==================== brv32p_muldiv
File: config.mk
export PLATFORM = sky130hd
export DESIGN_NAME = brv32p_muldiv
export DESIGN_NICKNAME = d
export VERILOG_FILES = /design/src/rtl/brv32p_muldiv.sv
export SDC_FILE = /design/constraint.sdc
export NUM_CORES = 2
export LEC_CHECK = 0
export CORE_ASPECT_RATIO = 0.5
export CORE_MARGIN = 5
export CORE_UTILIZATION = 60
export CTS_BUF_LIST = sky130_fd_sc_hd__clkbuf_16
export CTS_CLUSTER_SIZE = 8
export DETAILED_ROUTE_END_ITERATION = 16
export GPL_TIMING_DRIVEN = 0
export HOLD_SLACK_MARGIN = 0.05
export PLACE_DENSITY = 0.77
export REMOVE_ABC_BUFFERS = 1
export SYNTH_ARGS = -nofsm -noshare
export SYNTH_HDL_FRONTEND = slang
export SYNTH_SLANG_ARGS = --single-unit
export TNS_END_PERCENT = 5
File: constraint.sdc
create_clock -name clk -period 26.2 [get_ports clk]
set_input_delay 5.24 -clock clk [delete_from_list [all_inputs] [get_ports clk]]
set_output_delay 5.24 -clock clk [all_outputs]
set_load 0.02 [all_outputs]
File: src/rtl/brv32p_muldiv.sv
// M-extension execute unit: fixed-latency 33x33 multiplier and a 32-step
// radix-2 restoring divider sharing one result register and a small FSM.
module brv32p_muldiv #(
  parameter int MUL_LAT = 2
) (
  input  logic        clk,
  input  logic        rst_n,
  input  logic        start,
  input  logic [2:0]  op,
  input  logic [31:0] rs1,
  input  logic [31:0] rs2,
  input  logic        flush,
  output logic        busy,
  output logic        valid,
  output logic [31:0] result
);

  localparam logic [2:0] OP_MUL    = 3'b000;
  localparam logic [2:0] OP_MULH   = 3'b001;
  localparam logic [2:0] OP_MULHSU = 3'b010;

  typedef enum logic [1:0] {S_IDLE, S_MUL, S_DIV, S_DONE} state_e;

  state_e      state, state_nx;
  logic [4:0]  cnt;
  logic [2:0]  op_p0;
  logic [31:0] a_p0, b_p0;
  logic [31:0] rem_p0, quo_p0, dvs_p0;
  logic        q_neg_p0, r_neg_p0;

  function automatic logic [31:0] mul_calc(input logic [2:0] f_op,
                                           input logic [31:0] a,
                                           input logic [31:0] b);
    logic signed [32:0] ax;
    logic signed [32:0] bx;
    logic signed [63:0] prod;
    ax   = {a[31] & (f_op == OP_MULH || f_op == OP_MULHSU), a};
    bx   = {b[31] & (f_op == OP_MULH), b};
    prod = 64'(ax) * 64'(bx);
    mul_calc = (f_op == OP_MUL) ? prod[31:0] : prod[63:32];
  endfunction

  // request decode: op[2]=divide family, op[0]=unsigned, op[1]=remainder
  logic        accept, req_sgn, req_div0, req_ovf;
  logic [31:0] spc_res, a_abs, b_abs;

  assign accept   = (state == S_IDLE) && start && !flush;
  assign req_sgn  = op[2] & ~op[0];
  assign req_div0 = (rs2 == 32'd0);
  assign req_ovf  = req_sgn && (rs1 == 32'h8000_0000) && (rs2 == 32'hFFFF_FFFF);
  assign spc_res  = req_div0 ? (op[1] ? rs1 : 32'hFFFF_FFFF)
                             : (op[1] ? 32'd0 : 32'h8000_0000);
  assign a_abs    = (req_sgn && rs1[31]) ? -rs1 : rs1;
  assign b_abs    = (req_sgn && rs2[31]) ? -rs2 : rs2;

  // one restoring step: shift in next dividend bit, keep the difference if non-negative
  logic [32:0] rem_sh, diff;
  logic [31:0] rem_nx, quo_nx, quo_fin, rem_fin;
  logic        ge;

  assign rem_sh  = {rem_p0, quo_p0[31]};
  assign diff    = rem_sh - {1'b0, dvs_p0};
  assign ge      = ~diff[32];
  assign rem_nx  = ge ? diff[31:0] : rem_sh[31:0];
  assign quo_nx  = {quo_p0[30:0], ge};
  assign quo_fin = q_neg_p0 ? -quo_nx : quo_nx;
  assign rem_fin = r_neg_p0 ? -rem_nx : rem_nx;

  assign busy  = (state == S_MUL) || (state == S_DIV);
  assign valid = (state == S_DONE);

  always_comb begin
    state_nx = state;
    case (state)
      S_IDLE: if (accept) begin
        if (op[2])             state_nx = (req_div0 || req_ovf) ? S_DONE : S_DIV;
        else if (MUL_LAT == 1) state_nx = S_DONE;
        else                   state_nx = S_MUL;
      end
      S_MUL:  if (cnt == 5'd0) state_nx = S_DONE;
      S_DIV:  if (cnt == 5'd0) state_nx = S_DONE;
      S_DONE: state_nx = S_IDLE;
      default: state_nx = S_IDLE;
    endcase
    if (flush) state_nx = S_IDLE;
  end

  always_ff @(posedge clk) begin
    if (!rst_n) state <= S_IDLE;
    else        state <= state_nx;
  end

  // counter and result register: reset-visible, flush leaves result untouched
  always_ff @(posedge clk) begin
    if (!rst_n) begin
      cnt    <= 5'd0;
      result <= 32'd0;
    end else if (flush) begin
      cnt <= 5'd0;
    end else begin
      case (state)
        S_IDLE: if (start) begin
          if (op[2]) begin
            if (req_div0 || req_ovf) result <= spc_res;
            else                     cnt    <= 5'd31;
          end else if (MUL_LAT == 1) begin
            result <= mul_calc(op, rs1, rs2);
          end else begin
            cnt <= 5'(MUL_LAT - 2);
          end
        end
        S_MUL: begin
          if (cnt == 5'd0) result <= mul_calc(op_p0, a_p0, b_p0);
          else             cnt    <= cnt - 5'd1;
        end
        S_DIV: begin
          if (cnt == 5'd0) result <= op_p0[1] ? rem_fin : quo_fin;
          else             cnt    <= cnt - 5'd1;
        end
        default: ;
      endcase
    end
  end

  // stage p0: latched operands and divider working registers
  always_ff @(posedge clk) begin
    if (accept) begin
      op_p0    <= op;
      a_p0     <= rs1;
      b_p0     <= rs2;
      rem_p0   <= 32'd0;
      quo_p0   <= a_abs;
      dvs_p0   <= b_abs;
      q_neg_p0 <= req_sgn & (rs1[31] ^ rs2[31]);
      r_neg_p0 <= req_sgn & rs1[31];
    end else if (state == S_DIV) begin
      rem_p0 <= rem_nx;
      quo_p0 <= quo_nx;
    end
  end

endmodule

==================== sd_spi_sector_reader
$ cat config.mk
export PLATFORM = sky130hd
export DESIGN_NAME = sd_spi_sector_reader
export DESIGN_NICKNAME = d
export VERILOG_FILES = /design/src/rtl/sd_spi_sector_reader.sv
export SDC_FILE = /design/constraint.sdc
export NUM_CORES = 1
export LEC_CHECK = 0
export CORE_MARGIN = 1.5
export CORE_UTILIZATION = 39
export DETAILED_ROUTE_END_ITERATION = 10
export PLACE_DENSITY_LB_ADDON = 0.3
export SLEW_MARGIN = 20
export SYNTH_ARGS = -nofsm -noshare
export SYNTH_HDL_FRONTEND = slang
export SYNTH_SLANG_ARGS = --single-unit
export TNS_END_PERCENT = 100
$ cat constraint.sdc
create_clock -name sd_clk -period 6.3 [get_ports sd_clk]
set_input_delay 0.63 -clock sd_clk [delete_from_list [all_inputs] [get_ports sd_clk]]
set_output_delay 0.63 -clock sd_clk [all_outputs]
set_load 0.1 [all_outputs]
$ cat src/rtl/sd_spi_sector_reader.sv
// SPI-mode SD/SDHC front end: powers up and initialises the card, then reads
// 512-byte sectors on request and streams them out as 256 big-endian 16-bit words.
// A single byte engine drives SCK/MOSI/MISO. One FSM sequences init and reads.
module sd_spi_sector_reader #(
  parameter int SCK_HALF     = 1,
  parameter int POWERUP_CLKS = 80,
  parameter int RESP_TIMEOUT = 64
) (
  input  logic        sd_clk,
  input  logic        sd_rst_n,
  input  logic        sd_miso,
  output logic        sd_sck,
  output logic        sd_cs_n,
  output logic        sd_mosi,
  output logic        sdinit_ok,
  input  logic        addr_TVALID,
  input  logic [31:0] addr,
  output logic        busy,
  output logic        SectorData_TVALID,
  output logic [15:0] SectorData_TDATA,
  output logic        SectorData_TLAST
);

  localparam int HW        = (SCK_HALF > 1) ? $clog2(SCK_HALF) : 1;
  localparam int PWR_BYTES = (POWERUP_CLKS + 7) / 8;

  typedef enum logic [3:0] {
    ST_PWR, ST_CMD, ST_R1, ST_R7, ST_TOK, ST_DATA, ST_CRC, ST_TAIL, ST_DONE, ST_IDLE
  } state_e;

  typedef enum logic [2:0] {
    C_CMD0, C_CMD8, C_CMD55, C_ACMD41, C_CMD17
  } cmd_e;

  // ---------------------------------------------------------------------------
  // Byte engine (mode 0, MSB first)
  // ---------------------------------------------------------------------------
  logic          eng_act_q;
  logic [HW-1:0] div_q;
  logic          sck_q;
  logic          mosi_q;
  logic [2:0]    bit_q;
  logic [6:0]    tx_q;
  logic [7:0]    rx_q;
  logic          eng_start;
  logic [7:0]    eng_tx;
  logic          half_tick;
  logic          eng_done;  // edge where the 8th bit is sampled
  logic          eng_end;   // edge where SCK falls after the 8th bit
  logic [7:0]    eng_rx;

  assign half_tick = (div_q == HW'(SCK_HALF - 1));
  assign eng_done  = eng_act_q && half_tick && !sck_q && (bit_q == 3'd7);
  assign eng_end   = eng_act_q && half_tick &&  sck_q && (bit_q == 3'd7);
  assign eng_rx    = {rx_q[6:0], sd_miso};

  // Shift one byte: MOSI moves on SCK fall, MISO is captured on SCK rise.
  always_ff @(posedge sd_clk or negedge sd_rst_n) begin
    if (!sd_rst_n) begin
      eng_act_q <= 1'b0;
      div_q     <= '0;
      sck_q     <= 1'b0;
      mosi_q    <= 1'b1;
      bit_q     <= '0;
      tx_q      <= '0;
      rx_q      <= '0;
    end else if (!eng_act_q) begin
      if (eng_start) begin
        eng_act_q <= 1'b1;
        div_q     <= '0;
        bit_q     <= '0;
        mosi_q    <= eng_tx[7];
        tx_q      <= eng_tx[6:0];
      end
    end else if (half_tick) begin
      div_q <= '0;
      sck_q <= !sck_q;
      if (!sck_q) begin
        rx_q <= eng_rx;
      end else if (bit_q == 3'd7) begin
        eng_act_q <= 1'b0;
        mosi_q    <= 1'b1;
      end else begin
        bit_q  <= bit_q + 3'd1;
        mosi_q <= tx_q[6];
        tx_q   <= {tx_q[5:0], 1'b0};
      end
    end else begin
      div_q <= div_q + 1'b1;
    end
  end

  // ---------------------------------------------------------------------------
  // Sequencer
  // ---------------------------------------------------------------------------
  state_e      state_q, state_d, ret_q, ret_d;
  cmd_e        cmd_q, cmd_d;
  logic [9:0]  bcnt_q, bcnt_d;
  logic [15:0] to_q, to_d;
  logic        ok_q, ok_d;
  logic [31:0] addr_q, addr_d;
  logic        init_q, init_d;
  logic [5:0]  cmd_idx;
  logic [31:0] cmd_arg;
  logic [7:0]  cmd_crc;
  logic [7:0]  frame_byte;

  // Command frame byte for the current position: 0xFF lead-in, then 6 bytes.
  always_comb begin
    cmd_idx = 6'd0;
    cmd_arg = 32'd0;
    cmd_crc = 8'hFF;
    case (cmd_q)
      C_CMD0:   cmd_crc = 8'h95;
      C_CMD8:   begin cmd_idx = 6'd8;  cmd_arg = 32'h0000_01AA; cmd_crc = 8'h87; end
      C_CMD55:  cmd_idx = 6'd55;
      C_ACMD41: begin cmd_idx = 6'd41; cmd_arg = 32'h4000_0000; end
      C_CMD17:  begin cmd_idx = 6'd17; cmd_arg = addr_q; end
      default:  ;
    endcase
    case (bcnt_q[2:0])
      3'd1:    frame_byte = {2'b01, cmd_idx};
      3'd2:    frame_byte = cmd_arg[31:24];
      3'd3:    frame_byte = cmd_arg[23:16];
      3'd4:    frame_byte = cmd_arg[15:8];
      3'd5:    frame_byte = cmd_arg[7:0];
      3'd6:    frame_byte = cmd_crc;
      default: frame_byte = 8'hFF;
    endcase
  end

  // Sequencer state register.
  always_ff @(posedge sd_clk or negedge sd_rst_n) begin
    if (!sd_rst_n) begin
      state_q <= ST_PWR;
      ret_q   <= ST_IDLE;
      cmd_q   <= C_CMD0;
      bcnt_q  <= '0;
      to_q    <= '0;
      ok_q    <= 1'b0;
      addr_q  <= '0;
      init_q  <= 1'b0;
    end else begin
      state_q <= state_d;
      ret_q   <= ret_d;
      cmd_q   <= cmd_d;
      bcnt_q  <= bcnt_d;
      to_q    <= to_d;
      ok_q    <= ok_d;
      addr_q  <= addr_d;
      init_q  <= init_d;
    end
  end

  // Next-state logic; transitions happen when a byte fully ends so CS only
  // moves with SCK low.
  always_comb begin
    state_d   = state_q;
    ret_d     = ret_q;
    cmd_d     = cmd_q;
    bcnt_d    = bcnt_q;
    to_d      = to_q;
    ok_d      = ok_q;
    addr_d    = addr_q;
    init_d    = init_q;
    eng_tx    = 8'hFF;
    eng_start = (state_q != ST_IDLE) && (state_q != ST_DONE) && !eng_act_q;
    case (state_q)
      ST_PWR: if (eng_end) begin
        bcnt_d = bcnt_q + 10'd1;
        if (bcnt_q == 10'(PWR_BYTES - 1)) begin
          bcnt_d  = '0;
          cmd_d   = C_CMD0;
          state_d = ST_CMD;
        end
      end
      ST_CMD: begin
        eng_tx = frame_byte;
        if (eng_end) begin
          bcnt_d = bcnt_q + 10'd1;
          if (bcnt_q == 10'd6) begin
            bcnt_d  = '0;
            to_d    = '0;
            state_d = ST_R1;
          end
        end
      end
      ST_R1: if (eng_end) begin
        if (!rx_q[7]) begin
          state_d = ST_TAIL;
          ret_d   = ST_CMD;
          case (cmd_q)
            C_CMD0:  cmd_d = (rx_q == 8'h01) ? C_CMD8 : C_CMD0;
            C_CMD8:  if (rx_q == 8'h01) begin
                       state_d = ST_R7;
                       bcnt_d  = '0;
                     end else begin
                       cmd_d = C_CMD0;
                     end
            C_CMD55: cmd_d = C_ACMD41;
            C_ACMD41: begin
              if (rx_q == 8'h00)      ret_d = ST_DONE;
              else if (rx_q == 8'h01) cmd_d = C_CMD55;
              else                    cmd_d = C_CMD0;
            end
            default: if (rx_q == 8'h00) begin
                       state_d = ST_TOK;
                       to_d    = '0;
                     end else begin
                       ret_d = ST_IDLE;
                     end
          endcase
        end else if (to_q == 16'(RESP_TIMEOUT - 1)) begin
          state_d = ST_TAIL;
          if (cmd_q == C_CMD17) begin
            ret_d = ST_IDLE;
          end else begin
            ret_d = ST_CMD;
            cmd_d = C_CMD0;
          end
        end else begin
          to_d = to_q + 16'd1;
        end
      end
      ST_R7: if (eng_end) begin
        bcnt_d = bcnt_q + 10'd1;
        if (bcnt_q == 10'd2) ok_d = (rx_q == 8'h01);
        if (bcnt_q == 10'd3) begin
          bcnt_d  = '0;
          state_d = ST_TAIL;
          ret_d   = ST_CMD;
          cmd_d   = (ok_q && rx_q == 8'hAA) ? C_CMD55 : C_CMD0;
        end
      end
      ST_TOK: if (eng_end) begin
        if (rx_q == 8'hFE) begin
          state_d = ST_DATA;
          bcnt_d  = '0;
        end else if (to_q == 16'(8 * RESP_TIMEOUT - 1)) begin
          state_d = ST_TAIL;
          ret_d   = ST_IDLE;
        end else begin
          to_d = to_q + 16'd1;
        end
      end
      ST_DATA: if (eng_end) begin
        bcnt_d = bcnt_q + 10'd1;
        if (bcnt_q == 10'd511) begin
          bcnt_d  = '0;
          state_d = ST_CRC;
        end
      end
      ST_CRC: if (eng_end) begin
        bcnt_d = bcnt_q + 10'd1;
        if (bcnt_q == 10'd1) begin
          bcnt_d  = '0;
          state_d = ST_TAIL;
          ret_d   = ST_IDLE;
        end
      end
      ST_TAIL: if (eng_end) begin
        state_d = ret_q;
        bcnt_d  = '0;
        to_d    = '0;
      end
      ST_DONE: begin
        init_d  = 1'b1;
        state_d = ST_IDLE;
      end
      ST_IDLE: if (addr_TVALID && init_q) begin
        addr_d  = addr;
        cmd_d   = C_CMD17;
        bcnt_d  = '0;
        state_d = ST_CMD;
      end
      default: state_d = ST_PWR;
    endcase
  end

  // ---------------------------------------------------------------------------
  // Sector word output
  // ---------------------------------------------------------------------------
  logic [7:0]  hi_q;
  logic        tvalid_q;
  logic        tlast_q;
  logic [15:0] tdata_q;

  // Pair bytes into words as soon as the odd byte's last bit is captured.
  always_ff @(posedge sd_clk or negedge sd_rst_n) begin
    if (!sd_rst_n) begin
      hi_q     <= '0;
      tvalid_q <= 1'b0;
      tlast_q  <= 1'b0;
      tdata_q  <= '0;
    end else begin
      tvalid_q <= 1'b0;
      tlast_q  <= 1'b0;
      if (eng_done && state_q == ST_DATA) begin
        if (!bcnt_q[0]) begin
          hi_q <= eng_rx;
        end else begin
          tvalid_q <= 1'b1;
          tdata_q  <= {hi_q, eng_rx};
          tlast_q  <= (bcnt_q == 10'd511);
        end
      end
    end
  end

  assign sd_sck            = sck_q;
  assign sd_mosi           = mosi_q;
  assign sd_cs_n           = !(state_q inside {ST_CMD, ST_R1, ST_R7, ST_TOK, ST_DATA, ST_CRC});
  assign sdinit_ok         = init_q;
  assign busy              = (state_q != ST_IDLE);
  assign SectorData_TVALID = tvalid_q;
  assign SectorData_TDATA  = tdata_q;
  assign SectorData_TLAST  = tlast_q;

endmodule

==================== hilo_mul_sequencer_flat
==> src/rtl/hilo_mul_sequencer_pkg.sv <==
//------------------------------------------------------------------------------
// hilo_mul_sequencer_pkg: ALU control opcodes, sequencer states, op decode
// Rev 1.0
//------------------------------------------------------------------------------
`default_nettype none

package hilo_mul_sequencer_pkg;

  localparam logic [5:0] OP_MULTU = 6'b000011;
  localparam logic [5:0] OP_MADD  = 6'b000100;
  localparam logic [5:0] OP_MSUB  = 6'b000101;
  localparam logic [5:0] OP_MTHI  = 6'b010100;
  localparam logic [5:0] OP_MTLO  = 6'b010101;
  localparam logic [5:0] OP_MFHI  = 6'b010110;
  localparam logic [5:0] OP_MFLO  = 6'b010111;
  localparam logic [5:0] OP_MULT  = 6'b011000;

  typedef enum logic [1:0] {
    ST_IDLE = 2'd0,
    ST_MUL  = 2'd1,
    ST_FIX  = 2'd2,
    ST_ACC  = 2'd3
  } state_t;

  function automatic logic is_mul_op(input logic [5:0] op);
    return (op == OP_MULT) || (op == OP_MULTU) || (op == OP_MADD) || (op == OP_MSUB);
  endfunction

endpackage

`default_nettype wire

==> src/rtl/hilo_mul_sequencer_if.sv <==
//------------------------------------------------------------------------------
// hilo_mul_sequencer_if: execute-stage handshake and HI/LO result bundle
// Rev 1.0
//------------------------------------------------------------------------------
`default_nettype none

interface hilo_mul_sequencer_if;
  logic        OpValid;
  logic        OpReady;
  logic [5:0]  OpCode;
  logic [31:0] A;
  logic [31:0] B;
  logic [31:0] ReadData;
  logic        Stall;
  logic        Busy;
  logic        Done;
  logic [31:0] HI;
  logic [31:0] LO;

  modport master (
    output OpValid, OpCode, A, B,
    input  OpReady, ReadData, Stall, Busy, Done, HI, LO
  );

  modport slave (
    input  OpValid, OpCode, A, B,
    output OpReady, ReadData, Stall, Busy, Done, HI, LO
  );
endinterface

`default_nettype wire

==> src/rtl/hilo_mul_sequencer_mul_iter_datapath.sv <==
//------------------------------------------------------------------------------
// mul_iter_datapath: radix-2^BITS_PER_CYCLE shift-add unsigned multiplier core
// Rev 1.0
//------------------------------------------------------------------------------
`default_nettype none

module mul_iter_datapath #(
  parameter int BITS_PER_CYCLE = 1
) (
  input  logic        clk,
  input  logic        rst,
  input  logic        load,
  input  logic        step,
  input  logic        negate,
  input  logic [31:0] mcand_in,
  input  logic [31:0] mplier_in,
  output logic [63:0] product,
  output logic        last_iter
);

  localparam int N  = 32 / BITS_PER_CYCLE;
  localparam int CW = 6;

  logic [63:0]   mcand;
  logic [31:0]   mplier;
  logic [CW-1:0] count;
  logic [63:0]   terms [BITS_PER_CYCLE];
  logic [63:0]   partial;

  // One gated, shifted copy of the multiplicand per multiplier bit retired.
  for (genvar j = 0; j < BITS_PER_CYCLE; j++) begin : g_pp
    assign terms[j] = mplier[j] ? (mcand << j) : 64'd0;
  end

  always_comb begin
    partial = 64'd0;
    for (int k = 0; k < BITS_PER_CYCLE; k++) begin
      partial = partial + terms[k];
    end
  end

  always_ff @(posedge clk or posedge rst) begin
    if (rst) begin
      product <= 64'd0;
      mcand   <= 64'd0;
      mplier  <= 32'd0;
      count   <= '0;
    end else if (load) begin
      product <= 64'd0;
      mcand   <= {32'd0, mcand_in};
      mplier  <= mplier_in;
      count   <= CW'(N);
    end else if (step) begin
      product <= product + partial;
      mcand   <= mcand << BITS_PER_CYCLE;
      mplier  <= mplier >> BITS_PER_CYCLE;
      count   <= count - CW'(1);
    end else if (negate) begin
      product <= 64'd0 - product;
    end
  end

  assign last_iter = (count == CW'(1));

endmodule

`default_nettype wire

==> src/rtl/hilo_mul_sequencer.sv <==
//------------------------------------------------------------------------------
// hilo_mul_sequencer: HI/LO owner, iterative MULT/MULTU/MADD/MSUB and MT/MF ops
// Rev 1.0
//------------------------------------------------------------------------------
`default_nettype none

module hilo_mul_sequencer
  import hilo_mul_sequencer_pkg::*;
#(
  parameter int BITS_PER_CYCLE = 1
) (
  input  logic                 Clk,
  input  logic                 Rst,
  hilo_mul_sequencer_if.slave  bus
);

  state_t      state;
  state_t      state_next;
  logic [31:0] hi;
  logic [31:0] lo;
  logic [5:0]  op_q;
  logic        sign_q;
  logic        ready;
  logic        done;
  logic        accept;
  logic        dp_load;
  logic        dp_step;
  logic        dp_neg;
  logic        last_iter;
  logic [63:0] product;
  logic [63:0] acc_result;
  logic        signed_op;
  logic [31:0] mag_a;
  logic [31:0] mag_b;
  logic [31:0] read_data;

  assign accept    = bus.OpValid & ready;
  assign signed_op = (bus.OpCode != OP_MULTU);
  assign mag_a     = (signed_op && bus.A[31]) ? (32'd0 - bus.A) : bus.A;
  assign mag_b     = (signed_op && bus.B[31]) ? (32'd0 - bus.B) : bus.B;

  mul_iter_datapath #(
    .BITS_PER_CYCLE (BITS_PER_CYCLE)
  ) u_datapath (
    .clk       (Clk),
    .rst       (Rst),
    .load      (dp_load),
    .step      (dp_step),
    .negate    (dp_neg),
    .mcand_in  (mag_a),
    .mplier_in (mag_b),
    .product   (product),
    .last_iter (last_iter)
  );

  always_ff @(posedge Clk or posedge Rst) begin
    if (Rst) begin
      state <= ST_IDLE;
    end else begin
      state <= state_next;
    end
  end

  always_comb begin
    state_next = state;
    ready      = 1'b0;
    done       = 1'b0;
    dp_load    = 1'b0;
    dp_step    = 1'b0;
    dp_neg     = 1'b0;
    case (state)
      ST_IDLE: begin
        ready = 1'b1;
        if (bus.OpValid && is_mul_op(bus.OpCode)) begin
          dp_load    = 1'b1;
          state_next = ST_MUL;
        end
      end
      ST_MUL: begin
        dp_step = 1'b1;
        if (last_iter) begin
          state_next = ST_FIX;
        end
      end
      ST_FIX: begin
        dp_neg     = sign_q;
        state_next = ST_ACC;
      end
      ST_ACC: begin
        done       = 1'b1;
        state_next = ST_IDLE;
      end
      default: state_next = ST_IDLE;
    endcase
  end

  always_comb begin
    case (op_q)
      OP_MADD: acc_result = {hi, lo} + product;
      OP_MSUB: acc_result = {hi, lo} - product;
      default: acc_result = product;
    endcase
  end

  // Ops are only accepted in IDLE, so MT* writes and ACC commits never collide.
  always_ff @(posedge Clk or posedge Rst) begin
    if (Rst) begin
      hi     <= 32'd0;
      lo     <= 32'd0;
      op_q   <= 6'd0;
      sign_q <= 1'b0;
    end else begin
      if (dp_load) begin
        op_q   <= bus.OpCode;
        sign_q <= signed_op & (bus.A[31] ^ bus.B[31]);
      end
      if (accept && bus.OpCode == OP_MTHI) begin
        hi <= bus.A;
      end else if (accept && bus.OpCode == OP_MTLO) begin
        lo <= bus.A;
      end else if (state == ST_ACC) begin
        hi <= acc_result[63:32];
        lo <= acc_result[31:0];
      end
    end
  end

  always_comb begin
    read_data = 32'd0;
    if (accept) begin
      if (bus.OpCode == OP_MFHI) begin
        read_data = hi;
      end else if (bus.OpCode == OP_MFLO) begin
        read_data = lo;
      end
    end
  end

  assign bus.OpReady  = ready;
  assign bus.ReadData = read_data;
  assign bus.Stall    = bus.OpValid & ~ready;
  assign bus.Busy     = (state != ST_IDLE);
  assign bus.Done     = done;
  assign bus.HI       = hi;
  assign bus.LO       = lo;

endmodule

`default_nettype wire

==> src/flat_wrapper.sv <==
// flat-port wrapper written by rule: the top's interface ports become plain ports
module hilo_mul_sequencer_flat import hilo_mul_sequencer_pkg::*;
#(
  parameter int BITS_PER_CYCLE = 1
)
  (Clk, Rst, bus_OpValid, bus_OpCode, bus_A, bus_B, bus_OpReady, bus_ReadData, bus_Stall, bus_Busy, bus_Done, bus_HI, bus_LO);
  hilo_mul_sequencer_if bus_i ();
  input  logic Clk;
  input  logic Rst;
  input wire logic [$bits(bus_i.OpValid)-1:0] bus_OpValid;
  input wire logic [$bits(bus_i.OpCode)-1:0] bus_OpCode;
  input wire logic [$bits(bus_i.A)-1:0] bus_A;
  input wire logic [$bits(bus_i.B)-1:0] bus_B;
  output wire logic [$bits(bus_i.OpReady)-1:0] bus_OpReady;
  output wire logic [$bits(bus_i.ReadData)-1:0] bus_ReadData;
  output wire logic [$bits(bus_i.Stall)-1:0] bus_Stall;
  output wire logic [$bits(bus_i.Busy)-1:0] bus_Busy;
  output wire logic [$bits(bus_i.Done)-1:0] bus_Done;
  output wire logic [$bits(bus_i.HI)-1:0] bus_HI;
  output wire logic [$bits(bus_i.LO)-1:0] bus_LO;
  assign bus_i.OpValid = bus_OpValid;
  assign bus_i.OpCode = bus_OpCode;
  assign bus_i.A = bus_A;
  assign bus_i.B = bus_B;
  assign bus_OpReady = bus_i.OpReady;
  assign bus_ReadData = bus_i.ReadData;
  assign bus_Stall = bus_i.Stall;
  assign bus_Busy = bus_i.Busy;
  assign bus_Done = bus_i.Done;
  assign bus_HI = bus_i.HI;
  assign bus_LO = bus_i.LO;
  hilo_mul_sequencer #(.BITS_PER_CYCLE(BITS_PER_CYCLE)) u_core (.Clk(Clk), .Rst(Rst), .bus(bus_i));
endmodule
==> config.mk <==
export PLATFORM = sky130hd
export DESIGN_NAME = hilo_mul_sequencer_flat
export DESIGN_NICKNAME = d
export VERILOG_FILES = /design/src/rtl/hilo_mul_sequencer_pkg.sv /design/src/rtl/hilo_mul_sequencer_if.sv /design/src/rtl/hilo_mul_sequencer_mul_iter_datapath.sv /design/src/rtl/hilo_mul_sequencer.sv /design/src/flat_wrapper.sv
export SDC_FILE = /design/constraint.sdc
export NUM_CORES = 1
export LEC_CHECK = 0
export CORE_ASPECT_RATIO = 1.4
export CORE_UTILIZATION = 60
export CTS_CLUSTER_DIAMETER = 120
export CTS_CLUSTER_SIZE = 24
export DETAILED_ROUTE_END_ITERATION = 10
export GPL_TIMING_DRIVEN = 0
export PLACE_DENSITY = 0.82
export SLEW_MARGIN = 20
export SYNTH_ARGS = -nofsm -noshare
export SYNTH_HDL_FRONTEND = slang
export SYNTH_SLANG_ARGS = --single-unit
==> constraint.sdc <==
create_clock -name Clk -period 11.05 [get_ports Clk]
set_clock_uncertainty 0.05 [all_clocks]
set_input_delay 2.21 -clock Clk [delete_from_list [all_inputs] [get_ports Clk]]
set_output_delay 2.21 -clock Clk [all_outputs]
set_load 0.03 [all_outputs]
==================== tri_seq_ctrl
**config.mk**
```make
export PLATFORM = sky130hd
export DESIGN_NAME = tri_seq_ctrl
export DESIGN_NICKNAME = d
export VERILOG_FILES = /design/src/rtl/tri_seq_ctrl.sv
export SDC_FILE = /design/constraint.sdc
export NUM_CORES = 1
export LEC_CHECK = 0
export CORE_AREA = 5 5 65 125
export DETAILED_ROUTE_END_ITERATION = 7
export DIE_AREA = 0 0 70 130
export GPL_TIMING_DRIVEN = 0
export PLACE_DENSITY_LB_ADDON = 0.1
export SYNTH_ARGS = -nofsm -noshare
export SYNTH_HDL_FRONTEND = slang
export SYNTH_SLANG_ARGS = --single-unit
```
**constraint.sdc**
```tcl
create_clock -name clk -period 7.69 [get_ports clk]
set_input_delay 0.769 -clock clk [delete_from_list [all_inputs] [get_ports clk]]
set_output_delay 0.769 -clock clk [all_outputs]
set_load 0.02 [all_outputs]
```
**src/rtl/tri_seq_ctrl.sv**
```systemverilog
// ---------------------------------------------------------------------------
// tri_seq_ctrl
//
// Command-driven triangle-wave sequencer. A burst command (peak, hold, reps)
// is accepted over a valid/ready handshake into a one-deep pending buffer.
// The sequencer then plays reps periods of rise / hold-high / fall / hold-low
// on d_out, and can chain straight into the next pending command with no
// idle cycle in between.
//
// Parameters
//   DW  width of d_out and cmd_peak
//   HW  width of cmd_hold and the plateau counter
//   RW  width of cmd_reps and the repetition counter
//
// Ports
//   clk        system clock, rising edge
//   res        asynchronous active-high reset
//   cmd_valid  command present
//   cmd_ready  command can be taken (no command pending and no abort)
//   cmd_peak   top value of the triangle
//   cmd_hold   plateau length minus one
//   cmd_reps   number of triangle periods
//   abort      synchronous stop request, level-sampled, highest priority
//   d_out      registered waveform sample
//   busy       sequencer is not idle
//   phase      state code: IDLE=0 RISE=1 HOLD_HI=2 FALL=3 HOLD_LO=4
//   done       one-cycle pulse after the final repetition completes
//   err        one-cycle pulse when an illegal command is discarded
//   aborted    one-cycle pulse when abort cancels activity
// ---------------------------------------------------------------------------
module tri_seq_ctrl #(
   parameter int DW = 10,
   parameter int HW = 8,
   parameter int RW = 4
) (
   input  logic          clk,
   input  logic          res,
   input  logic          cmd_valid,
   output logic          cmd_ready,
   input  logic [DW-1:0] cmd_peak,
   input  logic [HW-1:0] cmd_hold,
   input  logic [RW-1:0] cmd_reps,
   input  logic          abort,
   output logic [DW-1:0] d_out,
   output logic          busy,
   output logic [2:0]    phase,
   output logic          done,
   output logic          err,
   output logic          aborted
);

   typedef enum logic [2:0] {
      IDLE    = 3'd0,
      RISE    = 3'd1,
      HOLD_HI = 3'd2,
      FALL    = 3'd3,
      HOLD_LO = 3'd4
   } state_t;

   state_t        state, state_nxt;

   logic [DW-1:0] dout_nxt;
   logic [HW-1:0] con, con_nxt;
   logic [RW-1:0] rep_cnt, rep_nxt;
   logic          done_nxt, err_nxt, aborted_nxt;

   logic          pend_valid;
   logic [DW-1:0] pend_peak;
   logic [HW-1:0] pend_hold;
   logic [RW-1:0] pend_reps;

   logic [DW-1:0] act_peak;
   logic [HW-1:0] act_hold;
   logic [RW-1:0] act_reps;

   logic          accept;
   logic          load;
   logic          pend_clr;
   logic          pend_legal;
   logic [RW-1:0] reps_m1;

   // A command with a zero peak or zero repetitions would produce no
   // waveform at all, so it is rejected instead of being played.
   function automatic logic cmd_legal(input logic [DW-1:0] peak,
                                      input logic [RW-1:0] reps);
      return (peak != '0) && (reps != '0);
   endfunction

   assign cmd_ready  = !pend_valid && !abort;
   assign accept     = cmd_valid && cmd_ready;
   assign pend_legal = cmd_legal(pend_peak, pend_reps);
   // act_reps is never zero while a burst runs, so this cannot underflow.
   assign reps_m1    = act_reps - RW'(1);

   assign busy  = (state != IDLE);
   assign phase = state;

   // Next-state and next-output decode
   always_comb begin
      state_nxt   = state;
      dout_nxt    = d_out;
      con_nxt     = con;
      rep_nxt     = rep_cnt;
      pend_clr    = 1'b0;
      load        = 1'b0;
      done_nxt    = 1'b0;
      err_nxt     = 1'b0;
      aborted_nxt = 1'b0;

      if (abort) begin
         state_nxt   = IDLE;
         dout_nxt    = '0;
         con_nxt     = '0;
         rep_nxt     = '0;
         pend_clr    = 1'b1;
         aborted_nxt = (state != IDLE) || pend_valid;
      end else begin
         case (state)
            IDLE: begin
               if (pend_valid) begin
                  pend_clr = 1'b1;
                  if (pend_legal) begin
                     load      = 1'b1;
                     state_nxt = RISE;
                     dout_nxt  = '0;
                     con_nxt   = '0;
                     rep_nxt   = '0;
                  end else begin
                     err_nxt = 1'b1;
                  end
               end
            end

            RISE: begin
               dout_nxt = d_out + DW'(1);
               // Leave one step early so d_out lands exactly on the peak.
               if (d_out == act_peak - DW'(1)) begin
                  state_nxt = HOLD_HI;
               end
            end

            HOLD_HI: begin
               if (con == act_hold) begin
                  con_nxt   = '0;
                  state_nxt = FALL;
               end else begin
                  con_nxt = con + HW'(1);
               end
            end

            FALL: begin
               dout_nxt = d_out - DW'(1);
               if (d_out == DW'(1)) begin
                  state_nxt = HOLD_LO;
               end
            end

            HOLD_LO: begin
               if (con == act_hold) begin
                  con_nxt = '0;
                  if (rep_cnt != reps_m1) begin
                     rep_nxt   = rep_cnt + RW'(1);
                     state_nxt = RISE;
                  end else begin
                     done_nxt = 1'b1;
                     rep_nxt  = '0;
                     // Chain into a waiting command without an idle cycle.
                     if (pend_valid) begin
                        pend_clr = 1'b1;
                        if (pend_legal) begin
                           load      = 1'b1;
                           state_nxt = RISE;
                           dout_nxt  = '0;
                        end else begin
                           err_nxt   = 1'b1;
                           state_nxt = IDLE;
                        end
                     end else begin
                        state_nxt = IDLE;
                     end
                  end
               end else begin
                  con_nxt = con + HW'(1);
               end
            end

            default: begin
               state_nxt = IDLE;
               dout_nxt  = '0;
               con_nxt   = '0;
               rep_nxt   = '0;
            end
         endcase
      end
   end

   // Control and output registers
   always_ff @(posedge clk or posedge res) begin
      if (res) begin
         state      <= IDLE;
         d_out      <= '0;
         con        <= '0;
         rep_cnt    <= '0;
         pend_valid <= 1'b0;
         done       <= 1'b0;
         err        <= 1'b0;
         aborted    <= 1'b0;
      end else begin
         state   <= state_nxt;
         d_out   <= dout_nxt;
         con     <= con_nxt;
         rep_cnt <= rep_nxt;
         done    <= done_nxt;
         err     <= err_nxt;
         aborted <= aborted_nxt;
         // Accept and clear never coincide: accept needs an empty buffer,
         // clear needs a full one (or abort, which blocks accept).
         if (pend_clr) begin
            pend_valid <= 1'b0;
         end else if (accept) begin
            pend_valid <= 1'b1;
         end
      end
   end

   // Command payload registers; only meaningful while their valid/busy
   // qualifier is set, so they carry no reset.
   always_ff @(posedge clk) begin
      if (accept) begin
         pend_peak <= cmd_peak;
         pend_hold <= cmd_hold;
         pend_reps <= cmd_reps;
      end
      if (load) begin
         act_peak <= pend_peak;
         act_hold <= pend_hold;
         act_reps <= pend_reps;
      end
   end

endmodule

```
Fig. 1: tri_seq_ctrl, metal layers overlaid
Only two layers are drawn.
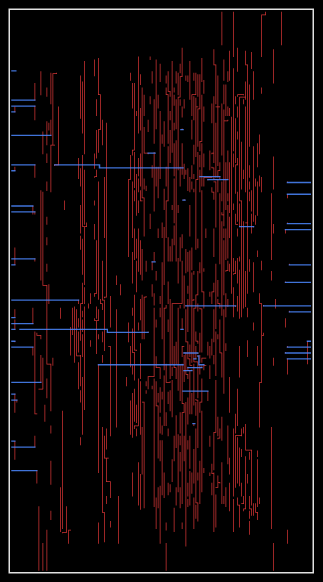
color	layer	wire length
red	M2	3,950 um
blue	M3	281 um

==> run notes, tri_seq_ctrl <==
run metrics: Chip Area, Yosys=about 3700 sq um, Finished Layout Cells=between 400 and 500, Comb/total area=between 30% and 40%, Hold Buf Count CTS=0, final setup fails=0, status=finished, final reports clean, Hold Slack=approximately 0.41 ns, Site Rows=roughly 43, fraction of area in non-clock buffers=10.73%, worst hold start=pend_hold[2]$_DFFE_PP_, reg-to-reg setup timing slack=roughly 4.7 ns, critical path's top delay family=buffers and inverters, WL/cell=15.58 um, RR Endpoint=act_reps[1]$_DFFE_PP_, ys async rst share=39.73%, tool warnings=28
[tri_seq_ctrl: routing by layer]
| metal | vias up | track usage (%) |
|---|---|---|
| met5 | - | 0 |
| met4 | 0 | 9.368 |
| met3 | 12 | 3.161 |
| met2 | 61 | 31.18 |
| met1 | 1327 | 18.01 |
| li1 | 1303 | - |
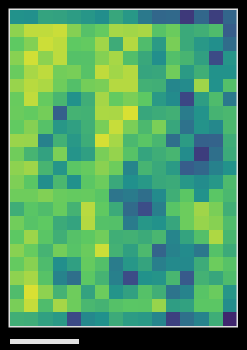
Fig. 2. Placement density heat map (hilo_mul_sequencer_flat).
Bar = 50 um. 16 x 23 tiles, from dark purple (low) to yellow (high), 0 to 100% covered.
tiles over 75% full	32%
fullest tile	94%
mean over tiles	64%

==> run notes, hilo_mul_sequencer_flat <==
run metrics: CTS Sinks=239, Max Fclk=around 130 MHz, Slew headroom=21.91%, Buffers on Ports=169, Largest cells by area=dfrtp_1 (27%), ha_1 (7.6%), xnor2_1 (6.8%), mux2i_1 (6.0%), o21ai_0 (5.4%), Hold Slack=~0.47 ns, WP data arrival=5.31 ns, most frequent cells in the layout=nand2_1 (305), nor2_1 (282), dfrtp_1 (239), o21ai_0 (238), a21oi_1 (184), Mux area share=6.221%, status=finished, final reports clean, die width=164.3 um, yosys simple share=around a fifth, total gr overflow=0, Num CTS Buffers=13, Post-CTS Resized=0, clock-pin slew on the worst setup and hold paths=0.09 ns, Post-CTS Setup Bufs=0
hilo_mul_sequencer_flat: layout make-up:
| class | count | area (sq um) |
|---|---|---|
| Multi-Input combinational cell | 2329 | 15300 |
| Fill cell | 2995 | 11210 |
| Sequential cell | 239 | 5981 |
| Timing Repair Buffer | 173 | 1759 |
| Buffer | 183 | 696.9 |
| Tap cell | 462 | 578.1 |
| Clock buffer | 14 | 329.1 |
| Inverter | 42 | 165.2 |
hilo_mul_sequencer_flat: metal layers:
layer	track usage (%)	vias up
met5	0	-
li1	-	10408
met1	56.43	10850
met3	7.678	324
met4	35.56	0
met2	70.28	1402
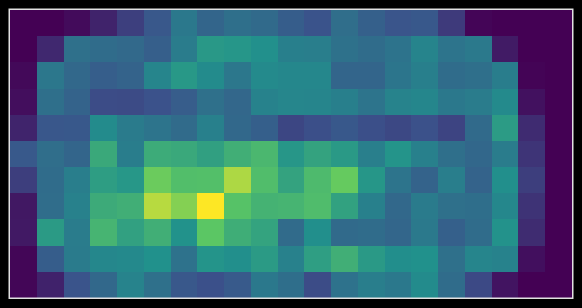
Fig. 3. Routed metal per tile (brv32p_muldiv).
21 x 11 tiles, from dark purple (low) to yellow (high), scaled to the fullest tile. Values are wire area over tile area, all layers added.
fullest tile	0.76
mean over tiles	0.28
nearly empty tiles	9.5%

==> run notes, brv32p_muldiv <==
run metrics: total gr overflow=0, DRT antenna net count=0, distinct lib cells=around 80, met3 WL=16,490 um, initial drt markers=4,239, syn avg cell area=around 9 sq um, status=finished, violations left, global-route wire length before repair=235,600 um, Slew headroom=0.2250%, Worst path max stage delay=~1.1 ns, aoi share=8.871%, grt met3 use=roughly 7.0%, max-cap violations=1, Top cell area share=43.49%, Placed Area=54,190 sq um, failing checks=max-capacitance violations, Largest cells by area=fa_1 (43%), inv_1 (9.0%), edfxtp_1 (7.6%), nand2_1 (6.9%), ha_1 (6.2%), Placed Cells=between 6,000 and 7,000, Hold EP=result[16]$_SDFFE_PN0P_, area delta synth->final=7.450%, Max Fclk=~90 MHz, XOR/XNOR Fraction of Synth Area=3.363%, yosys simple share=15.54%, core utilization before placement=60.36%, RSZ-0062 raised after global routing=false, clock-pin slew on the worst setup and hold paths=about 0.060 ns
brv32p_muldiv: state kept, by name, indices dropped and copies added, names as in the netlist:
signal / cells
op_p0: 3
q_neg_p0: 1
rem_p0: 32
r_neg_p0: 1
state: 2
a_p0: 32
result: 32
b_p0: 32
cnt: 5
dvs_p0: 31
quo_p0: 32
brv32p_muldiv: final cells by class:
class,instances,share of cell area [%]
Multi-Input combinational cell,4077,73.03
Tap cell,1170,2.629
Clock buffer,29,1.303
Antenna cell,5,0.02247
Clock inverter,25,0.1820
Sequential cell,203,9.670
Timing Repair Buffer,169,4.808
Inverter,1239,8.360
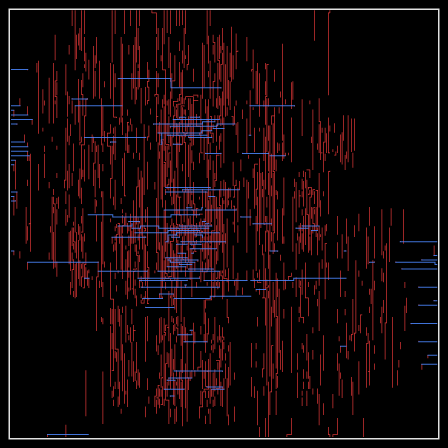
Fig. 4. Metal layers overlaid (sd_spi_sector_reader).
Only two layers are drawn.
color	layer	wire length
blue	M3	878 um
red	M2	6,770 um

==> run notes, sd_spi_sector_reader <==
run metrics: Post-Route WL=14,790 um, ys async rst share=100.0%, RSZ-0062 raised after global routing=false, DRC viols=0, Site Rows=45, area delta synth->final=23.17%, DR pass1 iterations=6, dominant kind of cell=combinational gates, critical path class=reg -> out, total gr overflow=0, global-route wire length before repair=around 25,000 um, number of synthesis warnings=0, Num CTS Buffers=17, Finished Layout Cells=between 800 and 900, Dominant combinational family=simple AND/OR/NAND/NOR gates, Nets=701, Final Critical Period=3.654 ns, status=finished, final reports clean
## sd_spi_sector_reader: sequential cells by signal, summed over array words and instances, names as in the netlist, 2 cells and up
register          flops
addr_q               32
tx_q                  7
rx_q                  8
bit_q                 3
bcnt_q               10
state_q               4
to_q                 16
SectorData_TDATA     16
cmd_q                 3
ret_q                 2
hi_q                  8
## sd_spi_sector_reader: cell families (layout without fill, tap and decap cells)
logic type	after synthesis	in the layout
AND/OR/NAND/NOR	218	218
multiplexers	65	65
AND-OR/OR-AND	153	153
XOR/XNOR	4	4
buffers and inverters	46	105
flip-flops	116	116
adder cells (fa/ha/maj)	8	8

==================== decimal_to_binary_encoder
Fig. 5: decimal_to_binary_encoder, metal layers overlaid
Only two layers are drawn.
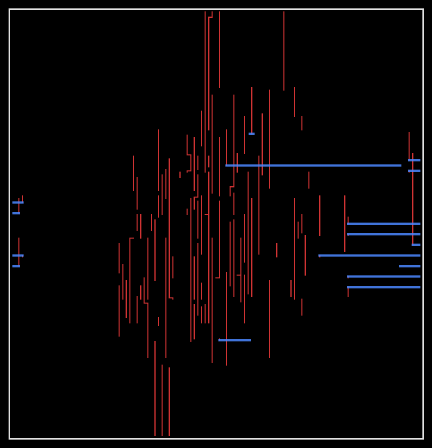

### config.mk
export PLATFORM = sky130hd
export DESIGN_NAME = decimal_to_binary_encoder
export DESIGN_NICKNAME = d
export VERILOG_FILES = /design/src/rtl/decimal_to_binary_encoder.sv
export SDC_FILE = /design/constraint.sdc
export NUM_CORES = 1
export LEC_CHECK = 0
export CAP_MARGIN = 20
export CORE_AREA = 8 8 45 47
export CTS_BUF_LIST = sky130_fd_sc_hd__clkbuf_8
export CTS_CLUSTER_DIAMETER = 50
export DETAILED_ROUTE_END_ITERATION = 8
export DIE_AREA = 0 0 53 55
export PLACE_DENSITY = 0.72
export SYNTH_ARGS = -nofsm -noshare
export SYNTH_HDL_FRONTEND = slang
export SYNTH_SLANG_ARGS = --single-unit
### constraint.sdc
create_clock -name clk -period 1.5 [get_ports clk]
set_clock_uncertainty 0.15 [all_clocks]
set_input_delay 0.375 -clock clk [delete_from_list [all_inputs] [get_ports clk]]
set_output_delay 0.375 -clock clk [all_outputs]
set_load 0.05 [all_outputs]
### src/rtl/decimal_to_binary_encoder.sv
// Registered 10-to-4 decimal priority encoder with zero / multi-hot flags.
// PRIO_MSB selects whether the highest (1) or lowest (0) set bit wins on multi-hot input.
module decimal_to_binary_encoder #(
  parameter bit PRIO_MSB = 1'b1
) (
  input  logic       clk,
  input  logic       rst,
  input  logic       en,
  input  logic [9:0] d_in,
  output logic [3:0] d_out,
  output logic       valid,
  output logic       zero,
  output logic       multi
);

  logic [3:0] sel;
  logic       zero_c;
  logic       multi_c;

  // Later loop iterations overwrite earlier ones, so scan order sets the priority.
  always_comb begin
    sel = 4'd0;
    if (PRIO_MSB) begin
      for (int i = 0; i < 10; i++) begin
        if (d_in[i]) sel = 4'(i);
      end
    end else begin
      for (int i = 9; i >= 0; i--) begin
        if (d_in[i]) sel = 4'(i);
      end
    end
  end

  // Clearing the lowest set bit leaves something only if two or more were set.
  assign zero_c  = ~|d_in;
  assign multi_c = |(d_in & (d_in - 10'd1));

  always_ff @(posedge clk) begin
    if (rst) begin
      d_out <= 4'd0;
      valid <= 1'b0;
      zero  <= 1'b0;
      multi <= 1'b0;
    end else begin
      valid <= en;
      if (en) begin
        d_out <= sel;
        zero  <= zero_c;
        multi <= multi_c;
      end
    end
  end

endmodule

==================== display_scan_mux
[src/rtl/display_scan_mux.sv]
// Time-multiplexed 7-segment driver for the egg timer: picks setting/running/zero digits by
// timer state, scans them across DIGITS common-anode digits, and applies blink and blanking.
module display_scan_mux #(
    parameter int unsigned DIGITS    = 4,
    parameter int unsigned SCAN_DIV  = 1000,
    parameter int unsigned BLINK_DIV = 250000,
    parameter int unsigned LZ_BLANK  = 1
) (
    input  logic                  clk,
    input  logic                  rst_n,
    input  logic [4*DIGITS-1:0]   setting_i,
    input  logic [4*DIGITS-1:0]   running_i,
    input  logic                  is_init_i,
    input  logic                  is_setting_i,
    input  logic                  is_running_i,
    input  logic                  is_done_i,
    input  logic [2:0]            cursor_i,
    output logic [6:0]            seg_o,
    output logic [DIGITS-1:0]     an_o
);

    localparam int unsigned IdxW   = (DIGITS > 1) ? $clog2(DIGITS) : 1;
    localparam int unsigned ScanW  = $clog2(SCAN_DIV);
    localparam int unsigned BlinkW = $clog2(BLINK_DIV);

    localparam logic [6:0] SegDark = 7'h7F;

    logic [ScanW-1:0]  scan_q, scan_d;
    logic [BlinkW-1:0] blink_q, blink_d;
    logic [IdxW-1:0]   idx_q, idx_d;
    logic              phase_q, phase_d;
    logic [6:0]        seg_q, seg_d;
    logic [DIGITS-1:0] an_q, an_d;

    logic              scan_wrap;
    logic              blink_wrap;
    logic              sel_set;
    logic              sel_run;
    logic [4*DIGITS-1:0] src;
    logic [3:0]        digit;
    logic              upper_nonzero;
    logic              cursor_hit;
    logic              blank_cursor;
    logic              blank_done;
    logic              blank_lz;
    logic [6:0]        seg_code;

    // Init state and "no flag" both select the zero source, so the init flag needs no logic.
    logic unused_is_init;
    assign unused_is_init = is_init_i;

    function automatic logic [6:0] seg_decode(input logic [3:0] value);
        logic [6:0] code;
        case (value)
            4'd0:    code = 7'h40;
            4'd1:    code = 7'h79;
            4'd2:    code = 7'h24;
            4'd3:    code = 7'h30;
            4'd4:    code = 7'h19;
            4'd5:    code = 7'h12;
            4'd6:    code = 7'h02;
            4'd7:    code = 7'h78;
            4'd8:    code = 7'h00;
            4'd9:    code = 7'h10;
            default: code = SegDark;
        endcase
        return code;
    endfunction

    // Free-running scan and blink timebases.
    always_comb begin
        scan_wrap  = (scan_q == ScanW'(SCAN_DIV - 1));
        blink_wrap = (blink_q == BlinkW'(BLINK_DIV - 1));

        scan_d  = scan_wrap ? '0 : scan_q + ScanW'(1);
        blink_d = blink_wrap ? '0 : blink_q + BlinkW'(1);
        phase_d = blink_wrap ? ~phase_q : phase_q;

        idx_d = idx_q;
        if (scan_wrap) begin
            idx_d = (idx_q == IdxW'(DIGITS - 1)) ? '0 : idx_q + IdxW'(1);
        end
    end

    always_comb begin
        sel_set = is_setting_i;
        sel_run = ~is_setting_i & (is_running_i | is_done_i);

        src = '0;
        if (sel_set) begin
            src = setting_i;
        end else if (sel_run) begin
            src = running_i;
        end
    end

    // Current digit value and whether it or any more-significant digit is nonzero.
    always_comb begin
        digit         = 4'd0;
        upper_nonzero = 1'b0;
        for (int i = 0; i < int'(DIGITS); i++) begin
            if (idx_q == IdxW'(i)) begin
                digit = src[4*i +: 4];
            end
            if ((i >= int'(idx_q)) && (src[4*i +: 4] != 4'd0)) begin
                upper_nonzero = 1'b1;
            end
        end
    end

    always_comb begin
        cursor_hit   = (int'(cursor_i) == int'(idx_q));
        blank_cursor = is_setting_i & cursor_hit & phase_q;
        blank_done   = is_done_i & phase_q;
        blank_lz     = (LZ_BLANK != 0) & sel_run & (idx_q != '0) & ~upper_nonzero;

        seg_code = seg_decode(digit);
        seg_d    = (blank_cursor | blank_done | blank_lz) ? SegDark : seg_code;
        an_d     = ~(DIGITS'(1) << idx_q);
    end

    always_ff @(posedge clk or negedge rst_n) begin
        if (!rst_n) begin
            scan_q  <= '0;
            blink_q <= '0;
            idx_q   <= '0;
            phase_q <= 1'b0;
            seg_q   <= SegDark;
            an_q    <= '1;
        end else begin
            scan_q  <= scan_d;
            blink_q <= blink_d;
            idx_q   <= idx_d;
            phase_q <= phase_d;
            seg_q   <= seg_d;
            an_q    <= an_d;
        end
    end

    assign seg_o = seg_q;
    assign an_o  = an_q;

endmodule

[config.mk]
export PLATFORM = sky130hd
export DESIGN_NAME = display_scan_mux
export DESIGN_NICKNAME = d
export VERILOG_FILES = /design/src/rtl/display_scan_mux.sv
export SDC_FILE = /design/constraint.sdc
export NUM_CORES = 1
export LEC_CHECK = 0
export CORE_MARGIN = 2
export CORE_UTILIZATION = 56
export CTS_BUF_LIST = sky130_fd_sc_hd__clkbuf_4 sky130_fd_sc_hd__clkbuf_8
export DETAILED_ROUTE_END_ITERATION = 8
export GPL_ROUTABILITY_DRIVEN = 1
export HOLD_SLACK_MARGIN = 0.03
export PLACE_DENSITY = 0.87
export SYNTH_ARGS = -nofsm -noshare
export SYNTH_HDL_FRONTEND = slang
export SYNTH_SLANG_ARGS = --single-unit
[constraint.sdc]
create_clock -name clk -period 4.3 [get_ports clk]
set_clock_uncertainty 0.05 [all_clocks]
set_input_delay 0.86 -clock clk [delete_from_list [all_inputs] [get_ports clk]]
set_output_delay 0.86 -clock clk [all_outputs]
set_load 0.05 [all_outputs]
Fig. 6: display_scan_mux, placement density heat map
Bar = 20 um. 7 x 7 tiles, from dark purple (low) to yellow (high), 0 to 100% covered.
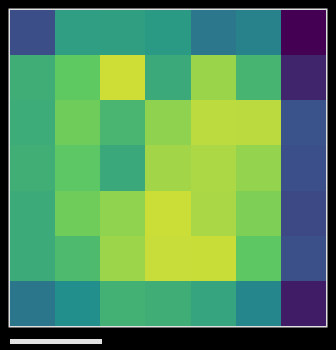
fullest tile	93%
mean over tiles	62%
tiles over 75% full	37%
nearly empty tiles	2.0%
emptiest ninth of the die	north-east

==> run notes, display_scan_mux <==
run metrics: CTS tree=done, global-route wire length before repair=8914 um, CP cell instances=clkdlybuf4s50_1, o21ba_2, and2_4, a21oi_1, a31oi_1, inv_1, ha_1, and3_1, o21ai_0, number of synthesis warnings=0, XOR/XNOR Fraction of Synth Area=8.505%, critical path's top delay family=AND-OR/OR-AND gates, Nets=350, Num CTS Buffers=5, worst path required time=4.46 ns, Hold Path Cell Cnt=1, VDD IR-drop max=0.0001745 V, DR pass1 iterations=4, Critical Path Source Type=input pin, Largest cells by area=dfrtp_1 (33%), dfstp_2 (12%), ha_1 (5.3%), xor2_1 (4.8%), nand3_1 (3.8%), Placed Area=2909 sq um, # diodes=0, Crit path depth=9, Comb gates=around 190, Worst Setup SP=is_setting_i, PwrDens=around 270 nW/um^2, clk cell area share=3.165%, DRC viols=0, IO Count=~52, Sw Ratio=approximately a quarter, status=finished, final reports clean, Top cell area share=32.75%, clk ins delay skew pair=0.30 ns, Die H=around 69 um
-- display_scan_mux: state kept, by name, indices dropped and copies added (netlist names) --
name,flops
an_o,4
blink_q,18
idx_q,2
phase_q,1
scan_q,10
seg_o,7
-- display_scan_mux: stage by stage --
stage / std cells / power [mW] / setup slack [ns] / utilization, %
after floorplan: 245 / 0.4953 / 1.781 / -
after global placement: 342 / 0.5627 / 0.7658 / 72.21
after detailed placement: 342 / 0.5649 / 0.7461 / 72.21
after CTS: 350 / 0.8282 / 1.062 / 74.57
after global routing: 350 / 0.8583 / 0.8007 / 74.57
final: 350 / 0.8209 / 0.9984 / 74.57
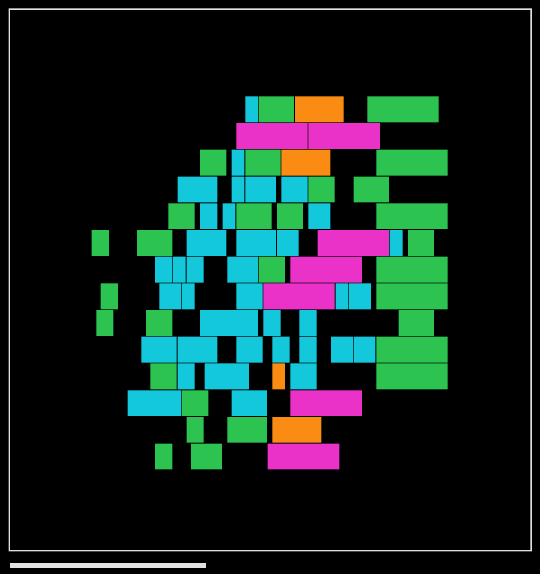
Fig. 7. Cells colored by class (decimal_to_binary_encoder).
Bar = 20 um.
color	class	cells	share of their area
orange	clock drivers and dummy loads	4	5.9%
cyan	remaining logic cells	37	35%
green	remaining buffers and delay cells	29	41%
magenta	registers	7	18%

Notes on Fig. 5 above:
color	layer	wire length
blue	M3	85.4 um
red	M2	597 um

==> run notes, decimal_to_binary_encoder <==
run metrics: met1 Usage GRT=8.104%, Worst Setup SP=d_in[4], Tot GR Track Use=8.598%, Slew headroom=between 80% and 90%, # diodes=0, synthesized area=385.4 sq um, DRT antenna net count=0, RSZ-0062 raised after global routing=true, Sw Ratio=26.79%, global-route wire length before repair=1766 um, DP HPWL=approximately 950 um, VDD IR-drop max=around 0.00032 V, yosys adder share=7.792%, Post-Route Utilization=a little under three fifths, Die H=55 um, Nets=between 90 and 100, Synthesized registers=7, Reg2Reg Depth=2, status=finished, final reports clean, syn nets=58, max-cap violations=0, largest net degree at the start of global routing=7, fin area=782.0 sq um, Post-CTS Setup Bufs=0, worst r2r src=d_out[3]$_SDFFE_PP0P_, Post-CTS Resized=26, worst hold start=d_out[2]$_SDFFE_PP0P_, WP data arrival=1.46 ns
decimal_to_binary_encoder: layout make-up:
cell class / count / area (sq um)
Clock buffer: 3 / 41.29
Clock inverter: 1 / 3.754
Fill cell: 137 / 601.8
Inverter: 3 / 11.26
Multi-Input combinational cell: 34 / 252.7
Sequential cell: 7 / 140.1
Tap cell: 16 / 20.02
Timing Repair Buffer: 29 / 312.8
decimal_to_binary_encoder: registers in the layout (all words and copies together) (netlist names):
signal / count
d_out: 4
multi: 1
valid: 1
zero: 1

==> layout pictures side by side <==
Routed metal per tile.
(a)
14 x 14 tiles, from dark purple (low) to yellow (high), scaled to the fullest tile. Values are wire area over tile area, all layers added.
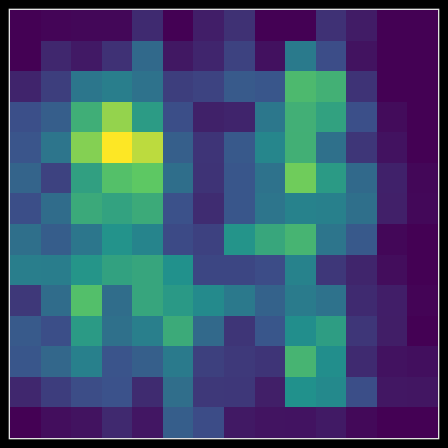
(b)
11 x 11 tiles, from dark purple (low) to yellow (high), scaled to the fullest tile. Values are wire area over tile area, all layers added.
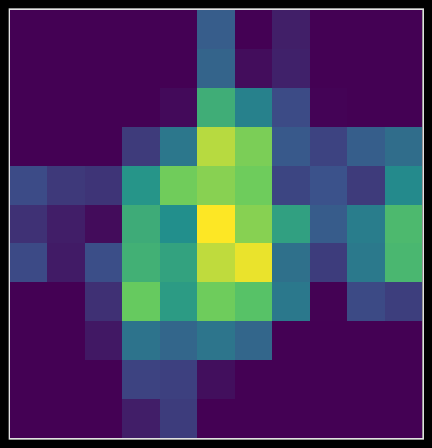
display_scan_mux is (a).
decimal_to_binary_encoder is (b).

Key to (a):
mean over tiles	0.18
densest ninth of the die	west
fullest tile	0.64
tiles over half the peak	18%


==================== check_move_kick
Fig. 8: check_move_kick, placement density heat map
Bar = 50 um. 14 x 14 tiles, from dark purple (low) to yellow (high), 0 to 100% covered.
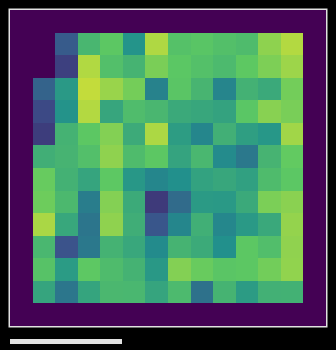

**config.mk**
```make
export PLATFORM = sky130hd
export DESIGN_NAME = check_move_kick
export DESIGN_NICKNAME = d
export VERILOG_FILES = /design/src/rtl/check_move_kick_pkg.sv /design/src/rtl/check_move_kick_probe.sv /design/src/rtl/check_move_kick.sv
export SDC_FILE = /design/constraint.sdc
export NUM_CORES = 1
export LEC_CHECK = 0
export CORE_MARGIN = 10
export CORE_UTILIZATION = 38
export DETAILED_ROUTE_END_ITERATION = 10
export PLACE_DENSITY_LB_ADDON = 0.08
export SLEW_MARGIN = 15
export SYNTH_ARGS = -nofsm -noshare
export SYNTH_HDL_FRONTEND = slang
export SYNTH_HIERARCHICAL = 1
export SYNTH_SLANG_ARGS = --single-unit
```
**constraint.sdc**
```tcl
create_clock -name clk_i -period 5.01 [get_ports clk_i]
set_input_delay 1.503 -clock clk_i [delete_from_list [all_inputs] [get_ports clk_i]]
set_output_delay 1.503 -clock clk_i [all_outputs]
set_load 0.005 [all_outputs]
```
**src/rtl/check_move_kick_pkg.sv**
```systemverilog
// Shared game-logic definitions: move requests and the rotation kick sequence.
package check_move_kick_pkg;

  typedef enum logic [2:0] {
    MOVE_NONE   = 3'd0,
    MOVE_LEFT   = 3'd1,
    MOVE_RIGHT  = 3'd2,
    MOVE_DOWN   = 3'd3,
    MOVE_ROTATE = 3'd4,
    MOVE_APPEAR = 3'd5
  } move_t;

  // Horizontal offset tried on attempt a: 0, +1, -1, +2, -2, +3, -3.
  function automatic logic signed [3:0] kick_offset(input logic [2:0] a);
    logic [3:0] a_w;
    a_w = {1'b0, a};
    if (a_w[0]) begin
      return $signed((a_w + 4'd1) >> 1);
    end
    return -$signed(a_w >> 1);
  endfunction

endpackage

```
**src/rtl/check_move_kick_probe.sv**
```systemverilog
// Combinational field probe: flags a target cell that lies outside the field
// or lands on an occupied cell. The field is only indexed once both
// coordinates are known to be in range.
module field_probe #(
  parameter int ROW_CNT = 22,
  parameter int COL_CNT = 12,
  parameter int RW      = 7,
  parameter int CW      = 6
) (
  input  logic signed [RW-1:0]              row_i,
  input  logic signed [CW-1:0]              col_i,
  input  logic [ROW_CNT-1:0][COL_CNT-1:0]   field_i,
  output logic                              collide_o
);

  localparam int RIW = $clog2(ROW_CNT);
  localparam int CIW = $clog2(COL_CNT);
  localparam logic signed [RW-1:0] ROW_LIM = RW'(ROW_CNT);
  localparam logic signed [CW-1:0] COL_LIM = CW'(COL_CNT);

  // Bounds first; the field lookup is reached only for in-range targets.
  always_comb begin
    collide_o = 1'b0;
    if (row_i[RW-1] || (row_i >= ROW_LIM) || col_i[CW-1] || (col_i >= COL_LIM)) begin
      collide_o = 1'b1;
    end else begin
      collide_o = field_i[row_i[RIW-1:0]][col_i[CIW-1:0]];
    end
  end

endmodule

```
**src/rtl/check_move_kick.sv**
```systemverilog
// Move checker with rotation kicks: scans the active piece one cell per
// clock against the field and stops at the first colliding cell.
module check_move_kick
  import check_move_kick_pkg::*;
#(
  parameter int BLK_SIZE = 4,
  parameter int ROW_CNT  = 22,
  parameter int COL_CNT  = 12,
  parameter int KICK_CNT = 0
) (
  input  logic                                              clk_i,
  input  logic                                              rst_i,
  input  logic                                              run_i,
  input  move_t                                             req_move_i,
  input  logic signed [$clog2(COL_CNT):0]                   blk_x_i,
  input  logic signed [$clog2(ROW_CNT):0]                   blk_y_i,
  input  logic [1:0]                                        blk_rot_i,
  input  logic [3:0][BLK_SIZE-1:0][BLK_SIZE-1:0]            blk_data_i,
  input  logic [ROW_CNT-1:0][COL_CNT-1:0]                   field_i,
  output logic                                              busy_o,
  output logic                                              done_o,
  output logic                                              can_move_o,
  output logic signed [3:0]                                 move_x_o,
  output logic signed [1:0]                                 move_y_o,
  output logic [2:0]                                        kick_idx_o
);

  localparam int N   = BLK_SIZE * BLK_SIZE;
  localparam int CIW = $clog2(N);
  localparam int XW  = $clog2(COL_CNT) + 1;
  localparam int YW  = $clog2(ROW_CNT) + 1;
  localparam int TXW = XW + 1;
  localparam int TYW = YW + 1;
  localparam logic [CIW-1:0] CELL_LAST = CIW'(N - 1);
  localparam logic [CIW-1:0] BLK_W     = CIW'(BLK_SIZE);
  localparam logic [2:0]     KICK_MAX  = 3'(KICK_CNT);

  typedef enum logic [1:0] {S_IDLE, S_SCAN, S_DONE} state_t;

  state_t                 state_q, state_d;
  logic                   vld_p0;
  logic [CIW-1:0]         cell_q;
  logic [2:0]             att_q;
  logic [N-1:0]           mask_q;
  logic signed [XW-1:0]   x_q;
  logic signed [YW-1:0]   y_q;
  logic signed [1:0]      dx_q, dy_q, dx_d, dy_d;
  logic                   is_rot_q;
  logic [1:0]             rot_next;
  logic                   accept;
  logic [CIW-1:0]         cell_row, cell_col;
  logic signed [3:0]      kick_w;
  logic signed [TXW-1:0]  tgt_x;
  logic signed [TYW-1:0]  tgt_y;
  logic                   probe_hit, hit, retry, last_cell;

  assign accept    = (state_q == S_IDLE) && !vld_p0 && run_i;
  assign rot_next  = blk_rot_i + 2'd1;
  assign cell_row  = cell_q / BLK_W;
  assign cell_col  = cell_q % BLK_W;
  assign kick_w    = kick_offset(att_q);
  assign tgt_x     = TXW'(x_q) + TXW'($signed({1'b0, cell_col})) + TXW'(dx_q) + TXW'(kick_w);
  assign tgt_y     = TYW'(y_q) + TYW'($signed({1'b0, cell_row})) + TYW'(dy_q);
  assign hit       = mask_q[cell_q] & probe_hit;
  assign retry     = is_rot_q && (att_q < KICK_MAX);
  assign last_cell = (cell_q == CELL_LAST);

  field_probe #(
    .ROW_CNT (ROW_CNT),
    .COL_CNT (COL_CNT),
    .RW      (TYW),
    .CW      (TXW)
  ) u_probe (
    .row_i     (tgt_y),
    .col_i     (tgt_x),
    .field_i   (field_i),
    .collide_o (probe_hit)
  );

  // Base delta of the requested move; rotate and appear only change the mask.
  always_comb begin
    dx_d = 2'sd0;
    dy_d = 2'sd0;
    case (req_move_i)
      MOVE_LEFT:  dx_d = -2'sd1;
      MOVE_RIGHT: dx_d = 2'sd1;
      MOVE_DOWN:  dy_d = 2'sd1;
      default:    ;
    endcase
  end

  // ---- p0: request capture (data registers carry no reset) ----
  always_ff @(posedge clk_i) begin
    if (accept) begin
      mask_q   <= (req_move_i == MOVE_ROTATE) ? blk_data_i[rot_next] : blk_data_i[blk_rot_i];
      x_q      <= blk_x_i;
      y_q      <= blk_y_i;
      dx_q     <= dx_d;
      dy_q     <= dy_d;
      is_rot_q <= (req_move_i == MOVE_ROTATE);
    end
  end

  // FSM state register.
  always_ff @(posedge clk_i or posedge rst_i) begin
    if (rst_i) state_q <= S_IDLE;
    else       state_q <= state_d;
  end

  // FSM next state: start after capture, leave the scan on a final hit or clean last cell.
  always_comb begin
    state_d = state_q;
    unique case (state_q)
      S_IDLE: if (vld_p0) state_d = S_SCAN;
      S_SCAN: begin
        if (hit) begin
          if (!retry) state_d = S_DONE;
        end else if (last_cell) begin
          state_d = S_DONE;
        end
      end
      S_DONE: state_d = S_IDLE;
      default: state_d = S_IDLE;
    endcase
  end

  // ---- p1: scan counters and result registers ----
  always_ff @(posedge clk_i or posedge rst_i) begin
    if (rst_i) begin
      vld_p0     <= 1'b0;
      cell_q     <= '0;
      att_q      <= '0;
      busy_o     <= 1'b0;
      done_o     <= 1'b0;
      can_move_o <= 1'b0;
      move_x_o   <= '0;
      move_y_o   <= '0;
      kick_idx_o <= '0;
    end else begin
      vld_p0 <= accept;
      done_o <= 1'b0;
      case (state_q)
        S_IDLE: begin
          if (vld_p0) begin
            busy_o     <= 1'b1;
            cell_q     <= '0;
            att_q      <= '0;
            can_move_o <= 1'b0;
          end
        end
        S_SCAN: begin
          if (hit) begin
            if (retry) begin
              att_q  <= att_q + 3'd1;
              cell_q <= '0;
            end else begin
              busy_o     <= 1'b0;
              done_o     <= 1'b1;
              can_move_o <= 1'b0;
              move_x_o   <= 4'(dx_q);
              move_y_o   <= dy_q;
              kick_idx_o <= '0;
            end
          end else if (last_cell) begin
            busy_o     <= 1'b0;
            done_o     <= 1'b1;
            can_move_o <= 1'b1;
            move_x_o   <= 4'(dx_q) + kick_w;
            move_y_o   <= dy_q;
            kick_idx_o <= att_q;
          end else begin
            cell_q <= cell_q + CIW'(1);
          end
        end
        default: ;
      endcase
    end
  end

endmodule
```
==================== dict_ram_arbiter
--- config.mk ---
export PLATFORM = sky130hd
export DESIGN_NAME = dict_ram_arbiter
export DESIGN_NICKNAME = d
export VERILOG_FILES = /design/src/rtl/dict_ram_arbiter.sv
export SDC_FILE = /design/constraint.sdc
export NUM_CORES = 1
export LEC_CHECK = 0
export CAP_MARGIN = 0
export CORE_AREA = 2 2 146 148
export DETAILED_ROUTE_END_ITERATION = 12
export DIE_AREA = 0 0 148 150
export SETUP_SLACK_MARGIN = 0.3
export SLEW_MARGIN = 5
export SYNTH_ARGS = -nofsm -noshare
export SYNTH_HDL_FRONTEND = slang
export SYNTH_SLANG_ARGS = --single-unit
export TNS_END_PERCENT = 20
--- constraint.sdc ---
create_clock -name clk -period 1.75 [get_ports clk]
set_input_delay 0.35 -clock clk [delete_from_list [all_inputs] [get_ports clk]]
set_output_delay 0.35 -clock clk [all_outputs]
set_load 0.01 [all_outputs]
--- src/rtl/dict_ram_arbiter.sv ---
// Round-robin arbiter sharing the dictionary RAM between NUM_REQ cores, with a clear sweep
// of the multi-character codes. Optional search-then-insert locking is enabled by DICT_ARB_LOCK_EN.
module dict_ram_arbiter #(
  parameter int NUM_REQ    = 2,
  parameter int ADDR_WIDTH = 12,
  parameter int DATA_WIDTH = 64,
  parameter int BASE_CODE  = 256,
  parameter int LOCK_MAX   = 16
) (
  input  logic                             clk,
  input  logic                             rst,
  input  logic [NUM_REQ-1:0]               req,
  input  logic [NUM_REQ-1:0]               req_we,
  input  logic [NUM_REQ-1:0]               req_lock,
  input  logic [NUM_REQ*ADDR_WIDTH-1:0]    req_addr,
  input  logic [NUM_REQ*DATA_WIDTH-1:0]    req_wdata,
  output logic [NUM_REQ-1:0]               gnt,
  output logic [NUM_REQ-1:0]               rsp_valid,
  output logic [DATA_WIDTH-1:0]            rsp_data,
  output logic                             rsp_hit,
  input  logic                             clear_start,
  output logic                             busy,
  output logic                             clear_done,
  output logic                             ram_cs,
  output logic                             ram_we,
  output logic                             ram_inv,
  output logic [ADDR_WIDTH-1:0]            ram_addr,
  output logic [DATA_WIDTH-1:0]            ram_data_in,
  input  logic [DATA_WIDTH-1:0]            ram_data_out,
  input  logic                             ram_valid
);

  localparam int RW = (NUM_REQ > 1) ? $clog2(NUM_REQ) : 1;

  typedef enum logic {ST_CLEAR, ST_IDLE} state_t;

  state_t                state;
  logic [ADDR_WIDTH-1:0] clr_addr;
  logic [RW-1:0]         rr;
  logic [NUM_REQ-1:0]    eligible;
  logic                  gnt_any;
  logic [RW-1:0]         gnt_sel;
  int                    arb_idx;

  function automatic logic [RW-1:0] next_ptr(input logic [RW-1:0] p);
    return (int'(p) == NUM_REQ - 1) ? '0 : p + 1'b1;
  endfunction

`ifdef DICT_ARB_LOCK_EN
  localparam int CW = $clog2(LOCK_MAX + 1);

  logic          locked;
  logic [RW-1:0] owner;
  logic [CW-1:0] lock_cnt;

  // An owner that drops its request loses the lock in that same cycle.
  always_comb begin
    eligible = req;
    if (locked && req[owner]) begin
      eligible        = '0;
      eligible[owner] = 1'b1;
    end
  end
`else
  localparam int unused_lock_max = LOCK_MAX;
  logic unused_lock;
  assign unused_lock = ^req_lock;
  assign eligible    = req;
`endif

  assign busy     = (state == ST_CLEAR);
  assign rsp_data = ram_data_out;
  assign rsp_hit  = ram_valid;

  // NOTE: every variable gets a default at the top of always_comb so no path can infer a latch.
  always_comb begin
    gnt     = '0;
    gnt_any = 1'b0;
    gnt_sel = '0;
    arb_idx = 0;
    if (state == ST_IDLE && !clear_start) begin
      for (int i = 0; i < NUM_REQ; i++) begin
        arb_idx = (int'(rr) + i) % NUM_REQ;
        if (!gnt_any && eligible[arb_idx]) begin
          gnt_any = 1'b1;
          gnt_sel = RW'(arb_idx);
        end
      end
      if (gnt_any) gnt[gnt_sel] = 1'b1;
    end
  end

  // The sweep is gated by rst so the RAM sees no invalidations while reset is held.
  always_comb begin
    ram_cs      = 1'b0;
    ram_we      = 1'b0;
    ram_inv     = 1'b0;
    ram_addr    = '0;
    ram_data_in = '0;
    if (state == ST_CLEAR && !rst) begin
      ram_cs   = 1'b1;
      ram_we   = 1'b1;
      ram_inv  = 1'b1;
      ram_addr = clr_addr;
    end else if (gnt_any) begin
      ram_cs      = 1'b1;
      ram_we      = req_we[gnt_sel];
      ram_addr    = req_addr[gnt_sel*ADDR_WIDTH +: ADDR_WIDTH];
      ram_data_in = req_wdata[gnt_sel*DATA_WIDTH +: DATA_WIDTH];
    end
  end

  // NOTE: sequential state uses non-blocking assignments so every register samples pre-edge values.
  always_ff @(posedge clk or posedge rst) begin
    if (rst) begin
      state      <= ST_CLEAR;
      clr_addr   <= ADDR_WIDTH'(BASE_CODE);
      rr         <= '0;
      rsp_valid  <= '0;
      clear_done <= 1'b0;
`ifdef DICT_ARB_LOCK_EN
      locked     <= 1'b0;
      owner      <= '0;
      lock_cnt   <= '0;
`endif
    end else begin
      clear_done <= 1'b0;
      rsp_valid  <= gnt & ~req_we;
      case (state)
        ST_CLEAR: begin
          clr_addr <= clr_addr + 1'b1;
          if (clr_addr == '1) begin
            state      <= ST_IDLE;
            clear_done <= 1'b1;
          end
        end
        ST_IDLE: begin
          if (clear_start) begin
            state    <= ST_CLEAR;
            clr_addr <= ADDR_WIDTH'(BASE_CODE);
`ifdef DICT_ARB_LOCK_EN
            locked   <= 1'b0;
`endif
          end else begin
            if (gnt_any) rr <= next_ptr(gnt_sel);
`ifdef DICT_ARB_LOCK_EN
            if (locked && !req[owner]) locked <= 1'b0;
            if (gnt_any) begin
              if (locked && gnt_sel == owner) begin
                if (!req_lock[gnt_sel] || lock_cnt == CW'(LOCK_MAX - 1)) locked <= 1'b0;
                else lock_cnt <= lock_cnt + 1'b1;
              end else if (req_lock[gnt_sel]) begin
                locked   <= (LOCK_MAX > 1);
                owner    <= gnt_sel;
                lock_cnt <= CW'(1);
              end
            end
`endif
          end
        end
        default: state <= ST_CLEAR;
      endcase
    end
  end

endmodule

==================== lcd_bus_sequencer
===== config.mk =====
export PLATFORM = sky130hd
export DESIGN_NAME = lcd_bus_sequencer
export DESIGN_NICKNAME = d
export VERILOG_FILES = /design/src/rtl/lcd_pkg.sv /design/src/rtl/lcd_wait_timer.sv /design/src/rtl/lcd_bus_sequencer.sv
export SDC_FILE = /design/constraint.sdc
export NUM_CORES = 1
export LEC_CHECK = 0
export ABC_CLOCK_PERIOD_IN_PS = 4000
export CORE_MARGIN = 4
export CORE_UTILIZATION = 50
export DETAILED_ROUTE_END_ITERATION = 8
export PLACE_DENSITY_LB_ADDON = 0.15
export SYNTH_ARGS = -nofsm -noshare
export SYNTH_HDL_FRONTEND = slang
export SYNTH_HIERARCHICAL = 1
export SYNTH_SLANG_ARGS = --single-unit

===== constraint.sdc =====
create_clock -name clk_i -period 4 [get_ports clk_i]
set_input_delay 0.8 -clock clk_i [delete_from_list [all_inputs] [get_ports clk_i]]
set_output_delay 0.8 -clock clk_i [all_outputs]
set_load 0.1 [all_outputs]

===== src/rtl/lcd_pkg.sv =====
// Shared types and bit positions for the HD44780 bus sequencer.
package lcd_pkg;

  localparam int LCD_ON_BIT = 31;
  localparam int LCD_EN_BIT = 10;
  localparam int LCD_RS_BIT = 9;
  localparam int LCD_RW_BIT = 8;

  typedef enum logic [2:0] {
    IDLE,
    SETUP,
    PULSE,
    HOLD,
    WAIT
  } lcd_state_t;

  typedef struct packed {
    logic       rs;
    logic       rw;
    logic [7:0] data;
  } lcd_req_t;

  function automatic lcd_req_t req_from_word(input logic [31:0] word);
    lcd_req_t r;
    r.rs   = word[LCD_RS_BIT];
    r.rw   = word[LCD_RW_BIT];
    r.data = word[7:0];
    return r;
  endfunction

  // Clear display (0x01) and return home (0x02/0x03) need the long execute time.
  function automatic logic is_long_cmd(input lcd_req_t r);
    return !r.rs && ((r.data == 8'h01) || (r.data == 8'h02) || (r.data == 8'h03));
  endfunction

endpackage


===== src/rtl/lcd_wait_timer.sv =====
// Loadable down-counter: load N-1 to get an expire pulse on the Nth cycle after the load.
module lcd_wait_timer #(
  parameter int CNT_W = 12
) (
  input  logic             clk_i,
  input  logic             rst_i,
  input  logic             load_i,
  input  logic [CNT_W-1:0] load_val_i,
  output logic             expire_o
);

  logic [CNT_W-1:0] r_cnt;
  logic             r_active;

  // A load on the expiring cycle keeps the timer running, so phases chain without gaps.
  always_ff @(posedge clk_i) begin
    if (rst_i) begin
      r_cnt    <= '0;
      r_active <= 1'b0;
    end else if (load_i) begin
      r_cnt    <= load_val_i;
      r_active <= 1'b1;
    end else if (r_active) begin
      if (r_cnt == '0) begin
        r_active <= 1'b0;
      end else begin
        r_cnt <= r_cnt - 1'b1;
      end
    end
  end

  assign expire_o = r_active && (r_cnt == '0);

endmodule


===== src/rtl/lcd_bus_sequencer.sv =====
// Turns software EN strobes into timed HD44780 bus cycles with a one-deep pending slot.
// Optional macro LCD_LONG_CMD_EN: clear/home commands get the long execute wait.
module lcd_bus_sequencer
  import lcd_pkg::*;
#(
  parameter int SETUP_CYC      = 2,
  parameter int PULSE_CYC      = 12,
  parameter int HOLD_CYC       = 2,
  parameter int SHORT_WAIT_CYC = 2500,
  parameter int LONG_WAIT_CYC  = 82000
) (
  input  logic        clk_i,
  input  logic        rst_i,
  input  logic [31:0] lcd_reg_i,
  output logic        lcd_on_o,
  output logic        lcd_en_o,
  output logic        lcd_rs_o,
  output logic        lcd_rw_o,
  output logic [7:0]  lcd_data_o,
  output logic        busy_o,
  output logic        done_o,
  output logic        overrun_o
);

`ifdef LCD_LONG_CMD_EN
  localparam int MAX_WAIT = (LONG_WAIT_CYC > SHORT_WAIT_CYC) ? LONG_WAIT_CYC : SHORT_WAIT_CYC;
`else
  localparam int MAX_WAIT = SHORT_WAIT_CYC;
`endif
  localparam int CNT_W = $clog2(MAX_WAIT + 1);

  localparam logic [CNT_W-1:0] SETUP_VAL = CNT_W'(SETUP_CYC - 1);
  localparam logic [CNT_W-1:0] PULSE_VAL = CNT_W'(PULSE_CYC - 1);
  localparam logic [CNT_W-1:0] HOLD_VAL  = CNT_W'(HOLD_CYC - 1);

  lcd_state_t       r_state;
  lcd_state_t       w_state_next;
  logic             r_en_q;
  logic             r_on;
  lcd_req_t         r_cur;
  lcd_req_t         w_cur_next;
  lcd_req_t         r_pend;
  lcd_req_t         w_pend_next;
  logic             r_pend_vld;
  logic             w_pend_vld_next;
  logic             r_overrun;
  logic             w_overrun_next;
  logic             r_done;
  logic             w_done_next;

  logic             w_req;
  lcd_req_t         w_new_req;
  logic             w_load;
  logic [CNT_W-1:0] w_load_val;
  logic [CNT_W-1:0] w_wait_val;
  logic             w_expire;
  logic             w_last_wait;

  assign w_req       = lcd_reg_i[LCD_EN_BIT] && !r_en_q;
  assign w_new_req   = req_from_word(lcd_reg_i);
  assign w_last_wait = (r_state == WAIT) && w_expire;

`ifdef LCD_LONG_CMD_EN
  assign w_wait_val = is_long_cmd(r_cur) ? CNT_W'(LONG_WAIT_CYC - 1) : CNT_W'(SHORT_WAIT_CYC - 1);
`else
  assign w_wait_val = CNT_W'(SHORT_WAIT_CYC - 1);
`endif

  lcd_wait_timer #(
    .CNT_W (CNT_W)
  ) u_timer (
    .clk_i      (clk_i),
    .rst_i      (rst_i),
    .load_i     (w_load),
    .load_val_i (w_load_val),
    .expire_o   (w_expire)
  );

  always_ff @(posedge clk_i) begin
    if (rst_i) begin
      r_state    <= IDLE;
      r_en_q     <= 1'b1;
      r_on       <= 1'b0;
      r_cur      <= '0;
      r_pend     <= '0;
      r_pend_vld <= 1'b0;
      r_overrun  <= 1'b0;
      r_done     <= 1'b0;
    end else begin
      r_state    <= w_state_next;
      r_en_q     <= lcd_reg_i[LCD_EN_BIT];
      r_on       <= lcd_reg_i[LCD_ON_BIT];
      r_cur      <= w_cur_next;
      r_pend     <= w_pend_next;
      r_pend_vld <= w_pend_vld_next;
      r_overrun  <= w_overrun_next;
      r_done     <= w_done_next;
    end
  end

  always_comb begin
    w_state_next    = r_state;
    w_cur_next      = r_cur;
    w_pend_next     = r_pend;
    w_pend_vld_next = r_pend_vld;
    w_overrun_next  = r_overrun;
    w_done_next     = 1'b0;
    w_load          = 1'b0;
    w_load_val      = '0;

    case (r_state)
      IDLE: begin
        if (w_req) begin
          w_state_next = SETUP;
          w_cur_next   = w_new_req;
          w_load       = 1'b1;
          w_load_val   = SETUP_VAL;
        end
      end
      SETUP: begin
        if (w_expire) begin
          w_state_next = PULSE;
          w_load       = 1'b1;
          w_load_val   = PULSE_VAL;
        end
      end
      PULSE: begin
        if (w_expire) begin
          w_state_next = HOLD;
          w_load       = 1'b1;
          w_load_val   = HOLD_VAL;
        end
      end
      HOLD: begin
        if (w_expire) begin
          w_state_next = WAIT;
          w_load       = 1'b1;
          w_load_val   = w_wait_val;
        end
      end
      WAIT: begin
        if (w_expire) begin
          w_done_next = 1'b1;
          // The pending entry goes first; a request arriving now takes its place.
          if (r_pend_vld) begin
            w_state_next    = SETUP;
            w_cur_next      = r_pend;
            w_load          = 1'b1;
            w_load_val      = SETUP_VAL;
            w_pend_vld_next = w_req;
            if (w_req) begin
              w_pend_next = w_new_req;
            end
          end else if (w_req) begin
            w_state_next = SETUP;
            w_cur_next   = w_new_req;
            w_load       = 1'b1;
            w_load_val   = SETUP_VAL;
          end else begin
            w_state_next = IDLE;
          end
        end
      end
      default: begin
        w_state_next = IDLE;
      end
    endcase

    if (w_req && (r_state != IDLE) && !w_last_wait) begin
      if (r_pend_vld) begin
        w_overrun_next = 1'b1;
      end else begin
        w_pend_next     = w_new_req;
        w_pend_vld_next = 1'b1;
      end
    end
  end

  assign lcd_on_o   = r_on;
  assign lcd_en_o   = (r_state == PULSE);
  assign lcd_rs_o   = r_cur.rs;
  assign lcd_rw_o   = r_cur.rw;
  assign lcd_data_o = r_cur.data;
  assign busy_o     = (r_state != IDLE);
  assign done_o     = r_done;
  assign overrun_o  = r_overrun;

endmodule


==================== pc_sequencer
## src/rtl/pc_sequencer_pkg.sv

```systemverilog
// Shared definitions for the program-counter sequencer: datapath width,
// reset-PC default and FSM state encoding.
package pc_sequencer_pkg;

    localparam int PC_W = 32;

    localparam logic [PC_W-1:0] RESET_PC_DEFAULT = 32'h0000_0000;

    typedef enum logic [1:0] {
        ST_ISSUE = 2'd0,
        ST_WAIT  = 2'd1,
        ST_HALT  = 2'd2
    } pc_state_t;

endpackage

```

## src/rtl/pc_sequencer_ra_stack.sv

```systemverilog
// Circular return-address stack: a push onto a full stack overwrites the
// oldest entry and sets a sticky overflow flag; a pop on empty does nothing.
module ra_stack #(
    parameter int DEPTH = 4,
    parameter int W     = 32
) (
    input  logic         clk,
    input  logic         rst,
    input  logic         push,
    input  logic         pop,
    input  logic [W-1:0] push_value,
    output logic [W-1:0] top,
    output logic         empty,
    output logic         overflow
);

    localparam int PTR_W = (DEPTH > 1) ? $clog2(DEPTH) : 1;
    localparam logic [PTR_W:0] DEPTH_CNT = (PTR_W+1)'(DEPTH);

    logic [W-1:0]     mem [DEPTH];
    logic [PTR_W-1:0] top_ptr_reg;
    logic [PTR_W:0]   count_reg;
    logic             overflow_reg;
    logic [PTR_W-1:0] push_ptr;
    logic             full;

    // The pointer wraps naturally because DEPTH is a power of two, so the
    // slot after the top is the oldest entry once the stack is full.
    assign push_ptr = top_ptr_reg + PTR_W'(1);
    assign empty    = (count_reg == '0);
    assign full     = (count_reg == DEPTH_CNT);
    assign top      = empty ? '0 : mem[top_ptr_reg];
    assign overflow = overflow_reg;

    always_ff @(posedge clk) begin
        if (push) begin
            mem[push_ptr] <= push_value;
        end
    end

    always_ff @(posedge clk) begin
        if (rst) begin
            top_ptr_reg  <= '0;
            count_reg    <= '0;
            overflow_reg <= 1'b0;
        end else if (push) begin
            top_ptr_reg <= push_ptr;
            if (full) begin
                overflow_reg <= 1'b1;
            end else begin
                count_reg <= count_reg + (PTR_W+1)'(1);
            end
        end else if (pop && !empty) begin
            top_ptr_reg <= top_ptr_reg - PTR_W'(1);
            count_reg   <= count_reg - (PTR_W+1)'(1);
        end
    end

endmodule

```

## src/rtl/pc_sequencer.sv

```systemverilog
// Program-counter stage: issues the PC to fetch, waits for resolve, computes
// the next PC. Define PC_SEQ_RAS_EN for a RAS_DEPTH-entry return-address stack.
module pc_sequencer
    import pc_sequencer_pkg::*;
#(
    parameter logic [PC_W-1:0] RESET_PC  = RESET_PC_DEFAULT,
    parameter int              RAS_DEPTH = 4
) (
    input  logic            clk,
    input  logic            rst,
    input  logic            halt,
    output logic            pc_valid,
    input  logic            pc_ready,
    output logic [PC_W-1:0] pc,
    input  logic            resolve,
    input  logic            branch,
    input  logic            jump_abs,
    input  logic            is_call,
    input  logic            is_ret,
    input  logic [PC_W-1:0] jump_value,
    output logic [PC_W-1:0] ra_value,
    output logic            ras_overflow
);

    if (RAS_DEPTH < 2 || RAS_DEPTH > 16 || (RAS_DEPTH & (RAS_DEPTH - 1)) != 0) begin : g_bad_ras_depth
        $error("RAS_DEPTH must be a power of two in 2..16");
    end

    pc_state_t       state_reg;
    pc_state_t       state_next;
    logic [PC_W-1:0] pc_reg;
    logic [PC_W-1:0] pc_next;
    logic [PC_W-1:0] pc_inc;
    logic            resolve_fire;

    always_ff @(posedge clk) begin
        if (rst) begin
            state_reg <= ST_ISSUE;
        end else begin
            state_reg <= state_next;
        end
    end

    // A handshake takes precedence over halt in the same ISSUE cycle.
    always_comb begin
        state_next = state_reg;
        case (state_reg)
            ST_ISSUE: begin
                if (pc_ready) begin
                    state_next = ST_WAIT;
                end else if (halt) begin
                    state_next = ST_HALT;
                end
            end
            ST_WAIT: begin
                if (resolve) begin
                    state_next = ST_ISSUE;
                end
            end
            default: state_next = state_reg;
        endcase
    end

    always_comb begin
        pc_valid     = (state_reg == ST_ISSUE);
        resolve_fire = (state_reg == ST_WAIT) && resolve;
    end

    assign pc_inc = pc_reg + PC_W'(1);

    always_comb begin
        pc_next = pc_reg;
        if (resolve_fire) begin
            if (is_ret) begin
                pc_next = jump_value;
            end else if (branch && jump_abs) begin
                pc_next = jump_value;
            end else if (branch) begin
                pc_next = pc_inc + jump_value;
            end else begin
                pc_next = pc_inc;
            end
        end
    end

    always_ff @(posedge clk) begin
        if (rst) begin
            pc_reg <= RESET_PC;
        end else begin
            pc_reg <= pc_next;
        end
    end

    assign pc = pc_reg;

`ifdef PC_SEQ_RAS_EN
    // Call wins over ret for the stack when both are flagged.
    ra_stack #(
        .DEPTH (RAS_DEPTH),
        .W     (PC_W)
    ) u_ra_stack (
        .clk        (clk),
        .rst        (rst),
        .push       (resolve_fire && is_call),
        .pop        (resolve_fire && is_ret && !is_call),
        .push_value (pc_inc),
        .top        (ra_value),
        .empty      (),
        .overflow   (ras_overflow)
    );
`else
    logic [PC_W-1:0] ra_reg;

    always_ff @(posedge clk) begin
        if (rst) begin
            ra_reg <= '0;
        end else if (resolve_fire && is_call) begin
            ra_reg <= pc_inc;
        end
    end

    assign ra_value     = ra_reg;
    assign ras_overflow = 1'b0;
`endif

endmodule

```

## config.mk

```make
export PLATFORM = sky130hd
export DESIGN_NAME = pc_sequencer
export DESIGN_NICKNAME = d
export VERILOG_FILES = /design/src/rtl/pc_sequencer_pkg.sv /design/src/rtl/pc_sequencer_ra_stack.sv /design/src/rtl/pc_sequencer.sv
export SDC_FILE = /design/constraint.sdc
export NUM_CORES = 1
export LEC_CHECK = 0
export CAP_MARGIN = 20
export CORE_MARGIN = 1
export CORE_UTILIZATION = 53
export CTS_CLUSTER_SIZE = 25
export DETAILED_ROUTE_END_ITERATION = 8
export GPL_TIMING_DRIVEN = 0
export PLACE_DENSITY = 0.82
export SYNTH_ARGS = -nofsm -noshare
export SYNTH_HDL_FRONTEND = slang
export SYNTH_SLANG_ARGS = --single-unit
```

## constraint.sdc

```tcl
create_clock -name clk -period 5.8 [get_ports clk]
set_clock_uncertainty 0.2 [all_clocks]
set_input_delay 1.16 -clock clk [delete_from_list [all_inputs] [get_ports clk]]
set_output_delay 1.16 -clock clk [all_outputs]
set_load 0.01 [all_outputs]
```


==> gallery <==
Routed metal per tile.
Plate I
30 x 30 tiles, from dark purple (low) to yellow (high), scaled to the fullest tile. Values are wire area over tile area, all layers added.
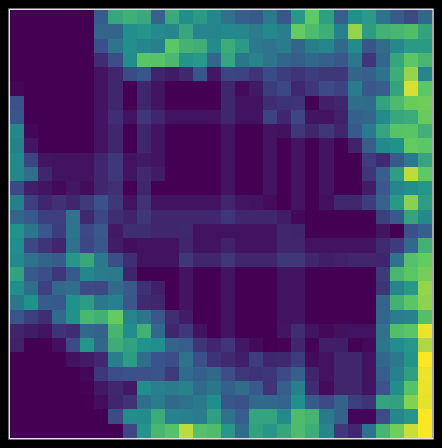
Plate II
15 x 15 tiles, from dark purple (low) to yellow (high), scaled to the fullest tile. Values are wire area over tile area, all layers added.
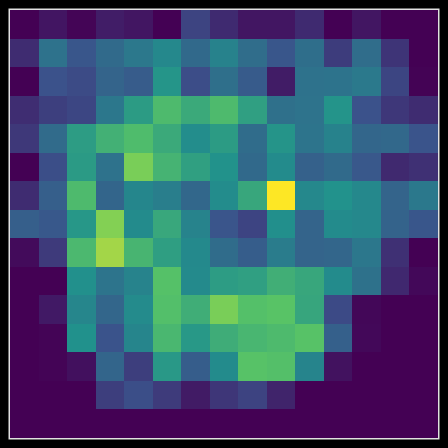
Plate III
20 x 20 tiles, from dark purple (low) to yellow (high), scaled to the fullest tile. Values are wire area over tile area, all layers added.
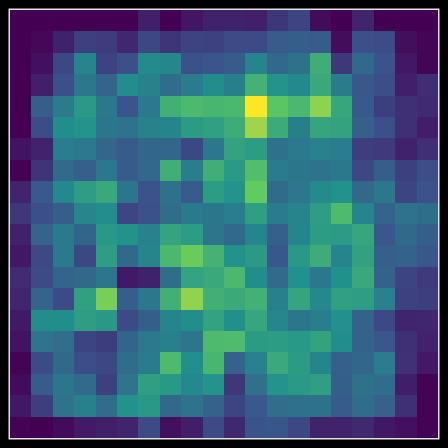
Plate IV
28 x 28 tiles, from dark purple (low) to yellow (high), scaled to the fullest tile. Values are wire area over tile area, all layers added.
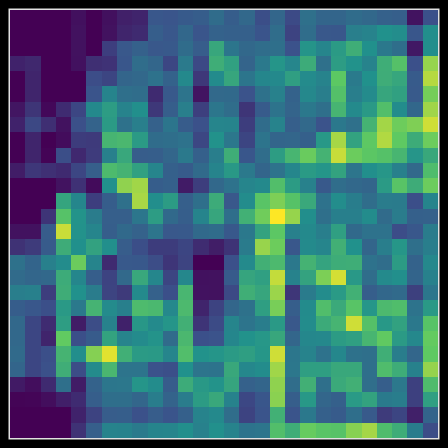
dict_ram_arbiter is Plate I.
pc_sequencer is Plate III.
lcd_bus_sequencer is Plate II.
check_move_kick is Plate IV.

Fig. 9: lcd_bus_sequencer, clock wiring as the flow saved it
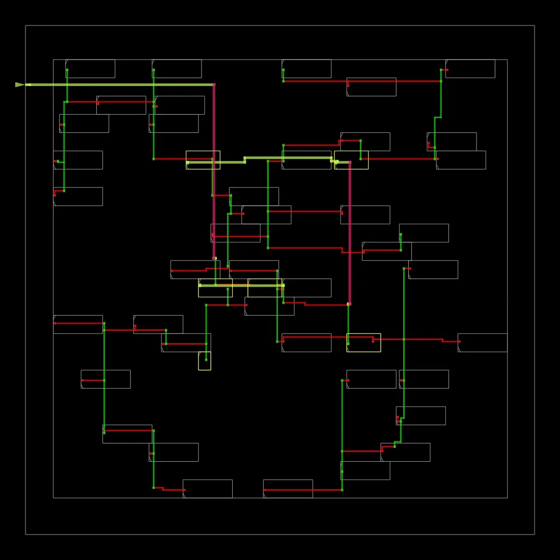
Flop Count: 41
CLK BUF: 5

==> run notes, lcd_bus_sequencer <==
run metrics: DRC viols=0, Post-Route Utilization=60.57%, IO Count=~49, Setup WS pre-CTS=1.074 ns, initial antenna violation count=0, XOR/XNOR Fraction of Synth Area=0.7621%, Finished Layout Cells=321, fraction of area in non-clock buffers=between 10% and 20%, DR pass1 iterations=4, CTS tree=done, Crit. End Element=primary output, Chip Area, Yosys=2298 sq um, Seq/total area=slightly above 30%, Tapcells=52, VDD IR-drop max=around 0.00018 V, Top Consumer=registers, yosys stat cell total=242, total power=0.9531 mW, endpoints failing hold=0, Slew headroom=34.86%, max FFs per register=12, status=finished, final reports clean, critical path class=reg -> out, Post-CTS Resized=0, DP HPWL=3147 um, RR Endpoint=u_timer/r_cnt[1]$_SDFFE_PP0P_, sequential power share=47.4%, aoi share=24.61%
[lcd_bus_sequencer: layer usage]
metal	routed length, um	GRT usage (%)	share of wire (%)
met1	2371	25.42	51
met2	2002	24.52	43
met3	221	4.354	4.7
met4	59	5.049	1.3
met5	0	0	0
[lcd_bus_sequencer: critical path, cell delays in order, from the launching register on]
cell             delay (ns)
dfxtp_1                0.61
or3_1                  0.19
clkdlybuf4s50_1        1.12
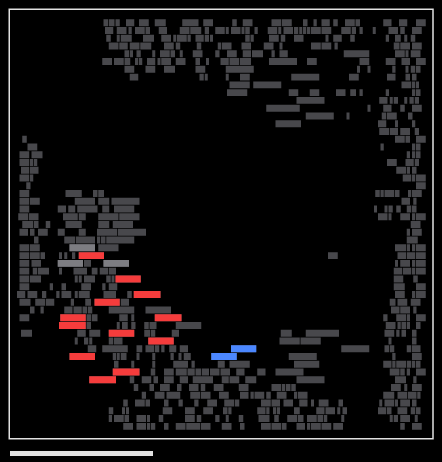
Fig. 10. Where the registers sit (dict_ram_arbiter).
Bar = 50 um. Other sequential cells in the stronger gray, the rest of the logic in the fainter gray.
color	name in the netlist	placed flops
red	`clr_addr`	12
blue	`rsp_valid`	2
not colored	3

==> run notes, dict_ram_arbiter <==
run metrics: status=finished, violations left, failing checks=negative setup slack, Reg2Reg Depth=5, Pleak=2.480 nW, Seq/total area=under 10%, synthesized area=around 2500 sq um, Crit path depth=8, Post-synth EDFFs=0, Chip Area, Yosys=roughly 2500 sq um, max-cap violations=0, Comb power frac=49.5%, IO Count=376, clock buffer depth=2, final setup fails=80, cell taking the most area after synthesis=nand2_1, Crit. End Element=primary output, Synthesized registers=17, die width=148 um, Max Fclk=497.0 MHz, FF/Latch Area=roughly 430 sq um, Main synth FF type=dfrtp_1, setup slack after layout=-0.2620 ns, most frequent cell on the critical path=buf_12, core utilization before placement=12.22%, DRC viols=0, Num CTS Buffers=3
-- dict_ram_arbiter: cell families after synthesis --
kind of cell,Yosys count
adder cells (fa/ha/maj),1
multiplexers,15
XOR/XNOR,4
flip-flops,17
AND-OR/OR-AND,99
AND/OR/NAND/NOR,170
buffers and inverters,101
-- dict_ram_arbiter: state kept, by name, summed over array words and instances (netlist names) --
signal and count:
rsp_valid 2, clear_done 1, clr_addr 12, rr 1
state 1
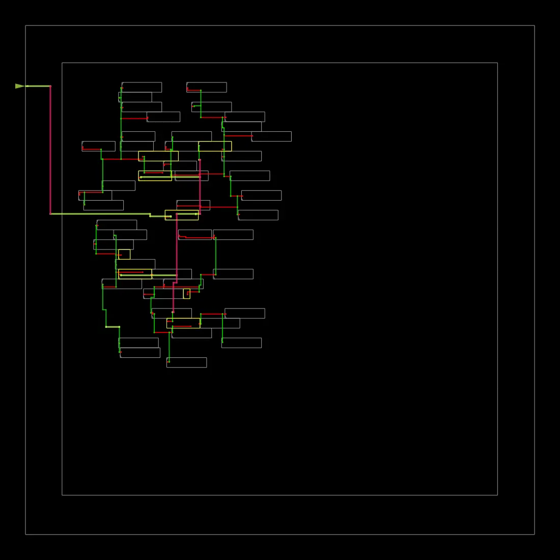
Fig. 11. Clock wiring as the flow saved it (check_move_kick).
clock skew: 0.007442 ns
clk ins delay skew pair: 0.28 ns
CTS Sinks: 43
Clk. pwr: 0.367 mW
Flop Count: 43

About Fig. 8:
nearly empty tiles	28%
emptiest ninth of the die	north-west
mean over tiles	46%
tiles over 75% full	16%

==> run notes, check_move_kick <==
run metrics: status=finished, final reports clean, worst r2r src=cell_q[2]$_DFFE_PP0P_, fill count=1,184, dominant kind of cell=combinational gates, distinct lib cells=around 65, Slew headroom=28.55%, met1 Usage GRT=26.08%, global-route wire length before repair=a little under 40,000 um, vias per std cell=between 5 and 6, core utilization before placement=38.50%, most frequent cells in the layout=clkdlybuf4s50_1 (353), mux2i_1 (50), mux4_2 (38), nand2_1 (36), a21oi_1 (31), Slew Limit Fails=0, DR top layer=met4, worst hold start=move_x_o[0]$_DFFE_PP0P_, Placed Area=9195 sq um, DP HPWL=22,210 um, IO Count=359, critical path class=reg -> reg, Setup crit end=move_x_o[2]$_DFFE_PP0P_, DRC viols=0, Hold Path Cell Cnt=1, TNS Setup=0 ns, Main synth FF type=edfxtp_1, RR Endpoint=move_x_o[2]$_DFFE_PP0P_, Die H=about 140 um, DR pass1 iterations=4, met3 WL=between 1500 and 2000 um, worst path required time=5.18 ns, top cells by count=mux2i_1 (50), mux4_2 (38), nand2_1 (36)
[check_move_kick: flip-flops by register name (all words and copies together), names as in the netlist, 2 cells and up]
register and cells:
y_q 6, move_x_o 2, state_q 2, mask_q 16
cell_q 4, x_q 5, dx_q 2
[check_move_kick: power by group]
part,switching (mW),internal (mW)
Sequential,0.0820,0.509
Clock,0.132,0.235
Combinational,1.47,1.48
Total,1.68,2.22
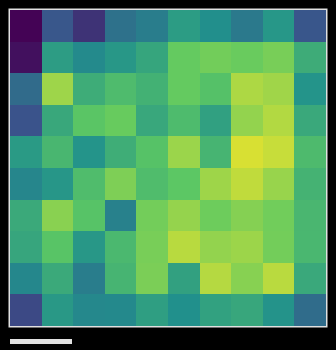
Fig. 12. Placement density heat map (pc_sequencer).
Bar = 20 um. 10 x 10 tiles, from dark purple (low) to yellow (high), 0 to 100% covered.
densest ninth of the die	east
fullest tile	94%
mean over tiles	63%

==> run notes, pc_sequencer <==
run metrics: CLK BUF=11, Max Fclk=221.2 MHz, Setup crit end=pc[29]$_SDFFE_PP0P_, Synthesized registers=66, Tapcells=129, largest net degree at the start of global routing=12, Power Combinational=roughly 0.35 mW, Tot GR Track Use=35.05%, Worst path max stage delay=0.52 ns, RR Endpoint=pc[29]$_SDFFE_PP0P_, Sw Ratio=31.99%, clk root buf=clkbuf_8, Slew Limit Fails=0, worst path required time=5.86 ns, vias in the first global route=about 5,200, status=finished, final reports clean, clk ins delay skew pair=around 0.35 ns, CP cell instances=ha_1, and2_1, nand4_2, nor2_1, xnor2_1, inv_1, ha_1, buf_4, a2111oi_4, or3b_1, a211oi_1, o41ai_2, nand4_1, o211ai_1, xor2_1, nand2_1, a221oi_1, Comb gates=561, final setup fails=0, Crit-path slowest cell=dfxtp_1, DRT antenna net count=0, syn avg cell area=7.511 sq um, Site Rows=35, Die H=101.5 um, grt met3 use=5.452%, max-cap violations=0, met3 WL=1726 um, Post-Route WL=17,320 um
-- pc_sequencer: kinds of logic after synthesis --
group,share of synthesized area [%]
other,0.07153
muxes,0.3819
buffers and inverters,5.274
AOI/OAI and AO/OA,27.23
and+or+nand+nor,22.79
DFF,25.20
xor gates and xnor gates,9.356
adders and majority gates,9.690
-- pc_sequencer: critical path, delay by kind of cell, from the launching register on --
kind	cells	cell delay, ns
AND/OR/NAND/NOR	6	1.20
AND-OR/OR-AND	5	1.19
adder cells (fa/ha/maj)	2	0.53
flip-flops	1	0.52
XOR/XNOR	2	0.48
buffers and inverters	2	0.29


## Gallery

Clock wiring as the flow saved it.
picture 1
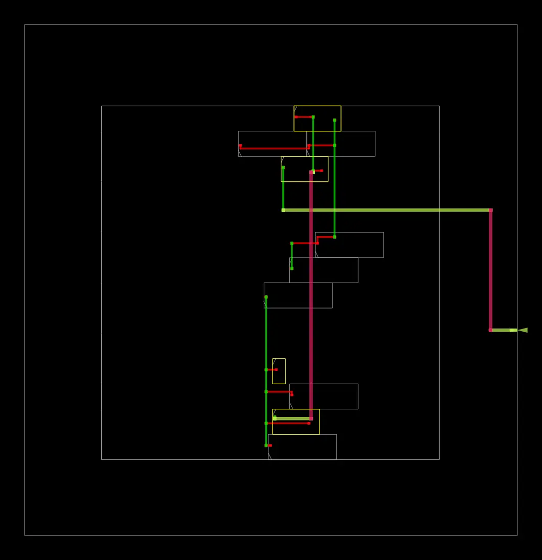
picture 2
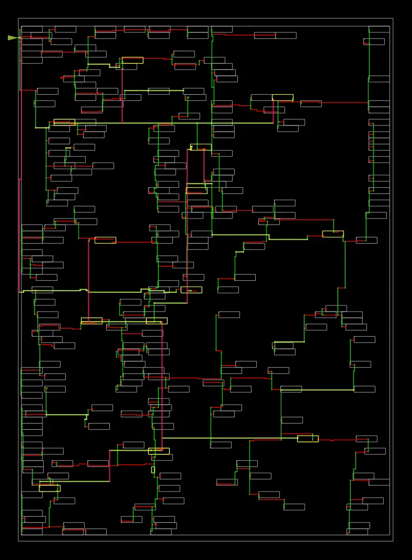
picture 3
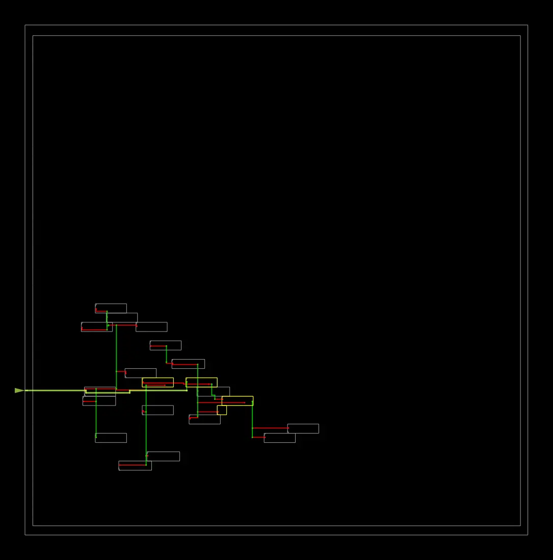
picture 4
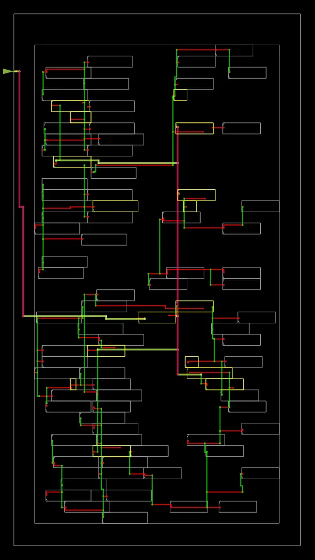
picture 5
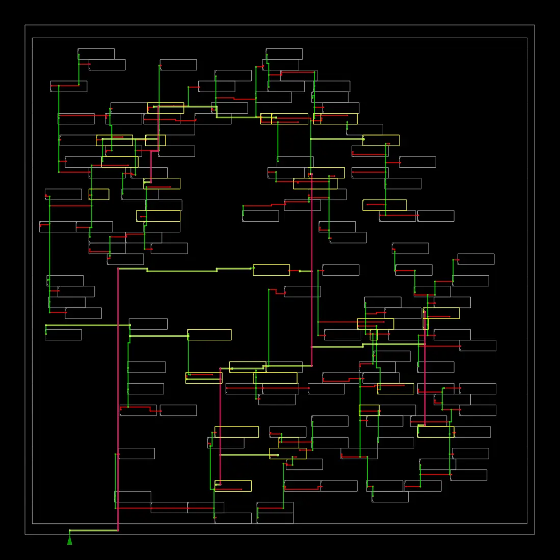
picture 6
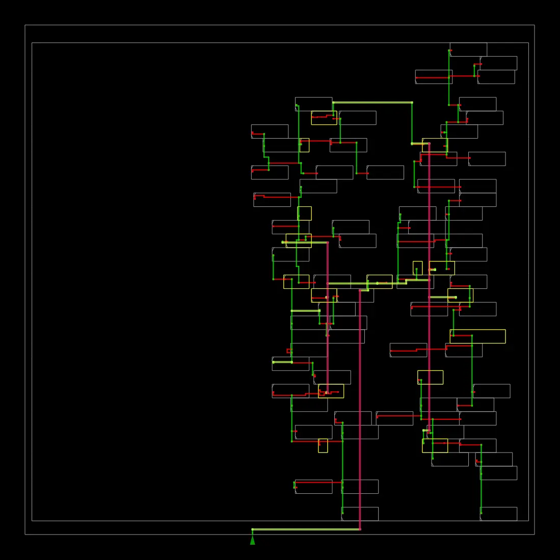
| from | picture |
|---|---|
| hilo_mul_sequencer_flat | picture 2 |
| dict_ram_arbiter | picture 3 |
| decimal_to_binary_encoder | picture 1 |
| pc_sequencer | picture 6 |
| sd_spi_sector_reader | picture 5 |
| tri_seq_ctrl | picture 4 |


## Gallery

Placement density heat map.
shot_01.png
Bar = 20 um. 7 x 13 tiles, from dark purple (low) to yellow (high), 0 to 100% covered.
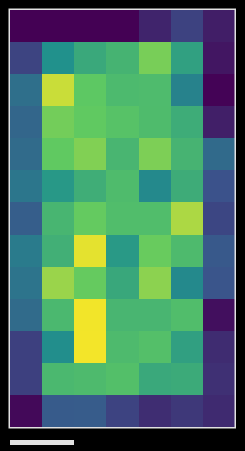
shot_02.png
Bar = 20 um. 8 x 8 tiles, from dark purple (low) to yellow (high), 0 to 100% covered.
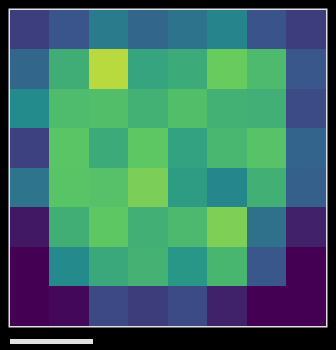
shot_03.png
Bar = 50 um. 15 x 15 tiles, from dark purple (low) to yellow (high), 0 to 100% covered.
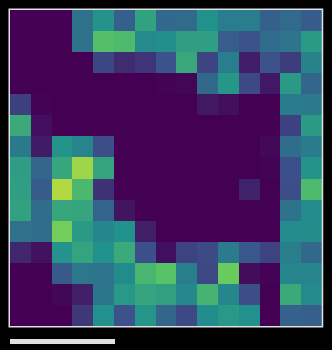
shot_04.png
Bar = 20 um. 11 x 11 tiles, from dark purple (low) to yellow (high), 0 to 100% covered.
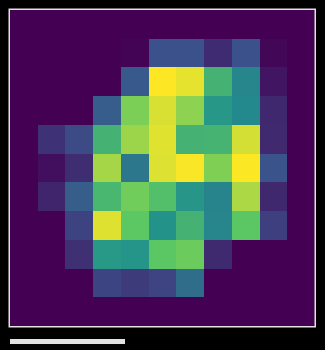
shot_05.png
Bar = 100 um. 21 x 11 tiles, from dark purple (low) to yellow (high), 0 to 100% covered.
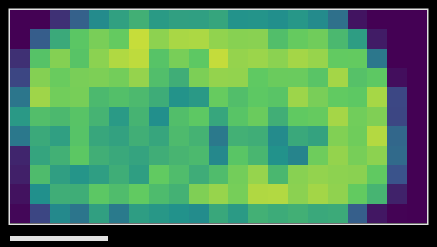
shot_06.png
Bar = 50 um. 13 x 13 tiles, from dark purple (low) to yellow (high), 0 to 100% covered.
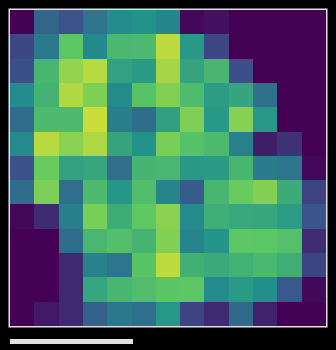
Of these, smallest die: shot_04.png
Of these, lowest utilization: shot_03.png
- shot_05.png = brv32p_muldiv
- shot_06.png = sd_spi_sector_reader
- shot_01.png = tri_seq_ctrl
- shot_04.png = decimal_to_binary_encoder
- shot_02.png = lcd_bus_sequencer
- shot_03.png = dict_ram_arbiter

Key to shot_05.png:
tiles over 75% full	33%
nearly empty tiles	8.7%
emptiest ninth of the die	north-east
fullest tile	91%
mean over tiles	59%

No activity file was given, so power comes from the tool's default toggle rates.
